=== design 1 ===
**config.mk**
```make
export PLATFORM = sky130hd
export DESIGN_NAME = arb_sink_downsizer
export DESIGN_NICKNAME = d
export VERILOG_FILES = /design/src/rtl/arb_sink_downsizer_pkg.sv /design/src/rtl/arb_sink_downsizer_sync_fifo.sv /design/src/rtl/arb_sink_downsizer.sv
export SDC_FILE = /design/constraint.sdc
export NUM_CORES = 1
export LEC_CHECK = 0
export CAP_MARGIN = 10
export CORE_ASPECT_RATIO = 1.2
export CORE_MARGIN = 1
export CORE_UTILIZATION = 36
export DETAILED_ROUTE_END_ITERATION = 8
export PLACE_DENSITY_LB_ADDON = 0.3
export SETUP_SLACK_MARGIN = 0.1
export SLEW_MARGIN = 20
export SYNTH_ARGS = -nofsm -noshare
export SYNTH_HDL_FRONTEND = slang
export SYNTH_SLANG_ARGS = --single-unit
```
**constraint.sdc**
```tcl
create_clock -name CLK -period 13.7 [get_ports CLK]
set_clock_uncertainty 0.1 [all_clocks]
set_input_delay 2.74 -clock CLK [delete_from_list [all_inputs] [get_ports CLK]]
set_output_delay 2.74 -clock CLK [all_outputs]
set_load 0.02 [all_outputs]
```
**src/rtl/arb_sink_downsizer_pkg.sv**
```systemverilog
// Shared constants, FSM state type and width helpers for the arbiter sink downsizer.
package arb_pkg;

    localparam int unsigned DEF_WIDTH      = 64;
    localparam int unsigned DEF_OUT_WIDTH  = 16;
    localparam int unsigned DEF_FIFO_DEPTH = 8;

    typedef enum logic {
        IDLE = 1'b0,
        SEND = 1'b1
    } sinkState_t;

    function automatic int unsigned beatRatio(input int unsigned wordWidth, input int unsigned beatWidth);
        return wordWidth / beatWidth;
    endfunction

    function automatic int unsigned cntWidth(input int unsigned ratio);
        return (ratio > 1) ? $clog2(ratio) : 1;
    endfunction

endpackage

```
**src/rtl/arb_sink_downsizer_sync_fifo.sv**
```systemverilog
// Plain synchronous FIFO without bypass; head data is read straight from storage.
module sync_fifo
    import arb_pkg::*;
#(
    parameter int unsigned DEPTH = DEF_FIFO_DEPTH,
    parameter int unsigned WIDTH = DEF_WIDTH
) (
    input  logic                     CLK,
    input  logic                     SynReset_N,
    input  logic                     push,
    input  logic [WIDTH-1:0]         pushData,
    input  logic                     pop,
    output logic [WIDTH-1:0]         headData,
    output logic [$clog2(DEPTH):0]   count
);

    localparam int unsigned AW = $clog2(DEPTH);

    logic [WIDTH-1:0] mem [DEPTH];
    logic [AW:0]      wrPtr;
    logic [AW:0]      rdPtr;

    // Extra MSB on each pointer separates full from empty after wrap.
    always_ff @(posedge CLK) begin
        if (!SynReset_N) begin
            wrPtr <= '0;
            rdPtr <= '0;
        end else begin
            if (push) wrPtr <= wrPtr + 1'b1;
            if (pop)  rdPtr <= rdPtr + 1'b1;
        end
    end

    always_ff @(posedge CLK) begin
        if (push) mem[wrPtr[AW-1:0]] <= pushData;
    end

    assign headData = mem[rdPtr[AW-1:0]];
    assign count    = wrPtr - rdPtr;

endmodule

```
**src/rtl/arb_sink_downsizer.sv**
```systemverilog
// Buffers arbiter words in a FIFO and serialises each one LSB-first into narrow ready/valid beats.
module arb_sink_downsizer
    import arb_pkg::*;
#(
    parameter int unsigned FIFO_DEPTH = DEF_FIFO_DEPTH,
    parameter int unsigned WIDTH      = DEF_WIDTH,
    parameter int unsigned OUT_WIDTH  = DEF_OUT_WIDTH
) (
    input  logic                          CLK,
    input  logic                          SynReset_N,
    input  logic                          i_DataValid,
    input  logic [WIDTH-1:0]              i_DataIn,
    output logic                          o_DataGrant,
    output logic                          o_BeatValid,
    output logic [OUT_WIDTH-1:0]          o_BeatData,
    output logic                          o_BeatFirst,
    output logic                          o_BeatLast,
    input  logic                          i_BeatReady,
    output logic [$clog2(FIFO_DEPTH):0]   o_Level
);

    localparam int unsigned RATIO = beatRatio(WIDTH, OUT_WIDTH);
    localparam int unsigned CW    = cntWidth(RATIO);
    localparam int unsigned LW    = $clog2(FIFO_DEPTH) + 1;
    localparam logic [CW-1:0] CNT_LAST  = CW'(RATIO - 1);
    localparam logic [LW-1:0] LVL_FULL  = LW'(FIFO_DEPTH);

    if (FIFO_DEPTH < 2 || (FIFO_DEPTH & (FIFO_DEPTH - 1)) != 0) begin : gBadDepth
        $error("FIFO_DEPTH must be a power of two and at least 2");
    end
    if ((WIDTH % OUT_WIDTH) != 0 || (WIDTH / OUT_WIDTH) < 2) begin : gBadRatio
        $error("WIDTH must be a multiple of OUT_WIDTH with a ratio of at least 2");
    end

    sinkState_t                   state, stateNext;
    logic [CW-1:0]                cnt, cntNext;
    logic [WIDTH-1:0]             stage;
    logic [WIDTH-1:0]             headData;
    logic [RATIO-1:0][OUT_WIDTH-1:0] stageBeats;
    logic                         push, pop, fifoNonEmpty;

    assign o_DataGrant  = (o_Level < LVL_FULL);
    assign push         = i_DataValid && o_DataGrant;
    assign fifoNonEmpty = (o_Level != '0);

    sync_fifo #(
        .DEPTH (FIFO_DEPTH),
        .WIDTH (WIDTH)
    ) uFifo (
        .CLK        (CLK),
        .SynReset_N (SynReset_N),
        .push       (push),
        .pushData   (i_DataIn),
        .pop        (pop),
        .headData   (headData),
        .count      (o_Level)
    );

    always_comb begin
        stateNext = state;
        cntNext   = cnt;
        pop       = 1'b0;
        case (state)
            IDLE: begin
                if (fifoNonEmpty) begin
                    pop       = 1'b1;
                    cntNext   = '0;
                    stateNext = SEND;
                end
            end
            SEND: begin
                if (i_BeatReady) begin
                    if (cnt != CNT_LAST) begin
                        cntNext = cnt + 1'b1;
                    end else if (fifoNonEmpty) begin
                        // Reload on the last beat so consecutive words stream without a bubble.
                        pop     = 1'b1;
                        cntNext = '0;
                    end else begin
                        cntNext   = '0;
                        stateNext = IDLE;
                    end
                end
            end
            default: stateNext = IDLE;
        endcase
    end

    always_ff @(posedge CLK) begin
        if (!SynReset_N) begin
            state <= IDLE;
            cnt   <= '0;
            stage <= '0;
        end else begin
            state <= stateNext;
            cnt   <= cntNext;
            if (pop) stage <= headData;
        end
    end

    assign stageBeats  = stage;
    assign o_BeatValid = (state == SEND);
    assign o_BeatData  = o_BeatValid ? stageBeats[cnt] : '0;
    assign o_BeatFirst = o_BeatValid && (cnt == '0);
    assign o_BeatLast  = o_BeatValid && (cnt == CNT_LAST);

endmodule

```
=== design 2 ===
`src/rtl/lcd_pkg.sv`:
```
// Shared types, default timing and helpers for the HD44780 byte writer.
// The LCD_LONG_CMD_EN build uses is_long_cmd to pick the clear/home execution wait.
package lcd_pkg;

    typedef enum logic [2:0] {
        ST_IDLE,
        ST_SETUP,
        ST_PULSE,
        ST_HOLD,
        ST_WAIT
    } lcd_wr_state_t;

    localparam int unsigned DEF_CYCLES_PER_US = 64;
    localparam int unsigned DEF_SETUP_US      = 1;
    localparam int unsigned DEF_PULSE_US      = 1;
    localparam int unsigned DEF_HOLD_US       = 1;
    localparam int unsigned DEF_EXEC_US       = 40;
    localparam int unsigned DEF_LONG_EXEC_US  = 1640;

    // Clear display (0x01) and return home (0x02/0x03) need the long execution wait.
    function automatic logic is_long_cmd(input logic rs, input logic [7:0] data);
        return !rs && (data[7:2] == 6'd0) && (data[1:0] != 2'd0);
    endfunction

endpackage

```
`src/rtl/lcd_us_tick.sv`:
```
// Microsecond prescaler: tick on every CYCLES_PER_US-th enabled cycle.
// tick_next flags the cycle just before tick so the caller can finish a state one cycle early.
module lcd_us_tick #(
    parameter int unsigned CYCLES_PER_US = 64
) (
    input  logic clk,
    input  logic reset,
    input  logic clear,
    input  logic enable,
    output logic tick,
    output logic tick_next
);
    localparam int unsigned W    = (CYCLES_PER_US > 1) ? $clog2(CYCLES_PER_US) : 1;
    localparam int unsigned LAST = CYCLES_PER_US - 1;
    localparam int unsigned PRE  = (CYCLES_PER_US > 1) ? CYCLES_PER_US - 2 : 0;

    logic [W-1:0] count;

    assign tick      = enable && (count == W'(LAST));
    assign tick_next = enable && ((CYCLES_PER_US == 1) || (count == W'(PRE)));

    always_ff @(posedge clk or posedge reset) begin
        if (reset) begin
            count <= '0;
        end else if (clear) begin
            count <= '0;
        end else if (enable) begin
            if (count == W'(LAST)) count <= '0;
            else                   count <= count + 1'b1;
        end
    end

endmodule

```
`src/rtl/lcd_byte_writer.sv`:
```
// Writes one byte per request onto an HD44780 bus with setup/pulse/hold/exec timing.
// Define LCD_LONG_CMD_EN to give clear/home commands the LONG_EXEC_US wait.
module lcd_byte_writer
    import lcd_pkg::*;
#(
    parameter int unsigned CYCLES_PER_US = DEF_CYCLES_PER_US,
    parameter int unsigned SETUP_US      = DEF_SETUP_US,
    parameter int unsigned PULSE_US      = DEF_PULSE_US,
    parameter int unsigned HOLD_US       = DEF_HOLD_US,
    parameter int unsigned EXEC_US       = DEF_EXEC_US,
    parameter int unsigned LONG_EXEC_US  = DEF_LONG_EXEC_US
) (
    input  logic       clk,
    input  logic       reset,
    input  logic       req_valid,
    input  logic       req_rs,
    input  logic [7:0] req_data,
    output logic       req_ready,
    output logic       cmd_done,
    output logic       lcd_rs,
    output logic       lcd_rw,
    output logic       lcd_e,
    output logic [7:0] lcd_data
);
    localparam logic [10:0] SETUP_U = 11'(SETUP_US);
    localparam logic [10:0] PULSE_U = 11'(PULSE_US);
    localparam logic [10:0] HOLD_U  = 11'(HOLD_US);
    localparam logic [10:0] EXEC_U  = 11'(EXEC_US);

    lcd_wr_state_t state, next_state;
    logic [10:0]   units, target, exec_u;
    logic          tick, tick_next, entry, accept, last_unit;

    assign accept = (state == ST_IDLE) && req_valid;
    assign entry  = (next_state != state);
    assign lcd_rw = 1'b0;

`ifdef LCD_LONG_CMD_EN
    localparam logic [10:0] LONG_U = 11'(LONG_EXEC_US);
    logic long_q;

    always_ff @(posedge clk or posedge reset) begin
        if (reset)       long_q <= 1'b0;
        else if (accept) long_q <= is_long_cmd(req_rs, req_data);
    end

    assign exec_u = long_q ? LONG_U : EXEC_U;
`else
    assign exec_u = EXEC_U;
`endif

    lcd_us_tick #(
        .CYCLES_PER_US(CYCLES_PER_US)
    ) u_tick (
        .clk      (clk),
        .reset    (reset),
        .clear    (entry),
        .enable   (state != ST_IDLE),
        .tick     (tick),
        .tick_next(tick_next)
    );

    always_comb begin
        target = 11'd1;
        case (state)
            ST_SETUP: target = SETUP_U;
            ST_PULSE: target = PULSE_U;
            ST_HOLD:  target = HOLD_U;
            ST_WAIT:  target = exec_u;
            default:  target = 11'd1;
        endcase
    end

    assign last_unit = (units == target - 11'd1);

    // WAIT leaves one cycle early; the single IDLE cycle that follows carries
    // cmd_done/req_ready, so accept-to-accept spacing stays a whole number of units.
    always_comb begin
        next_state = state;
        case (state)
            ST_IDLE:  if (req_valid)              next_state = ST_SETUP;
            ST_SETUP: if (tick && last_unit)      next_state = ST_PULSE;
            ST_PULSE: if (tick && last_unit)      next_state = ST_HOLD;
            ST_HOLD:  if (tick && last_unit)      next_state = ST_WAIT;
            ST_WAIT:  if (tick_next && last_unit) next_state = ST_IDLE;
            default:                              next_state = ST_IDLE;
        endcase
    end

    always_ff @(posedge clk or posedge reset) begin
        if (reset) begin
            state <= ST_IDLE;
            units <= '0;
        end else begin
            state <= next_state;
            if (entry)     units <= '0;
            else if (tick) units <= units + 11'd1;
        end
    end

    always_ff @(posedge clk or posedge reset) begin
        if (reset) begin
            req_ready <= 1'b1;
            cmd_done  <= 1'b0;
            lcd_e     <= 1'b0;
            lcd_rs    <= 1'b0;
            lcd_data  <= '0;
        end else begin
            req_ready <= (next_state == ST_IDLE);
            cmd_done  <= (state == ST_WAIT) && (next_state == ST_IDLE);
            lcd_e     <= (next_state == ST_PULSE);
            if (accept) begin
                lcd_rs   <= req_rs;
                lcd_data <= req_data;
            end
        end
    end

endmodule

```
`config.mk`:
```
export PLATFORM = sky130hd
export DESIGN_NAME = lcd_byte_writer
export DESIGN_NICKNAME = d
export VERILOG_FILES = /design/src/rtl/lcd_pkg.sv /design/src/rtl/lcd_us_tick.sv /design/src/rtl/lcd_byte_writer.sv
export SDC_FILE = /design/constraint.sdc
export NUM_CORES = 1
export LEC_CHECK = 0
export CORE_ASPECT_RATIO = 1.5
export CORE_MARGIN = 2
export CORE_UTILIZATION = 44
export DETAILED_ROUTE_END_ITERATION = 12
export GPL_ROUTABILITY_DRIVEN = 0
export PLACE_DENSITY = 0.67
export SLEW_MARGIN = 20
export SYNTH_ARGS = -nofsm -noshare
export SYNTH_HDL_FRONTEND = slang
export SYNTH_SLANG_ARGS = --single-unit
```
`constraint.sdc`:
```
create_clock -name clk -period 4.5 [get_ports clk]
set_clock_uncertainty 0.2 [all_clocks]
set_input_delay 0.9 -clock clk [delete_from_list [all_inputs] [get_ports clk]]
set_output_delay 0.9 -clock clk [all_outputs]
set_load 0.01 [all_outputs]
```
=== design 3 ===
===== config.mk =====
export PLATFORM = sky130hd
export DESIGN_NAME = reg_dump_reader
export DESIGN_NICKNAME = d
export VERILOG_FILES = /design/src/rtl/reg_dump_reader.sv
export SDC_FILE = /design/constraint.sdc
export NUM_CORES = 1
export LEC_CHECK = 0
export CORE_ASPECT_RATIO = 0.5
export CORE_MARGIN = 4
export CORE_UTILIZATION = 48
export CTS_CLUSTER_SIZE = 28
export DETAILED_ROUTE_END_ITERATION = 7
export PLACE_DENSITY = 0.89
export REMOVE_ABC_BUFFERS = 1
export SYNTH_ARGS = -nofsm -noshare
export SYNTH_HDL_FRONTEND = slang
export SYNTH_SLANG_ARGS = --single-unit

===== constraint.sdc =====
create_clock -name clk -period 4.8 [get_ports clk]
set_input_delay 0.48 -clock clk [delete_from_list [all_inputs] [get_ports clk]]
set_output_delay 0.48 -clock clk [all_outputs]
set_load 0.05 [all_outputs]

===== src/rtl/reg_dump_reader.sv =====
// Debug read-out engine: stalls the core, walks the register file through
// read port 1 and streams every register out on a valid/ready port.
module reg_dump_reader #(
  parameter int DATA_W   = 32,
  parameter int REG_W    = 5,
  parameter int NUM_REGS = 32
) (
  input  logic              clk,
  input  logic              rst_n,
  input  logic              start,
  output logic              hold_req,
  input  logic              hold_ack,
  output logic [REG_W-1:0]  rd_addr,
  input  logic [DATA_W-1:0] rd_data,
  output logic              dump_valid,
  input  logic              dump_ready,
  output logic [DATA_W-1:0] dump_data,
  output logic [REG_W-1:0]  dump_index,
  output logic              dump_last,
  output logic              busy,
  output logic              done,
  output logic              abort
);

  localparam logic [2:0] S_IDLE = 3'd0;
  localparam logic [2:0] S_HOLD = 3'd1;
  localparam logic [2:0] S_READ = 3'd2;
  localparam logic [2:0] S_SEND = 3'd3;
  localparam logic [2:0] S_FIN  = 3'd4;

  localparam logic [REG_W-1:0] LAST_IDX = REG_W'(NUM_REGS - 1);

  logic [2:0]        state_q, state_d;
  logic [REG_W-1:0]  index_q, index_d;
  logic [DATA_W-1:0] data_q, data_d;

  logic in_xfer;
  logic abort_w;
  logic is_last;
  logic sending;

  assign in_xfer = (state_q == S_READ) || (state_q == S_SEND);
  // Losing the stall mid-dump wins over everything, including a handshake.
  assign abort_w = in_xfer && !hold_ack;
  assign is_last = (index_q == LAST_IDX);
  assign sending = (state_q == S_SEND) && !abort_w;

  always_comb begin
    state_d = state_q;
    index_d = index_q;
    data_d  = data_q;
    case (state_q)
      S_IDLE: begin
        if (start) begin
          state_d = S_HOLD;
          index_d = '0;
        end
      end
      S_HOLD: begin
        if (hold_ack) state_d = S_READ;
      end
      S_READ: begin
        data_d  = rd_data;
        state_d = S_SEND;
      end
      S_SEND: begin
        if (dump_ready) begin
          if (is_last) begin
            state_d = S_FIN;
          end else begin
            index_d = index_q + REG_W'(1);
            state_d = S_READ;
          end
        end
      end
      S_FIN: begin
        state_d = S_IDLE;
        index_d = '0;
      end
      default: begin
        state_d = S_IDLE;
        index_d = '0;
      end
    endcase
    if (abort_w) begin
      state_d = S_IDLE;
      index_d = '0;
    end
  end

  always_ff @(posedge clk) begin
    if (!rst_n) begin
      state_q <= S_IDLE;
      index_q <= '0;
      data_q  <= '0;
    end else begin
      state_q <= state_d;
      index_q <= index_d;
      data_q  <= data_d;
    end
  end

  assign hold_req   = ((state_q == S_HOLD) || in_xfer) && !abort_w;
  assign rd_addr    = (in_xfer && !abort_w) ? index_q : '0;
  assign dump_valid = sending;
  assign dump_data  = sending ? data_q : '0;
  assign dump_index = sending ? index_q : '0;
  assign dump_last  = sending && is_last;
  assign busy       = (state_q != S_IDLE) && !abort_w;
  assign done       = (state_q == S_FIN);
  assign abort      = abort_w;

endmodule


=== design 4 ===
<file path="src/rtl/mem_arbiter.sv">
// mem_arbiter: sole owner of the byte-wide RAM/IO port. Round-robin shares it between
// instruction fetch and the load/store buffer, serialising requests into byte beats.
module mem_arbiter #(
    parameter logic [1:0] IO_ADDR_HI = 2'b11
) (
    input  logic        clk,
    input  logic        rst,
    input  logic        rdy,
    input  logic        flush,
    input  logic        if_req,
    input  logic [31:0] if_addr,
    output logic        if_done,
    output logic [31:0] if_data,
    input  logic        lsb_req,
    input  logic        lsb_we,
    input  logic [1:0]  lsb_size,
    input  logic [31:0] lsb_addr,
    input  logic [31:0] lsb_wdata,
    output logic        lsb_done,
    output logic [31:0] lsb_rdata,
    input  logic [7:0]  mem_din,
    output logic [7:0]  mem_dout,
    output logic [31:0] mem_a,
    output logic        mem_wr,
    input  logic        io_buffer_full
);
    typedef enum logic [1:0] {IDLE, READ, WRITE, DONE} state_e;

    state_e      state_q, state_d;
    logic        last_lsb_q, last_lsb_d;
    logic        own_lsb_q, own_lsb_d;
    logic        io_q, io_d;
    logic [31:0] base_q, base_d;
    logic [2:0]  n_q, n_d;
    logic [2:0]  cnt_q, cnt_d;
    logic [31:0] wdata_q, wdata_d;
    logic [31:0] asm_q, asm_d;
    logic [31:0] mem_a_q, mem_a_d;
    logic [7:0]  mem_dout_q, mem_dout_d;
    logic        mem_wr_q, mem_wr_d;
    logic        if_done_q, if_done_d;
    logic        lsb_done_q, lsb_done_d;
    logic [31:0] if_data_q, if_data_d;
    logic [31:0] lsb_rdata_q, lsb_rdata_d;

    logic        gnt_if, gnt_lsb, lsb_io, abort;
    logic [2:0]  lsb_n, cnt_inc;
    logic [1:0]  cnt_m1;

    assign lsb_io  = (lsb_addr[17:16] == IO_ADDR_HI);
    assign abort   = flush && !own_lsb_q && (state_q == READ || state_q == DONE);
    assign cnt_inc = cnt_q + 3'd1;
    assign cnt_m1  = cnt_q[1:0] - 2'd1;

    always_comb begin
        case (lsb_size)
            2'd0:    lsb_n = 3'd1;
            2'd1:    lsb_n = 3'd2;
            default: lsb_n = 3'd4;
        endcase
    end

    // A flush blocks only the fetch side of arbitration.
    always_comb begin
        gnt_if  = 1'b0;
        gnt_lsb = 1'b0;
        if (state_q == IDLE) begin
            if (if_req && !flush && lsb_req) begin
                gnt_if  = last_lsb_q;
                gnt_lsb = !last_lsb_q;
            end else if (if_req && !flush) begin
                gnt_if = 1'b1;
            end else if (lsb_req) begin
                gnt_lsb = 1'b1;
            end
        end
    end

    always_ff @(posedge clk or posedge rst) begin
        if (rst) begin
            state_q     <= IDLE;
            last_lsb_q  <= 1'b1;
            own_lsb_q   <= 1'b0;
            io_q        <= 1'b0;
            base_q      <= '0;
            n_q         <= '0;
            cnt_q       <= '0;
            wdata_q     <= '0;
            asm_q       <= '0;
            mem_a_q     <= '0;
            mem_dout_q  <= '0;
            mem_wr_q    <= 1'b0;
            if_done_q   <= 1'b0;
            lsb_done_q  <= 1'b0;
            if_data_q   <= '0;
            lsb_rdata_q <= '0;
        end else begin
            state_q     <= state_d;
            last_lsb_q  <= last_lsb_d;
            own_lsb_q   <= own_lsb_d;
            io_q        <= io_d;
            base_q      <= base_d;
            n_q         <= n_d;
            cnt_q       <= cnt_d;
            wdata_q     <= wdata_d;
            asm_q       <= asm_d;
            mem_a_q     <= mem_a_d;
            mem_dout_q  <= mem_dout_d;
            mem_wr_q    <= mem_wr_d;
            if_done_q   <= if_done_d;
            lsb_done_q  <= lsb_done_d;
            if_data_q   <= if_data_d;
            lsb_rdata_q <= lsb_rdata_d;
        end
    end

    always_comb begin
        state_d = state_q;
        if (rdy) begin
            case (state_q)
                IDLE: begin
                    if (gnt_if)       state_d = READ;
                    else if (gnt_lsb) state_d = lsb_we ? WRITE : READ;
                end
                READ: begin
                    if (abort)              state_d = IDLE;
                    else if (cnt_q == n_q)  state_d = DONE;
                end
                WRITE: if (cnt_q == n_q) state_d = DONE;
                DONE:  state_d = IDLE;
            endcase
        end
    end

    // Read beats run one cycle ahead of capture: cnt_q counts beats already presented.
    always_comb begin
        last_lsb_d  = last_lsb_q;
        own_lsb_d   = own_lsb_q;
        io_d        = io_q;
        base_d      = base_q;
        n_d         = n_q;
        cnt_d       = cnt_q;
        wdata_d     = wdata_q;
        asm_d       = asm_q;
        mem_a_d     = mem_a_q;
        mem_dout_d  = mem_dout_q;
        mem_wr_d    = 1'b0;
        if_done_d   = if_done_q;
        lsb_done_d  = lsb_done_q;
        if_data_d   = if_data_q;
        lsb_rdata_d = lsb_rdata_q;
        if (rdy) begin
            if_done_d  = 1'b0;
            lsb_done_d = 1'b0;
            case (state_q)
                IDLE: begin
                    if (gnt_if || gnt_lsb) begin
                        last_lsb_d = gnt_lsb;
                        own_lsb_d  = gnt_lsb;
                        base_d     = gnt_lsb ? lsb_addr : if_addr;
                        n_d        = gnt_lsb ? lsb_n : 3'd4;
                        io_d       = gnt_lsb && lsb_io;
                        asm_d      = '0;
                        cnt_d      = '0;
                        mem_a_d    = base_d;
                        if (gnt_lsb && lsb_we) begin
                            wdata_d    = lsb_wdata;
                            mem_dout_d = lsb_wdata[7:0];
                            if (!(lsb_io && io_buffer_full)) begin
                                mem_wr_d = 1'b1;
                                cnt_d    = 3'd1;
                            end
                        end
                    end
                end
                READ: begin
                    if (!abort) begin
                        if (cnt_inc < n_q) mem_a_d = base_q + {29'd0, cnt_inc};
                        if (cnt_q != 3'd0) asm_d[{cnt_m1, 3'b000} +: 8] = mem_din;
                        if (cnt_q == n_q) begin
                            if (own_lsb_q) begin
                                lsb_rdata_d = asm_d;
                                lsb_done_d  = 1'b1;
                            end else begin
                                if_data_d = asm_d;
                                if_done_d = 1'b1;
                            end
                        end
                        cnt_d = cnt_inc;
                    end
                end
                WRITE: begin
                    if (cnt_q == n_q) begin
                        lsb_done_d = 1'b1;
                    end else if (!(io_q && io_buffer_full)) begin
                        mem_a_d    = base_q + {29'd0, cnt_q};
                        mem_dout_d = wdata_q[{cnt_q[1:0], 3'b000} +: 8];
                        mem_wr_d   = 1'b1;
                        cnt_d      = cnt_inc;
                    end
                end
                default: ;
            endcase
        end
    end

    assign mem_a     = mem_a_q;
    assign mem_dout  = mem_dout_q;
    assign mem_wr    = mem_wr_q;
    assign if_done   = if_done_q;
    assign lsb_done  = lsb_done_q;
    assign if_data   = if_data_q;
    assign lsb_rdata = lsb_rdata_q;
endmodule

</file>
<file path="config.mk">
export PLATFORM = sky130hd
export DESIGN_NAME = mem_arbiter
export DESIGN_NICKNAME = d
export VERILOG_FILES = /design/src/rtl/mem_arbiter.sv
export SDC_FILE = /design/constraint.sdc
export NUM_CORES = 1
export LEC_CHECK = 0
export ABC_CLOCK_PERIOD_IN_PS = 18900
export CORE_UTILIZATION = 54
export CTS_CLUSTER_SIZE = 14
export DETAILED_ROUTE_END_ITERATION = 8
export PLACE_DENSITY = 0.84
export REMOVE_ABC_BUFFERS = 1
export SETUP_SLACK_MARGIN = 0.02
export SYNTH_ARGS = -nofsm -noshare
export SYNTH_HDL_FRONTEND = slang
export SYNTH_SLANG_ARGS = --single-unit
</file>
<file path="constraint.sdc">
create_clock -name clk -period 18.9 [get_ports clk]
set_clock_uncertainty 0.15 [all_clocks]
set_input_delay 2.835 -clock clk [delete_from_list [all_inputs] [get_ports clk]]
set_output_delay 2.835 -clock clk [all_outputs]
set_load 0.01 [all_outputs]
</file>

==> gallery <==
Ports around the boundary.
Pins as bars across the die edge, other pins in gray.
image #1
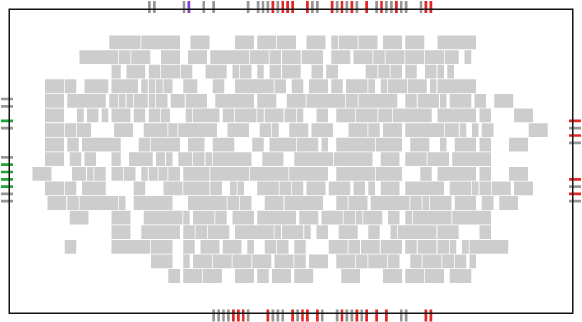
image #2
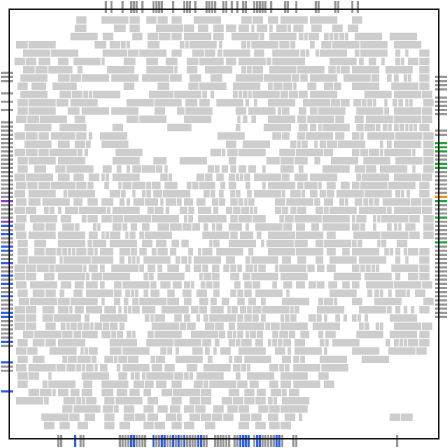
image #3
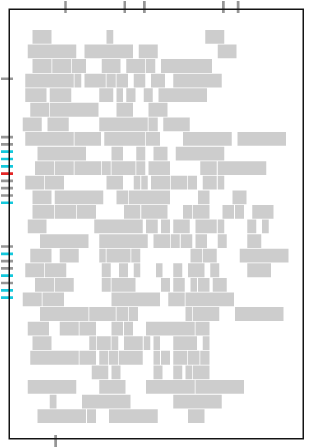
image #4
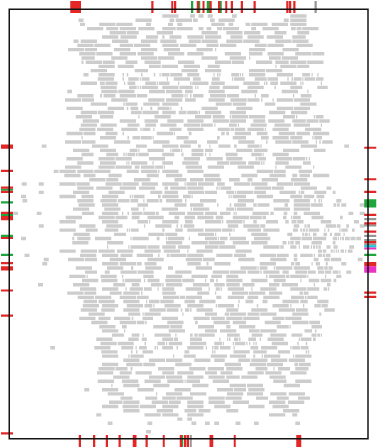
image #2 -> design 4
image #1 -> design 3
image #4 -> design 1
image #3 -> design 2
Of these, fewest pins: image #3
Of these, most pins: image #2

Key to image #3:
`lcd_data`: drawn in cyan, pins 8, direction output, edge left. `req_rs`: drawn in red, pins 1, direction input, edge left.
All pins by edge: 19 left, 5 top, 1 bottom.

**Design 3: I/O nets highlighted**

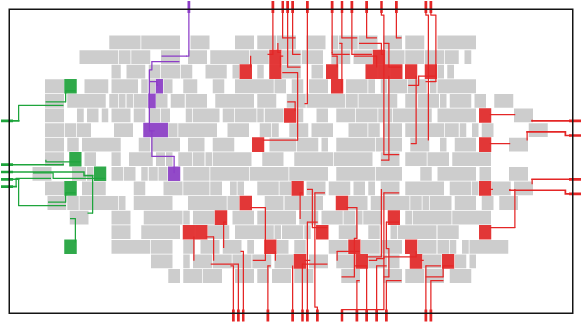
`hold_ack`: drawn in purple, bits 1, direction input, end cells 4, buffers 1, wire 47.4 um. `dump_data`: drawn in red, bits 32, direction output, end cells 32, buffers 32, wire 642 um. `rd_addr`: drawn in green, bits 5, direction output, end cells 5, buffers 5, wire 110 um.

==> out/results.ini, design 3 <==
[global_route]
busiest_layer = met2
antenna_found_initial = 0

[cells_and_area]
comb_area_um2 = 1270
inverters = 2
final_cell_mix = clkdlybuf4s50_1, and2_1, dfxtp_1
logic_gate_count = 186
mostFrequentLayoutCell = clkdlybuf4s50_1

[clock_tree]
postCtsSetupBuffers = 0
cts_tree = yes
cts_buffers = 5
ctsResizeCount = 0
insertion_delay_ps = 280

[power]
pg_comb_w = 0.0000998

[synthesis]
largest_area_cell = dfxtp_1

[routing]
m1WireLength_um = 2170
dr_wl_met2_um = 2870
drt_wl_total_um = 5280
top_layer = met4

[setup_path]
crit_start = hold_ack

[run]
warnings = 25

[worst_hold_path]
min_to = data_q[5]$_SDFFE_PN0P_
holdPathStages = 2
hold_path.class = flip-flop to flip-flop

[floorplanning]
die_area_um2 = 5900
rows = 17

[status]
status = finished, final reports clean

design 3: state kept, by name, indices dropped and copies added, names as in the netlist:
name and cells:
index_q 5, data_q 32, state_q 3
design 3: through the flow:
step / worst slack (ps) / hold slack (ps) / util / cell area [um2]
after global placement: 1740 / 447 / 0.674 / 3000
after CTS: 1610 / 465 / 0.696 / 3090
after global routing: 1510 / 476 / 0.696 / 3090
after detailed placement: 1630 / 454 / 0.674 / 3000
final: 1590 / 461 / 0.696 / 3090
after floorplan: 2280 / 439 / - / 2080
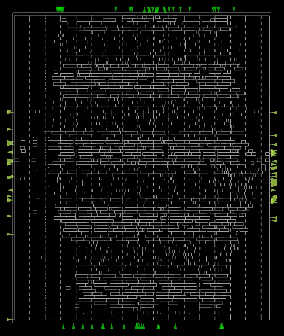
**Above:** design 1 (cell placement).
row count: 100
non-filler cells, final: 2111
Flop Count: 587
CORE AREA: 62200 um2
Well-Tap Cells: 816

==> out/results.ini, design 1 <==
[synthesis]
synth-xor-area-share = 0.00193
synth_area_um2 = 22700
logic_family = multiplexers

[global_route]
busiest_layer = met2
grt_use_total = 0.160

[setup_path]
crit_end = o_Level[3]
cp.arrival_ps = 3070

[clock_tree]
cts.clk_slew.worst_paths_ps = 60

[timing]
holdWs_ps = 409
fin_setup_tns_ps = 0

[status]
status = finished, final reports clean

[power]
max-vdd-ir-drop_uv = 200
pg_seq_w = 0.00231
combPwrFrac = 0.256

[cells_and_area]
clkCellAreaFrac = 0.0677
drive_above_1_share = 0.251

[worst_hold_path]
holdPathStages = 2

[routing]
vias = 10900

[design 1: critical path, cell delays in order (launching register included)]
cell,delay [ps]
dfxtp_4,710
inv_1,150
ha_1,360
nand3b_1,110
a21oi_1,310
nor2_1,160
inv_1,100
clkdlybuf4s50_1,600
[design 1: per-stage QoR]
step           total power, W  area, um2   util
2_1_floorplan         0.00333      22700      -
3_3_place_gp          0.00366      24600  0.395
3_5_place_dp          0.00369      24600  0.395
4_1_cts               0.00521      26300  0.424
5_1_grt               0.00539      26300  0.424
6_report              0.00514      26300  0.424
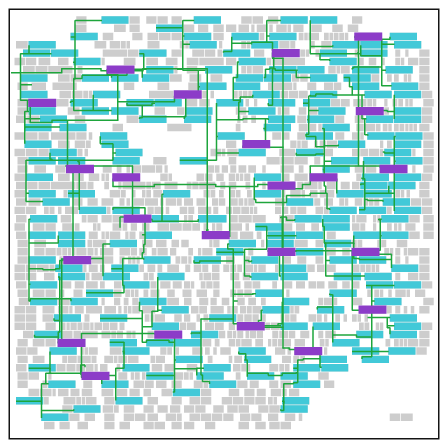
**Above:** design 4 (clock network drawn from the DEF).
clock-net drivers: drawn in purple, count 23. flip-flops: drawn in cyan, count 214. clock wires: drawn in green, length 2490 um.
Position of the flops: spread over the die.

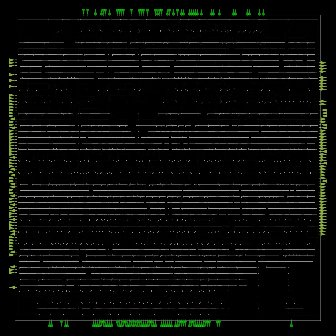
**Above:** design 4 (cell placement).
Final Util: 0.713
Well-Tap Cells: 234
row count: 50

==> out/results.ini, design 4 <==
[status]
status = finished, final reports clean

[power]
total_leakage_power_nw = 5.80
p_clk_frac = 0.231
pwr-share-seq = 0.371

[setup_path]
cp-start-kind = input port
rr_startpoint = cnt_q[1]$_DFFE_PP0P_
crit_end = mem_a[6]$_DFFE_PP0P_
slowest_delay_ps = 930
worst_ep_required_time_ps = 19140

[cells_and_area]
comb_area_frac = 0.347
clkCellAreaFrac = 0.0525
fin_nets = 1287
drive_above_1_share = 0.104

[synthesis]
top_cell = dfrtp_1
ys_cells = 970
ys_chip_area_um2 = 10400

[clock_tree]
cts.clk_slew.worst_paths_ps = 60
cts_sinks = 214

[floorplanning]
die-width_um = 141

[timing]
rsz0062_at_grt = false

[place]
globalplace.congestion = 0.882
io_buffer_count = 220

[routing]
dr_wl_met2_um = 13200
vias = 8452

[global_route]
antenna_found_initial = 2

[run]
maxCapViolCount = 0

-- design 4: worst max-delay path, delay by kind of cell --
kind	cells	cell delay, ps
and+or+nand+nor	2	1300
muxes	3	770
buffers and inverters	1	450
-- design 4: registers in the layout (all words and copies together), names as in the netlist, 8 cells and up --
| signal | count |
|---|---|
| base_q | 32 |
| mem_a | 32 |
| if_data | 32 |
| wdata_q | 32 |
| asm_q | 32 |
| mem_dout | 8 |
| lsb_rdata | 32 |
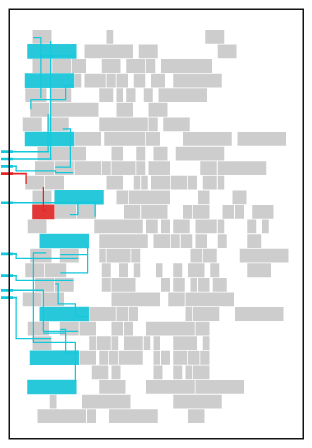
**Above:** design 2 (I/O nets highlighted).
`req_rs`: drawn in red, bits 1, direction input, end cells 1, buffers 1, wire 9.30 um. `lcd_data`: drawn in cyan, bits 8, direction output, end cells 8, buffers 8, wire 258 um.

==> out/results.ini, design 2 <==
[power]
pg_clk_w = 0.000242

[routing]
firstDrtPassIters = 4

[setup_path]
reg2reg_depth = 4

[timing]
fin_setup_tns_ps = 0

[clock_tree]
cts_tree = yes
cts_max_level = 2
insertion_delay_ps = 290

[synthesis]
top_cells_by_count = dfrtp_1, nor3_1, mux2_2
ys_cells = 157
top_cell = dfrtp_1
ys_ff = 32
ys_sh_aoi = 0.117

[worst_hold_path]
holdPathStages = 1
hold_path.class = flip-flop to flip-flop

[global_route]
grt_pass1_wl_um = 6170
grt_pass1_vias = 1380

[status]
status = finished, final reports clean

[cells_and_area]
drive_above_1_share = 0.175

==> design 2: area by class of cell <==
class	count	area, um2
repair buffers	24	238
clock buffers	8	100
fillers	328	1630
multi-input cells	114	836
well taps	43	53.8
inverters	5	18.8
flip-flops and latches	32	802
==> design 2: critical path, delay by kind of cell <==
| family | cells | cell delay, ps |
|---|---|---|
| AND-OR/OR-AND | 2 | 800 |
| buffers and inverters | 1 | 440 |
| AND/OR/NAND/NOR | 1 | 340 |
==> design 2: flip-flops by register name, summed over array words and instances, names as in the netlist <==
name	count
units	11
cmd_done	1
req_ready	1
lcd_rs	1
lcd_e	1
state	3
u_tick.count	6
lcd_data	8

=== design 5 ===
**Design 5: clock network drawn from the DEF**

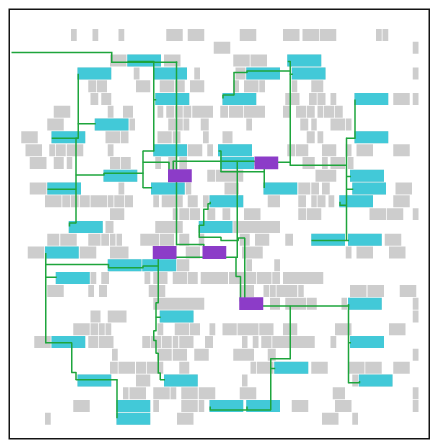

===== config.mk =====
export PLATFORM = sky130hd
export DESIGN_NAME = stage_monitor
export DESIGN_NICKNAME = d
export VERILOG_FILES = /design/src/rtl/stage_monitor_pkg.sv /design/src/rtl/stage_onehot_chk.sv /design/src/rtl/stage_monitor.sv
export SDC_FILE = /design/constraint.sdc
export NUM_CORES = 1
export LEC_CHECK = 0
export CAP_MARGIN = 25
export CORE_AREA = 2 2 87 89
export CTS_CLUSTER_SIZE = 24
export DETAILED_ROUTE_END_ITERATION = 8
export DIE_AREA = 0 0 89 91
export PLACE_DENSITY_LB_ADDON = 0.12
export SLEW_MARGIN = 20
export SYNTH_ARGS = -nofsm -noshare
export SYNTH_HDL_FRONTEND = slang
export SYNTH_SLANG_ARGS = --single-unit

===== constraint.sdc =====
create_clock -name I_clk -period 5.8 [get_ports I_clk]
set_clock_uncertainty 0.05 [all_clocks]
set_input_delay 1.16 -clock I_clk [delete_from_list [all_inputs] [get_ports I_clk]]
set_output_delay 1.16 -clock I_clk [all_outputs]
set_load 0.03 [all_outputs]

===== src/rtl/stage_monitor_pkg.sv =====
// Shared constants, error codes and helpers for the stage-enable protocol monitor.
package stage_monitor_pkg;

  localparam int unsigned NSTAGE    = 6;
  localparam int unsigned IDX_W     = 3;
  localparam int unsigned ERR_CNT_W = 8;

  localparam logic [NSTAGE-1:0] STG_FETCH = 6'b000001;
  localparam logic [NSTAGE-1:0] STG_DEC   = 6'b000010;
  localparam logic [NSTAGE-1:0] STG_RGRD  = 6'b000100;
  localparam logic [NSTAGE-1:0] STG_ALU   = 6'b001000;
  localparam logic [NSTAGE-1:0] STG_RGWR  = 6'b010000;
  localparam logic [NSTAGE-1:0] STG_MEM   = 6'b100000;

  typedef enum logic [1:0] {
    ERR_NONE  = 2'b00,
    ERR_IDLE  = 2'b01,
    ERR_MULTI = 2'b10,
    ERR_ORDER = 2'b11
  } err_code_e;

  // Advance a one-hot stage vector; the memory stage wraps back to fetch.
  function automatic logic [NSTAGE-1:0] rotl1(input logic [NSTAGE-1:0] v);
    return {v[NSTAGE-2:0], v[NSTAGE-1]};
  endfunction

  // Stage index that follows idx, wrapping 5 -> 0.
  function automatic logic [IDX_W-1:0] next_idx(input logic [IDX_W-1:0] idx);
    return (idx == IDX_W'(NSTAGE - 1)) ? '0 : idx + IDX_W'(1);
  endfunction

endpackage


===== src/rtl/stage_onehot_chk.sv =====
// Combinational classifier of a stage-enable vector: zero, one-hot, multi-hot and index.
module stage_onehot_chk
  import stage_monitor_pkg::*;
(
  input  logic [NSTAGE-1:0] v,
  output logic              zero_c,
  output logic              onehot_c,
  output logic              multi_c,
  output logic [IDX_W-1:0]  idx_c
);

  logic [IDX_W-1:0] cnt;

  // Index reports the highest set bit; only meaningful when one-hot.
  always_comb begin
    cnt   = '0;
    idx_c = '0;
    for (int i = 0; i < int'(NSTAGE); i++) begin
      if (v[i]) begin
        cnt   = cnt + IDX_W'(1);
        idx_c = IDX_W'(i);
      end
    end
    zero_c   = (cnt == '0);
    onehot_c = (cnt == IDX_W'(1));
    multi_c  = (cnt > IDX_W'(1));
  end

endmodule


===== src/rtl/stage_monitor.sv =====
// Passive checker of the six one-hot stage enables: tracks the expected stage,
// counts retired instructions and records protocol errors. Macro STAGE_MON_CYCLE_CNT_EN builds the cycle counter.
module stage_monitor
  import stage_monitor_pkg::*;
#(
  parameter int unsigned CNT_W = 16
) (
  input  logic                 I_clk,
  input  logic                 I_reset,
  input  logic                 I_enfetch,
  input  logic                 I_endec,
  input  logic                 I_enrgrd,
  input  logic                 I_enalu,
  input  logic                 I_enrgwr,
  input  logic                 I_enmem,
  input  logic                 I_clr,
  output logic [IDX_W-1:0]     O_stage_idx,
  output logic                 O_retire,
  output logic [CNT_W-1:0]     O_instr_count,
  output logic [CNT_W-1:0]     O_cycle_count,
  output logic                 O_err,
  output logic [1:0]           O_err_code,
  output logic [NSTAGE-1:0]    O_err_stage,
  output logic [ERR_CNT_W-1:0] O_err_count
);

  logic [NSTAGE-1:0]    v_c;
  logic                 v_zero_c;
  logic                 v_onehot_c;
  logic                 v_multi_c;
  logic [IDX_W-1:0]     v_idx_c;
  logic                 legal_c;
  err_code_e            ev_code_c;

  logic [NSTAGE-1:0]    e_q, e_d;
  logic [IDX_W-1:0]     stage_idx_q, stage_idx_d;
  logic                 retire_q, retire_d;
  logic [CNT_W-1:0]     instr_cnt_q, instr_cnt_d;
  logic                 err_q, err_d;
  err_code_e            err_code_q, err_code_d;
  logic [NSTAGE-1:0]    err_stage_q, err_stage_d;
  logic [ERR_CNT_W-1:0] err_cnt_q, err_cnt_d;

  assign v_c = {I_enmem, I_enrgwr, I_enalu, I_enrgrd, I_endec, I_enfetch};

  stage_onehot_chk u_chk (
    .v        (v_c),
    .zero_c   (v_zero_c),
    .onehot_c (v_onehot_c),
    .multi_c  (v_multi_c),
    .idx_c    (v_idx_c)
  );

  // Classify the sample, move the expected stage and update the record.
  always_comb begin
    e_d         = e_q;
    stage_idx_d = stage_idx_q;
    retire_d    = 1'b0;
    instr_cnt_d = instr_cnt_q;
    err_d       = err_q;
    err_code_d  = err_code_q;
    err_stage_d = err_stage_q;
    err_cnt_d   = err_cnt_q;

    legal_c   = v_onehot_c && (v_c == e_q);
    ev_code_c = ERR_NONE;
    if (v_zero_c)        ev_code_c = ERR_IDLE;
    else if (v_multi_c)  ev_code_c = ERR_MULTI;
    else if (!legal_c)   ev_code_c = ERR_ORDER;

    // An out-of-order stage is trusted and tracking resyncs behind it.
    if (legal_c) begin
      e_d         = rotl1(e_q);
      stage_idx_d = next_idx(stage_idx_q);
    end else if (ev_code_c == ERR_ORDER) begin
      e_d         = rotl1(v_c);
      stage_idx_d = next_idx(v_idx_c);
    end

    if (I_clr) begin
      instr_cnt_d = '0;
      err_d       = 1'b0;
      err_code_d  = ERR_NONE;
      err_stage_d = '0;
      err_cnt_d   = '0;
    end else begin
      if (legal_c && (e_q == STG_MEM)) begin
        retire_d    = 1'b1;
        instr_cnt_d = instr_cnt_q + CNT_W'(1);
      end
      if (ev_code_c != ERR_NONE) begin
        if (!err_q) begin
          err_d       = 1'b1;
          err_code_d  = ev_code_c;
          err_stage_d = v_c;
        end
        if (err_cnt_q != '1) err_cnt_d = err_cnt_q + ERR_CNT_W'(1);
      end
    end
  end

  always_ff @(posedge I_clk) begin
    if (I_reset) begin
      e_q         <= STG_FETCH;
      stage_idx_q <= '0;
      retire_q    <= 1'b0;
      instr_cnt_q <= '0;
      err_q       <= 1'b0;
      err_code_q  <= ERR_NONE;
      err_stage_q <= '0;
      err_cnt_q   <= '0;
    end else begin
      e_q         <= e_d;
      stage_idx_q <= stage_idx_d;
      retire_q    <= retire_d;
      instr_cnt_q <= instr_cnt_d;
      err_q       <= err_d;
      err_code_q  <= err_code_d;
      err_stage_q <= err_stage_d;
      err_cnt_q   <= err_cnt_d;
    end
  end

`ifdef STAGE_MON_CYCLE_CNT_EN
  logic [CNT_W-1:0] cyc_cnt_q, cyc_cnt_d;

  always_comb begin
    cyc_cnt_d = cyc_cnt_q + CNT_W'(1);
    if (I_clr) cyc_cnt_d = '0;
  end

  always_ff @(posedge I_clk) begin
    if (I_reset) cyc_cnt_q <= '0;
    else         cyc_cnt_q <= cyc_cnt_d;
  end

  assign O_cycle_count = cyc_cnt_q;
`else
  assign O_cycle_count = '0;
`endif

  assign O_stage_idx   = stage_idx_q;
  assign O_retire      = retire_q;
  assign O_instr_count = instr_cnt_q;
  assign O_err         = err_q;
  assign O_err_code    = err_code_q;
  assign O_err_stage   = err_stage_q;
  assign O_err_count   = err_cnt_q;

endmodule


=== design 6 ===
File: src/rtl/pkt_tx_serializer_pkg.sv
// Shared types for the reward-packet TX path.
// TX_CHECKSUM_EN appends an XOR checksum word (PKT_WORDS 8 -> 9).
package eer_pkg;

    localparam int WORD_WIDTH = 16;

`ifdef TX_CHECKSUM_EN
    localparam int PKT_WORDS = 9;
    localparam int PKT_IDX_W = 4;
`else
    localparam int PKT_WORDS = 8;
    localparam int PKT_IDX_W = 3;
`endif

    localparam logic [2:0] PT_HB  = 3'b000;
    localparam logic [2:0] PT_ADV = 3'b001;
    localparam logic [2:0] PT_INV = 3'b010;
    localparam logic [2:0] PT_ACK = 3'b011;
    localparam logic [2:0] PT_DAT = 3'b100;

    typedef enum logic [1:0] {
        S_IDLE,
        S_SEND,
        S_GAP
    } tx_state_t;

    typedef struct packed {
        logic [WORD_WIDTH-1:0] packet_type;
        logic [WORD_WIDTH-1:0] source_id;
        logic [WORD_WIDTH-1:0] destination_id;
        logic [WORD_WIDTH-1:0] source_hops;
        logic [WORD_WIDTH-1:0] energy_left;
        logic [WORD_WIDTH-1:0] q_value;
        logic [WORD_WIDTH-1:0] chosen_ch;
        logic [WORD_WIDTH-1:0] hops_from_ch;
`ifdef TX_CHECKSUM_EN
        logic [WORD_WIDTH-1:0] checksum;
`endif
    } pkt_t;

    // Wire-order word selector: index 0 is the packet type.
    function automatic logic [WORD_WIDTH-1:0] pkt_word(pkt_t p, logic [PKT_IDX_W-1:0] idx);
        logic [WORD_WIDTH-1:0] w;
        w = '0;
        case (int'(idx))
            0: w = p.packet_type;
            1: w = p.source_id;
            2: w = p.destination_id;
            3: w = p.source_hops;
            4: w = p.energy_left;
            5: w = p.q_value;
            6: w = p.chosen_ch;
            7: w = p.hops_from_ch;
`ifdef TX_CHECKSUM_EN
            8: w = p.checksum;
`endif
            default: w = '0;
        endcase
        return w;
    endfunction

endpackage

File: src/rtl/pkt_tx_serializer_if.sv
// TX word-stream handshake bundle between the serializer and the MAC.
interface pkt_tx_serializer_if #(
    parameter int WORD_WIDTH = 16
);
    logic                  tx_valid;
    logic                  tx_ready;
    logic [WORD_WIDTH-1:0] tx_data;
    logic                  tx_sop;
    logic                  tx_eop;

    modport master (output tx_valid, output tx_data, output tx_sop, output tx_eop,
                    input  tx_ready);
    modport slave  (input  tx_valid, input  tx_data, input  tx_sop, input  tx_eop,
                    output tx_ready);
endinterface

File: src/rtl/pkt_tx_serializer_fifo.sv
// Whole-packet FIFO; a push while full is accepted only alongside a pop.
module pkt_fifo
    import eer_pkg::*;
#(
    parameter int DEPTH = 2
) (
    input  logic clk,
    input  logic rst,
    input  logic clear,
    input  logic push,
    input  logic pop,
    input  pkt_t din,
    output pkt_t dout,
    output logic full,
    output logic empty
);
    localparam int AW = (DEPTH > 1) ? $clog2(DEPTH) : 1;
    localparam logic [AW-1:0] LAST = AW'(DEPTH - 1);

    pkt_t          mem [DEPTH];
    logic [AW-1:0] wr_idx, rd_idx;
    logic          wr_wrap, rd_wrap;
    logic          do_push, do_pop;

    assign empty   = (wr_idx == rd_idx) && (wr_wrap == rd_wrap);
    assign full    = (wr_idx == rd_idx) && (wr_wrap != rd_wrap);
    assign do_pop  = pop && !empty;
    assign do_push = push && (!full || do_pop);
    assign dout    = mem[rd_idx];

    always_ff @(posedge clk or posedge rst) begin
        if (rst) begin
            wr_idx  <= '0;
            rd_idx  <= '0;
            wr_wrap <= 1'b0;
            rd_wrap <= 1'b0;
        end else if (clear) begin
            wr_idx  <= '0;
            rd_idx  <= '0;
            wr_wrap <= 1'b0;
            rd_wrap <= 1'b0;
        end else begin
            if (do_push) begin
                wr_idx <= (wr_idx == LAST) ? '0 : wr_idx + 1'b1;
                if (wr_idx == LAST) wr_wrap <= ~wr_wrap;
            end
            if (do_pop) begin
                rd_idx <= (rd_idx == LAST) ? '0 : rd_idx + 1'b1;
                if (rd_idx == LAST) rd_wrap <= ~rd_wrap;
            end
        end
    end

    always_ff @(posedge clk) begin
        if (do_push && !clear) mem[wr_idx] <= din;
    end

endmodule

File: src/rtl/pkt_tx_serializer.sv
// Buffers reward packets and serializes them word by word with an inter-packet gap.
// Build option: TX_CHECKSUM_EN adds a trailing XOR checksum word.
module pkt_tx_serializer
    import eer_pkg::*;
#(
    parameter int WORD_WIDTH = 16,
    parameter int PKT_DEPTH  = 2,
    parameter int IFG_CYCLES = 2,
    parameter int DROP_CNT_W = 8
) (
    input  logic                  clk,
    input  logic                  rst,
    input  logic                  reward_done,
    input  logic [WORD_WIDTH-1:0] rPacketType,
    input  logic [WORD_WIDTH-1:0] rSourceID,
    input  logic [WORD_WIDTH-1:0] rDestinationID,
    input  logic [WORD_WIDTH-1:0] rSourceHops,
    input  logic [WORD_WIDTH-1:0] rEnergyLeft,
    input  logic [WORD_WIDTH-1:0] rQValue,
    input  logic [WORD_WIDTH-1:0] rChosenCH,
    input  logic [WORD_WIDTH-1:0] rHopsFromCH,
    input  logic                  flush,
    pkt_tx_serializer_if.master   tx,
    output logic                  tx_pkt_done,
    output logic                  busy,
    output logic [DROP_CNT_W-1:0] drop_count
);
    localparam logic [PKT_IDX_W-1:0] LAST_IDX = PKT_IDX_W'(PKT_WORDS - 1);
    localparam int GAP_W = (IFG_CYCLES > 1) ? $clog2(IFG_CYCLES) : 1;
    localparam logic [GAP_W-1:0] GAP_LAST = GAP_W'(IFG_CYCLES - 1);

    tx_state_t             state;
    logic [PKT_IDX_W-1:0]  word_idx;
    logic [GAP_W-1:0]      gap_cnt;
    logic                  tx_valid_q, tx_sop_q, tx_eop_q, pkt_done_q;
    logic [WORD_WIDTH-1:0] tx_data_q;
    logic [DROP_CNT_W-1:0] drop_q;

    pkt_t in_pkt, head, launch_pkt;
    logic fifo_full, fifo_empty;
    logic push, pop, push_acc, drop, start_now;

    always_comb begin
        in_pkt                = '0;
        in_pkt.packet_type    = rPacketType;
        in_pkt.source_id      = rSourceID;
        in_pkt.destination_id = rDestinationID;
        in_pkt.source_hops    = rSourceHops;
        in_pkt.energy_left    = rEnergyLeft;
        in_pkt.q_value        = rQValue;
        in_pkt.chosen_ch      = rChosenCH;
        in_pkt.hops_from_ch   = rHopsFromCH;
`ifdef TX_CHECKSUM_EN
        in_pkt.checksum = rPacketType ^ rSourceID ^ rDestinationID ^ rSourceHops ^
                          rEnergyLeft ^ rQValue ^ rChosenCH ^ rHopsFromCH;
`endif
    end

    assign push     = reward_done && !flush;
    assign pop      = tx_valid_q && tx.tx_ready && tx_eop_q && !flush;
    assign push_acc = push && (!fifo_full || pop);
    assign drop     = push && !push_acc;

    // An empty buffer launches straight from the capture inputs to meet one-cycle latency.
    assign launch_pkt = fifo_empty ? in_pkt : head;
    assign start_now  = !flush && (!fifo_empty || push_acc) &&
                        ((state == S_IDLE) || ((state == S_GAP) && (gap_cnt == GAP_LAST)));

    pkt_fifo #(.DEPTH(PKT_DEPTH)) u_fifo (
        .clk   (clk),
        .rst   (rst),
        .clear (flush),
        .push  (push),
        .pop   (pop),
        .din   (in_pkt),
        .dout  (head),
        .full  (fifo_full),
        .empty (fifo_empty)
    );

    always_ff @(posedge clk or posedge rst) begin
        if (rst) begin
            state      <= S_IDLE;
            word_idx   <= '0;
            gap_cnt    <= '0;
            tx_valid_q <= 1'b0;
            tx_sop_q   <= 1'b0;
            tx_eop_q   <= 1'b0;
            tx_data_q  <= '0;
            pkt_done_q <= 1'b0;
            drop_q     <= '0;
        end else begin
            pkt_done_q <= 1'b0;
            if (drop && (drop_q != '1)) drop_q <= drop_q + 1'b1;

            if (flush) begin
                state      <= S_IDLE;
                word_idx   <= '0;
                gap_cnt    <= '0;
                tx_valid_q <= 1'b0;
                tx_sop_q   <= 1'b0;
                tx_eop_q   <= 1'b0;
            end else if (start_now) begin
                state      <= S_SEND;
                word_idx   <= '0;
                tx_valid_q <= 1'b1;
                tx_sop_q   <= 1'b1;
                tx_eop_q   <= (LAST_IDX == '0);
                tx_data_q  <= pkt_word(launch_pkt, '0);
            end else begin
                unique case (state)
                    S_IDLE: ;
                    S_SEND: begin
                        if (tx.tx_ready) begin
                            if (word_idx == LAST_IDX) begin
                                pkt_done_q <= 1'b1;
                                tx_valid_q <= 1'b0;
                                tx_sop_q   <= 1'b0;
                                tx_eop_q   <= 1'b0;
                                word_idx   <= '0;
                                gap_cnt    <= '0;
                                state      <= (IFG_CYCLES > 0) ? S_GAP : S_IDLE;
                            end else begin
                                word_idx  <= word_idx + 1'b1;
                                tx_data_q <= pkt_word(head, word_idx + 1'b1);
                                tx_sop_q  <= 1'b0;
                                tx_eop_q  <= ((word_idx + 1'b1) == LAST_IDX);
                            end
                        end
                    end
                    S_GAP: begin
                        if (gap_cnt == GAP_LAST) state <= S_IDLE;
                        else gap_cnt <= gap_cnt + 1'b1;
                    end
                    default: state <= S_IDLE;
                endcase
            end
        end
    end

    assign tx.tx_valid = tx_valid_q;
    assign tx.tx_data  = tx_data_q;
    assign tx.tx_sop   = tx_sop_q;
    assign tx.tx_eop   = tx_eop_q;
    assign tx_pkt_done = pkt_done_q;
    assign drop_count  = drop_q;
    assign busy        = !fifo_empty || (state != S_IDLE);

endmodule

File: src/flat_wrapper.sv
// flat-port wrapper written by rule: the top's interface ports become plain ports
module pkt_tx_serializer_flat import eer_pkg::*;
#(
    parameter int WORD_WIDTH = 16,
    parameter int PKT_DEPTH  = 2,
    parameter int IFG_CYCLES = 2,
    parameter int DROP_CNT_W = 8
)
  (clk, rst, reward_done, rPacketType, rSourceID, rDestinationID, rSourceHops, rEnergyLeft, rQValue, rChosenCH, rHopsFromCH, flush, tx_pkt_done, busy, drop_count, tx_tx_valid, tx_tx_data, tx_tx_sop, tx_tx_eop, tx_tx_ready);
  pkt_tx_serializer_if #(.WORD_WIDTH(WORD_WIDTH)) tx_i ();
  input  logic clk;
  input  logic rst;
  input  logic reward_done;
  input  logic [WORD_WIDTH-1:0] rPacketType;
  input  logic [WORD_WIDTH-1:0] rSourceID;
  input  logic [WORD_WIDTH-1:0] rDestinationID;
  input  logic [WORD_WIDTH-1:0] rSourceHops;
  input  logic [WORD_WIDTH-1:0] rEnergyLeft;
  input  logic [WORD_WIDTH-1:0] rQValue;
  input  logic [WORD_WIDTH-1:0] rChosenCH;
  input  logic [WORD_WIDTH-1:0] rHopsFromCH;
  input  logic flush;
  output logic tx_pkt_done;
  output logic busy;
  output logic [DROP_CNT_W-1:0] drop_count;
  output wire logic [$bits(tx_i.tx_valid)-1:0] tx_tx_valid;
  output wire logic [$bits(tx_i.tx_data)-1:0] tx_tx_data;
  output wire logic [$bits(tx_i.tx_sop)-1:0] tx_tx_sop;
  output wire logic [$bits(tx_i.tx_eop)-1:0] tx_tx_eop;
  input wire logic [$bits(tx_i.tx_ready)-1:0] tx_tx_ready;
  assign tx_tx_valid = tx_i.tx_valid;
  assign tx_tx_data = tx_i.tx_data;
  assign tx_tx_sop = tx_i.tx_sop;
  assign tx_tx_eop = tx_i.tx_eop;
  assign tx_i.tx_ready = tx_tx_ready;
  pkt_tx_serializer #(.WORD_WIDTH(WORD_WIDTH), .PKT_DEPTH(PKT_DEPTH), .IFG_CYCLES(IFG_CYCLES), .DROP_CNT_W(DROP_CNT_W)) u_core (.clk(clk), .rst(rst), .reward_done(reward_done), .rPacketType(rPacketType), .rSourceID(rSourceID), .rDestinationID(rDestinationID), .rSourceHops(rSourceHops), .rEnergyLeft(rEnergyLeft), .rQValue(rQValue), .rChosenCH(rChosenCH), .rHopsFromCH(rHopsFromCH), .flush(flush), .tx(tx_i), .tx_pkt_done(tx_pkt_done), .busy(busy), .drop_count(drop_count));
endmodule
File: config.mk
export PLATFORM = sky130hd
export DESIGN_NAME = pkt_tx_serializer_flat
export DESIGN_NICKNAME = d
export VERILOG_FILES = /design/src/rtl/pkt_tx_serializer_pkg.sv /design/src/rtl/pkt_tx_serializer_if.sv /design/src/rtl/pkt_tx_serializer_fifo.sv /design/src/rtl/pkt_tx_serializer.sv /design/src/flat_wrapper.sv
export SDC_FILE = /design/constraint.sdc
export NUM_CORES = 1
export LEC_CHECK = 0
export CORE_MARGIN = 3
export CORE_UTILIZATION = 40
export CTS_CLUSTER_DIAMETER = 30
export DETAILED_ROUTE_END_ITERATION = 8
export PLACE_DENSITY = 0.7
export SETUP_SLACK_MARGIN = 0.15
export SYNTH_ARGS = -nofsm -noshare
export SYNTH_HDL_FRONTEND = slang
export SYNTH_SLANG_ARGS = --single-unit
File: constraint.sdc
create_clock -name clk -period 15.5 [get_ports clk]
set_input_delay 3.1 -clock clk [delete_from_list [all_inputs] [get_ports clk]]
set_output_delay 3.1 -clock clk [all_outputs]
set_load 0.02 [all_outputs]
=== design 7 ===
--- src/rtl/ecc_pkg.sv ---
// Shared GF(2^163) field constants and the multi_square FSM state encoding.
package ecc_pkg;
  localparam int FIELD_W = 163;
  localparam int CNT_W   = 8;

  typedef enum logic [1:0] {
    IDLE = 2'd0,
    RUN  = 2'd1,
    DONE = 2'd2
  } state_t;
endpackage

--- src/rtl/square.sv ---
// Combinational GF(2^163) squarer, reduction polynomial x^163+x^7+x^6+x^3+1.
module square #(
  parameter int FIELD_W = 163
) (
  input  logic [FIELD_W-1:0] a,
  output logic [FIELD_W-1:0] y
);
  logic [2*FIELD_W-2:0] p;

  always_comb begin
    p = '0;
    // Squaring in characteristic 2 only spreads bit i to bit 2i.
    for (int i = 0; i < FIELD_W; i++) p[2*i] = a[i];
    // Fold from the top down so terms landing above FIELD_W-1 are folded again.
    for (int i = 2*FIELD_W-2; i >= FIELD_W; i--) begin
      if (p[i]) begin
        p[i-FIELD_W+7] = ~p[i-FIELD_W+7];
        p[i-FIELD_W+6] = ~p[i-FIELD_W+6];
        p[i-FIELD_W+3] = ~p[i-FIELD_W+3];
        p[i-FIELD_W]   = ~p[i-FIELD_W];
      end
    end
    y = p[FIELD_W-1:0];
  end
endmodule

--- src/rtl/multi_square.sv ---
// Repeated GF(2^163) squaring: result = op_a^(2^count).
// Define MULTI_SQUARE_DOUBLE_EN to chain two squarers and halve the run length.
module multi_square #(
  parameter int FIELD_W = ecc_pkg::FIELD_W,
  parameter int CNT_W   = ecc_pkg::CNT_W
) (
  input  logic               clk,
  input  logic               rst,
  input  logic               start,
  input  logic [FIELD_W-1:0] op_a,
  input  logic [CNT_W-1:0]   count,
  output logic               busy,
  output logic               done,
  output logic [FIELD_W-1:0] result
);
  import ecc_pkg::*;

  state_t             state;
  logic [FIELD_W-1:0] acc;
  logic [CNT_W-1:0]   rem;
  logic [FIELD_W-1:0] sq1;

  square #(.FIELD_W(FIELD_W)) u_sq0 (.a(acc), .y(sq1));

`ifdef MULTI_SQUARE_DOUBLE_EN
  logic [FIELD_W-1:0] sq2;
  square #(.FIELD_W(FIELD_W)) u_sq1 (.a(sq1), .y(sq2));
`endif

  always_ff @(posedge clk) begin
    if (rst) begin
      state  <= IDLE;
      acc    <= '0;
      rem    <= '0;
      result <= '0;
      busy   <= 1'b0;
      done   <= 1'b0;
    end else begin
      case (state)
        IDLE, DONE: begin
          done <= 1'b0;
          if (start) begin
            acc <= op_a;
            rem <= count;
            if (count == '0) begin
              state  <= DONE;
              result <= op_a;
              done   <= 1'b1;
            end else begin
              state <= RUN;
              busy  <= 1'b1;
            end
          end else begin
            state <= IDLE;
          end
        end
        RUN: begin
`ifdef MULTI_SQUARE_DOUBLE_EN
          if (rem >= CNT_W'(2)) begin
            acc <= sq2;
            rem <= rem - CNT_W'(2);
            if (rem == CNT_W'(2)) begin
              state  <= DONE;
              result <= sq2;
              busy   <= 1'b0;
              done   <= 1'b1;
            end
          end else begin
            // Odd tail: one last single squaring.
            acc    <= sq1;
            rem    <= rem - CNT_W'(1);
            state  <= DONE;
            result <= sq1;
            busy   <= 1'b0;
            done   <= 1'b1;
          end
`else
          acc <= sq1;
          rem <= rem - CNT_W'(1);
          if (rem == CNT_W'(1)) begin
            state  <= DONE;
            result <= sq1;
            busy   <= 1'b0;
            done   <= 1'b1;
          end
`endif
        end
        default: begin
          state <= IDLE;
          busy  <= 1'b0;
          done  <= 1'b0;
        end
      endcase
    end
  end
endmodule
--- config.mk ---
export PLATFORM = sky130hd
export DESIGN_NAME = multi_square
export DESIGN_NICKNAME = d
export VERILOG_FILES = /design/src/rtl/ecc_pkg.sv /design/src/rtl/square.sv /design/src/rtl/multi_square.sv
export SDC_FILE = /design/constraint.sdc
export NUM_CORES = 1
export LEC_CHECK = 0
export CAP_MARGIN = 10
export CELL_PAD_IN_SITES_DETAIL_PLACEMENT = 0
export CELL_PAD_IN_SITES_GLOBAL_PLACEMENT = 2
export CORE_MARGIN = 4
export CORE_UTILIZATION = 34
export DETAILED_ROUTE_END_ITERATION = 10
export MAX_ROUTING_LAYER = met4
export PLACE_DENSITY_LB_ADDON = 0.15
export REMOVE_ABC_BUFFERS = 1
export SYNTH_ARGS = -nofsm -noshare
export SYNTH_HDL_FRONTEND = slang
export SYNTH_SLANG_ARGS = --single-unit
--- constraint.sdc ---
create_clock -name clk -period 3 [get_ports clk]
set_input_delay 0.6 -clock clk [delete_from_list [all_inputs] [get_ports clk]]
set_output_delay 0.6 -clock clk [all_outputs]
set_load 0.005 [all_outputs]
=== design 8 ===
===== src/rtl/pid_pkg.sv =====
// Shared types and constants for the PID sequencer: state encoding, default width, saturating helpers.
package pid_pkg;

   localparam int PID_W = 19;

   localparam logic signed [PID_W-1:0] PID_MAX = {1'b0, {(PID_W-1){1'b1}}};
   localparam logic signed [PID_W-1:0] PID_MIN = {1'b1, {(PID_W-1){1'b0}}};

   typedef enum logic [2:0] {
      IDLE  = 3'd0,
      ERR   = 3'd1,
      MUL_P = 3'd2,
      MUL_I = 3'd3,
      MUL_D = 3'd4,
      SUM   = 3'd5
   } pid_state_e;

   function automatic logic signed [PID_W-1:0] sat_clamp(input logic signed [PID_W:0] v);
      if (v[PID_W] != v[PID_W-1])
         return v[PID_W] ? PID_MIN : PID_MAX;
      return v[PID_W-1:0];
   endfunction

   function automatic logic signed [PID_W-1:0] sat_add(input logic signed [PID_W-1:0] a,
                                                       input logic signed [PID_W-1:0] b);
      return sat_clamp({a[PID_W-1], a} + {b[PID_W-1], b});
   endfunction

   function automatic logic signed [PID_W-1:0] sat_sub(input logic signed [PID_W-1:0] a,
                                                       input logic signed [PID_W-1:0] b);
      return sat_clamp({a[PID_W-1], a} - {b[PID_W-1], b});
   endfunction

endpackage


===== src/rtl/pid_sat_add.sv =====
// Saturating two's-complement add/subtract: computed one bit wider, then clamped to the W-bit range.
module pid_sat_add
   import pid_pkg::*;
#(
   parameter int W   = PID_W,
   parameter bit SUB = 1'b0
) (
   input  logic signed [W-1:0] i_a,
   input  logic signed [W-1:0] i_b,
   output logic signed [W-1:0] o_s
);

   logic signed [W:0] w_full;

   always_comb begin
      if (SUB)
         w_full = {i_a[W-1], i_a} - {i_b[W-1], i_b};
      else
         w_full = {i_a[W-1], i_a} + {i_b[W-1], i_b};

      // Sign bits disagree only when the true result left the W-bit range.
      if (w_full[W] != w_full[W-1])
         o_s = w_full[W] ? {1'b1, {(W-1){1'b0}}} : {1'b0, {(W-1){1'b1}}};
      else
         o_s = w_full[W-1:0];
   end

endmodule


===== src/rtl/pid_sequencer.sv =====
// PID sample engine sharing one external multiplier; D term present only when PID_DERIV_EN is defined.
//  state | meaning
//  IDLE  | wait for sample_req, capture ref/y/gains
//  ERR   | e = ref - y, de = e - e_prev
//  MUL_P | p_reg = e * Kp
//  MUL_I | integ += e * Ki
//  MUL_D | d_reg = de * Kd (PID_DERIV_EN only)
//  SUM   | u = p_reg + integ + d_reg
module pid_sequencer
   import pid_pkg::*;
#(
   parameter int W = PID_W
) (
   input  logic                Clk,
   input  logic                Reset,
   input  logic                sample_req,
   input  logic signed [W-1:0] ref_in,
   input  logic signed [W-1:0] y,
   input  logic signed [W-1:0] Kp,
   input  logic signed [W-1:0] Ki,
   input  logic signed [W-1:0] Kd,
   input  logic                int_clr,
   output logic signed [W-1:0] mul_a,
   output logic signed [W-1:0] mul_b,
   input  logic signed [W-1:0] mul_p,
   output logic signed [W-1:0] u,
   output logic                u_valid,
   output logic                busy,
   output logic                overrun
);

   pid_state_e r_state, w_next;

   logic signed [W-1:0] r_ref, r_y, r_kp, r_ki, r_e, r_p, r_integ, r_u;
   logic                r_u_valid, r_overrun;
   logic signed [W-1:0] w_e, w_integ_nxt, w_pi, w_sum, w_d;

`ifdef PID_DERIV_EN
   logic signed [W-1:0] r_kd, r_de, r_d, w_de;

   pid_sat_add #(.W(W), .SUB(1'b1)) u_de (.i_a(w_e), .i_b(r_e), .o_s(w_de));
   assign w_d = r_d;
`else
   logic w_unused_kd;
   assign w_unused_kd = ^Kd;
   assign w_d         = '0;
`endif

   pid_sat_add #(.W(W), .SUB(1'b1)) u_err   (.i_a(r_ref),   .i_b(r_y),     .o_s(w_e));
   pid_sat_add #(.W(W), .SUB(1'b0)) u_integ (.i_a(r_integ), .i_b(mul_p),   .o_s(w_integ_nxt));
   pid_sat_add #(.W(W), .SUB(1'b0)) u_sum_pi(.i_a(r_p),     .i_b(r_integ), .o_s(w_pi));
   pid_sat_add #(.W(W), .SUB(1'b0)) u_sum   (.i_a(w_pi),    .i_b(w_d),     .o_s(w_sum));

   always_ff @(posedge Clk or posedge Reset) begin
      if (Reset)
         r_state <= IDLE;
      else
         r_state <= w_next;
   end

   always_comb begin
      w_next = r_state;
      mul_a  = '0;
      mul_b  = '0;
      case (r_state)
         IDLE:  if (sample_req) w_next = ERR;
         ERR:   w_next = MUL_P;
         MUL_P: begin
            mul_a  = r_e;
            mul_b  = r_kp;
            w_next = MUL_I;
         end
         MUL_I: begin
            mul_a  = r_e;
            mul_b  = r_ki;
`ifdef PID_DERIV_EN
            w_next = MUL_D;
`else
            w_next = SUM;
`endif
         end
         MUL_D: begin
`ifdef PID_DERIV_EN
            mul_a  = r_de;
            mul_b  = r_kd;
`endif
            w_next = SUM;
         end
         SUM:     w_next = IDLE;
         default: w_next = IDLE;
      endcase
   end

   // r_e doubles as e_prev: it is only overwritten in ERR, after de has used the old value.
   always_ff @(posedge Clk or posedge Reset) begin
      if (Reset) begin
         r_ref     <= '0;
         r_y       <= '0;
         r_kp      <= '0;
         r_ki      <= '0;
         r_e       <= '0;
         r_p       <= '0;
         r_integ   <= '0;
         r_u       <= '0;
         r_u_valid <= 1'b0;
         r_overrun <= 1'b0;
`ifdef PID_DERIV_EN
         r_kd      <= '0;
         r_de      <= '0;
         r_d       <= '0;
`endif
      end else begin
         r_u_valid <= (r_state == SUM);
         r_overrun <= sample_req && (r_state != IDLE);
         if (r_state == IDLE && sample_req) begin
            r_ref <= ref_in;
            r_y   <= y;
            r_kp  <= Kp;
            r_ki  <= Ki;
`ifdef PID_DERIV_EN
            r_kd  <= Kd;
`endif
         end
         if (r_state == ERR) begin
            r_e  <= w_e;
`ifdef PID_DERIV_EN
            r_de <= w_de;
`endif
         end
         if (r_state == MUL_P)
            r_p <= mul_p;
`ifdef PID_DERIV_EN
         if (r_state == MUL_D)
            r_d <= mul_p;
`endif
         if (int_clr)
            r_integ <= '0;
         else if (r_state == MUL_I)
            r_integ <= w_integ_nxt;
         if (r_state == SUM)
            r_u <= w_sum;
      end
   end

   assign u       = r_u;
   assign u_valid = r_u_valid;
   assign overrun = r_overrun;
   assign busy    = (r_state != IDLE);

endmodule


===== config.mk =====
export PLATFORM = sky130hd
export DESIGN_NAME = pid_sequencer
export DESIGN_NICKNAME = d
export VERILOG_FILES = /design/src/rtl/pid_pkg.sv /design/src/rtl/pid_sat_add.sv /design/src/rtl/pid_sequencer.sv
export SDC_FILE = /design/constraint.sdc
export NUM_CORES = 1
export LEC_CHECK = 0
export CORE_MARGIN = 2
export CORE_UTILIZATION = 43
export DETAILED_ROUTE_END_ITERATION = 7
export PLACE_DENSITY = 0.83
export RECOVER_POWER = 100
export SLEW_MARGIN = 20
export SYNTH_ARGS = -nofsm -noshare
export SYNTH_HDL_FRONTEND = slang
export SYNTH_SLANG_ARGS = --single-unit

===== constraint.sdc =====
create_clock -name Clk -period 5.2 [get_ports Clk]
set_clock_uncertainty 0.05 [all_clocks]
set_input_delay 1.04 -clock Clk [delete_from_list [all_inputs] [get_ports Clk]]
set_output_delay 1.04 -clock Clk [all_outputs]
set_load 0.01 [all_outputs]

**Design 6: I/O nets highlighted**

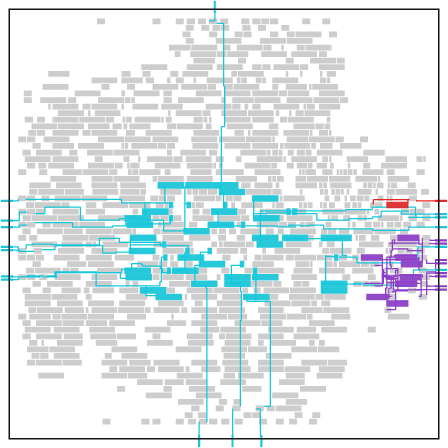
`tx_tx_valid`: drawn in red, bits 1, direction output, end cells 1, buffers 1, wire 27.5 um. `rPacketType`: drawn in cyan, bits 16, direction input, end cells 48, buffers 16, wire 1430 um. `drop_count`: drawn in purple, bits 8, direction output, end cells 8, buffers 8, wire 319 um.

==> out/results.ini, design 6 <==
[routing]
wl_per_cell_um = 21.1
antenna_left = 0
drc = 0

[timing]
holdWs_ps = 495
maxSlewViolCount = 0

[synthesis]
logic_family = multiplexers
synth-xor-area-share = 0.00969
synth.avg_cell_area_um2 = 17.8

[power]
pg_comb_w = 0.000234
p_per_area_nw_per_um2 = 151
pwr-share-seq = 0.407
p_sw_frac = 0.235
total_leakage_power_nw = 5.36

[setup_path]
cp.arrival_ps = 6240
crit_end = u_core.u_fifo.mem[1][17]$_DFFE_PP_

[place]
pre_cts_ws_ps = 8900
dpl_cell_area_um2 = 13700
globalplace.congestion = 0.782

[worst_hold_path]
holdPathStages = 1

[cells_and_area]
fin_nets = 988
regMostFlops = u_core.u_fifo.mem

[clock_tree]
ctsResizeCount = 0
cts.clk_slew.worst_paths_ps = 50

[floorplanning]
fp_util = 0.407
coreArea_um2 = 28900

[status]
status = finished, final reports clean

## design 6: cell type report
class                      instances  area [um2]
multi-input combinational        321        2890
clock inverter                    39         414
tap                              384         480
inverter                           6        22.5
timing repair buffer             169        1670
sequential                       294        8640
clock buffer                      63        1440
fill                            2343       13300
## design 6: routing by layer
metal	track usage	vias up	wire length, um
met3	0.0392	36	2060
met4	0.0474	2	436
met2	0.279	284	13300
li1	-	3069	-
met1	0.230	3411	11100
met5	0	-	13
## design 6: critical path: stages
cell and delay, ps:
clkdlybuf4s50_1 1030, nand2_1 270, nor3b_2 260, buf_4 580
buf_4 940
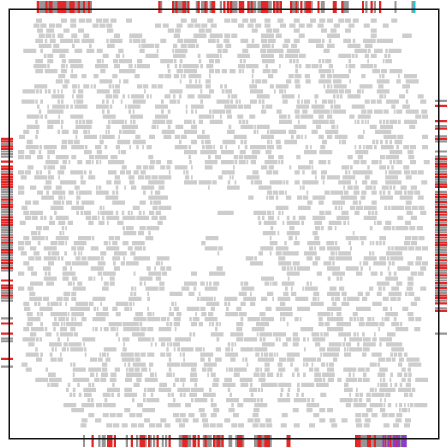
**Above:** design 7 (ports around the boundary).
Pins as bars across the die edge, other pins in gray.
`rst`: drawn in cyan, pins 1, direction input, edge top. `count`: drawn in purple, pins 8, direction input, edge bottom. `op_a`: drawn in red, pins 163, direction input, edge 53 top, 42 bottom, 34 right, 34 left.

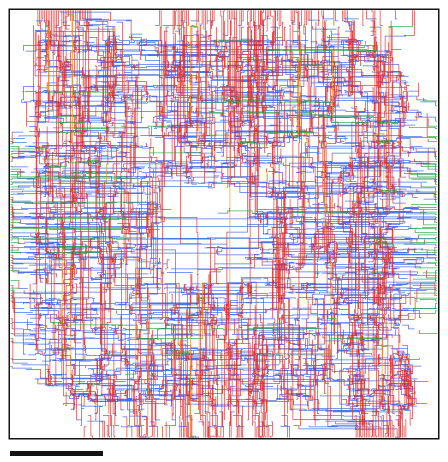
**Above:** design 7 (metal layers overlaid).
The bar under the picture is 50 um long.
M4: drawn in orange, wire length 1260 um. M3: drawn in green, wire length 2830 um. M1: drawn in blue, wire length 28.3 mm. M2: drawn in red, wire length 28.2 mm.

==> out/results.ini, design 7 <==
[worst_hold_path]
hold_path.class = input port to flip-flop
min_to = result[23]$_SDFFE_PP0P_

[timing]
layout_setup_ws_ps = 374
fmax_mhz = 381
post-route-period-util = 0.875
hold_viol_final = 0

[power]
pwr-share-seq = 0.396
cellInternalPower_w = 0.00945
total_leakage_power_nw = 7.64

[floorplanning]
coreArea_um2 = 48800

[routing]
routed_via_density = 5.04
first_iter_violations = 898

[setup_path]
r2r_slack_ps = 370
end_kind = flip-flop
cp.arrival_ps = 3050
crit_start = rem[2]$_SDFFE_PP0P_

[synthesis]
ys_top_cells_by_area = dfxtp_1, xnor2_1, a211oi_2
synth-adder-area-share = 0.00149
largest_area_cell = dfxtp_1
yosysWarnings = 0

[clock_tree]
cts_buffers = 42

[cells_and_area]
drive_above_1_share = 0.134
final_cell_mix = dfxtp_1, clkdlybuf4s50_1, nand2_1
nFillCells = 4826

[place]
pre_cts_ws_ps = 299

[global_route]
grt_max_degree = 85
use_met3 = 0.0401
gr-total-overflow = 0

[status]
status = finished, final reports clean

[design 7: cell usage after synthesis (32+ instances only)]
cell type	n
mux2i_1	78
buf_2	32
nand2_1	176
nand3_1	83
xnor2_1	156
a211oi_1	81
xor2_1	84
a21oi_1	167
o21ai_0	84
a211oi_2	79
mux2_2	82
dfxtp_1	337
nor2_1	87
clkbuf_1	175
nor3_1	82
[design 7: state kept, by name, summed over array words and instances (netlist names)]
signal,flops
busy,1
state,2
result,163
rem,8
acc,163
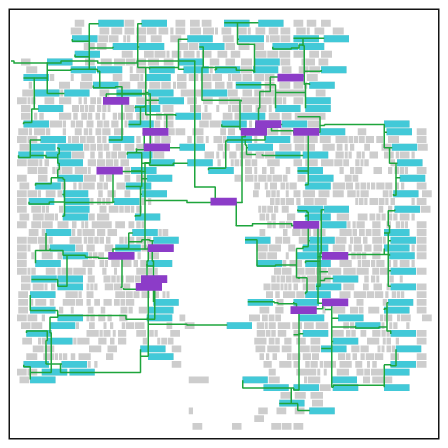
**Above:** design 8 (clock network drawn from the DEF).
clock-net drivers: drawn in purple, count 17. clock wires: drawn in green, length 2010 um. flip-flops: drawn in cyan, count 157.
There are 18 routed clock nets. Position of the flops: spread over the die.

==> out/results.ini, design 8 <==
[status]
status = complete, but fails checks
violations = capacitance limit, slew limit

[floorplanning]
coreArea_um2 = 21000
rows = 53

[synthesis]
yosysWarnings = 0
ys_cells = 910
synth_area_um2 = 9190
synthCells = 910
ys_sh_aoi = 0.166
ys_ff = 157

[place]
dpl.hpwl_um = 15500

[timing]
maxSlewViolCount = 121
fin_setup_tns_ps = 0
finalCriticalPeriod_ps = 4320

[global_route]
antenna_found_initial = 0
gr-total-overflow = 0

[routing]
m1WireLength_um = 9340
first_iter_violations = 392

[cells_and_area]
clkCellAreaFrac = 0.0522
drive_above_1_share = 0.108
flops = 157
flop_area_um2 = 3930
seq_area_frac = 0.339
logic_gate_count = 678

[run]
maxCapViolCount = 4

-- design 8: worst max-delay path, stage by stage --
cell and delay, ps:
dlygate4sd3_1 570, ha_1 350, or4_1 500, and3_1 230, a211o_1 300, a31oi_1 440, o22ai_1 210, o21a_1 470
a221o_1 450
-- design 8: registers in the layout, summed over array words and instances (netlist names), 3 cells and up --
signal	flops
r_e	19
r_integ	19
r_ki	19
r_kp	19
r_p	19
r_ref	19
r_state	3
r_y	19
u	19
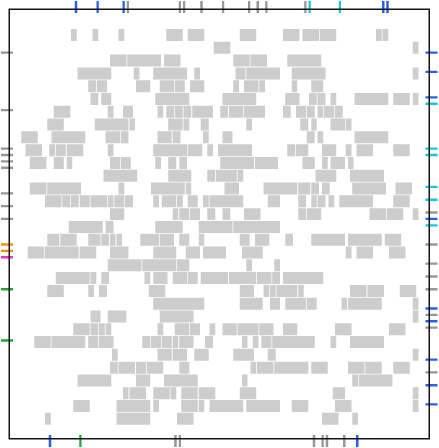
**Above:** design 5 (ports around the boundary).
Pins as bars across the die edge, other pins in gray.
`O_stage_idx`: drawn in green, pins 3, direction output, edge 2 left, 1 bottom. `O_err_count`: drawn in cyan, pins 8, direction output, edge 6 right, 2 top. `O_cycle_count`: drawn in blue, pins 16, direction output, edge 9 right, 5 top, 2 bottom. `O_err`: drawn in magenta, pins 1, direction output, edge left. `O_err_code`: drawn in orange, pins 2, direction output, edge left.

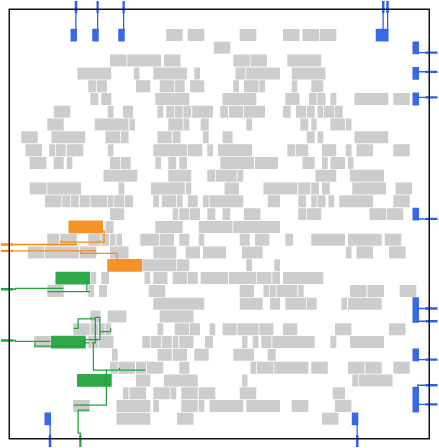
**Above:** design 5 (I/O nets highlighted).
`O_cycle_count`: drawn in blue, bits 16, direction output, end cells 16, buffers 0, wire 51.4 um. `O_err_code`: drawn in orange, bits 2, direction output, end cells 2, buffers 2, wire 59.3 um. `O_stage_idx`: drawn in green, bits 3, direction output, end cells 3, buffers 3, wire 109 um.

## Picture notes: 'clock network drawn from the DEF' of design 5
clock wires: drawn in green, length 622 um. clock-net drivers: drawn in purple, count 5. flip-flops: drawn in cyan, count 43.
Position of the flops: spread over the die.

==> out/results.ini, design 5 <==
[synthesis]
top_cells_by_count = dfxtp_1, nor2_1, nand2_1
synth.avg_cell_area_um2 = 8.79
synth-xor-area-share = 0.115
yosysWarnings = 0
edf_count = 0
logic_family = simple AND/OR/NAND/NOR gates

[timing]
rsz0062_at_grt = false
fmax_mhz = 199
hold_viol_final = 0
finalCriticalPeriod_ps = 5030
finalSetupViolCount = 0
tightest_slew_ps = 645

[setup_path]
cp.arrival_ps = 5180
crit_start = I_endec
critPathKind = input port to flip-flop

[power]
total_leakage_power_nw = 1.14
pg_comb_w = 0.000187

[global_route]
grt_max_degree = 30
met1_usage = 0.193

[place]
io_buffer_count = 45

[clock_tree]
root_buffer = clkbuf_8
clockBufferDepth = 2
cts_buffers = 5
insertion_delay_ps = 300

[status]
status = finished, final reports clean

[worst_hold_path]
hp-start = O_err_code[1]$_SDFFE_PP0P_

[floorplanning]
die_area_um2 = 8100

design 5: metrics by stage:
step	power, W	instance area [um2]	setup WS (ps)	util	cells
floorplan	0.000491	2520	1650	-	296
global placement	0.000514	2910	533	0.407	412
detailed placement	0.000515	2910	446	0.407	412
CTS	0.000755	3020	751	0.423	420
global route	0.000787	3020	392	0.423	420
finish	0.000746	3020	775	0.423	420
design 5: sequential cells by signal (all words and copies together), names as in the netlist:
signal and cells:
O_instr_count 16, O_err_count 8, O_err_stage 6, e_q 6, O_stage_idx 3, O_err_code 2, O_err 1, O_retire 1


==> screenshots <==
I/O nets highlighted.
Plate I
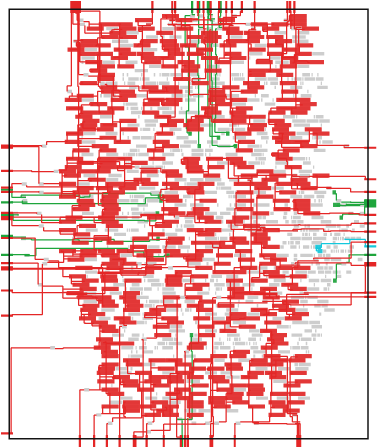
Plate II
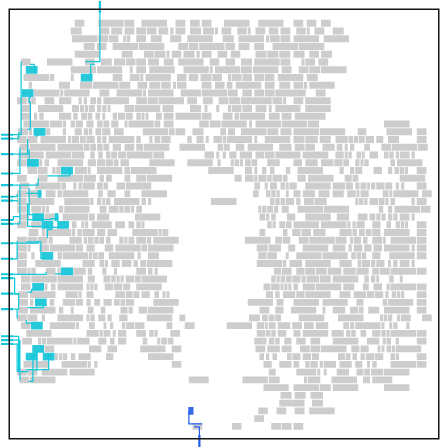
Plate III
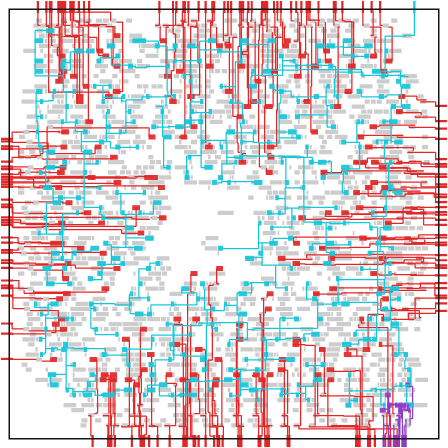
Plate IV
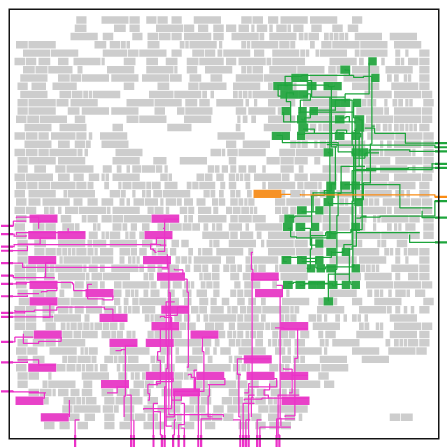
The one with the most cells is Plate III.
design 8 -> Plate II
design 7 -> Plate III
design 1 -> Plate I
design 4 -> Plate IV


## Gallery

Cell placement.
shot_01.png
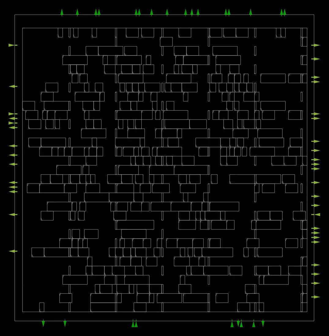
shot_02.png
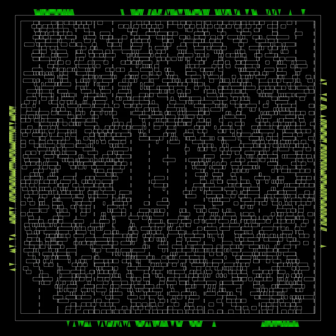
shot_03.png
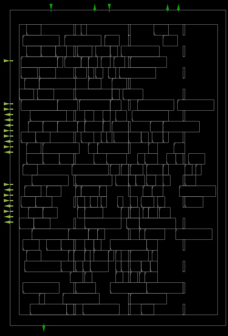
shot_04.png
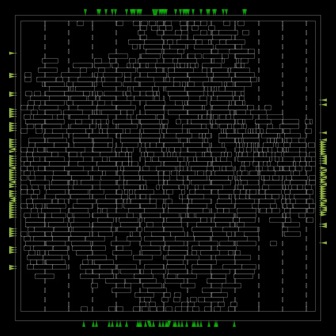
shot_05.png
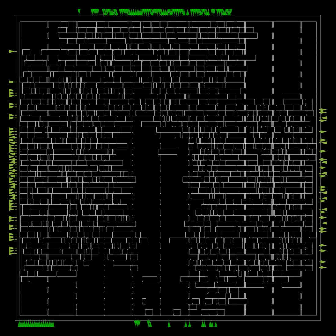
shot_06.png
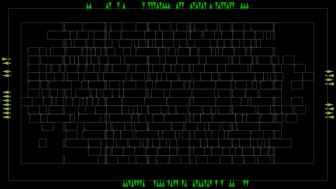
shot_05.png is design 8.
shot_01.png is design 5.
shot_06.png is design 3.
shot_04.png is design 6.
shot_03.png is design 2.
shot_02.png is design 7.
The one with the highest utilization is shot_06.png.
The one with the fewest sequential cells is shot_03.png.

Power and IR drop assume default switching activity.
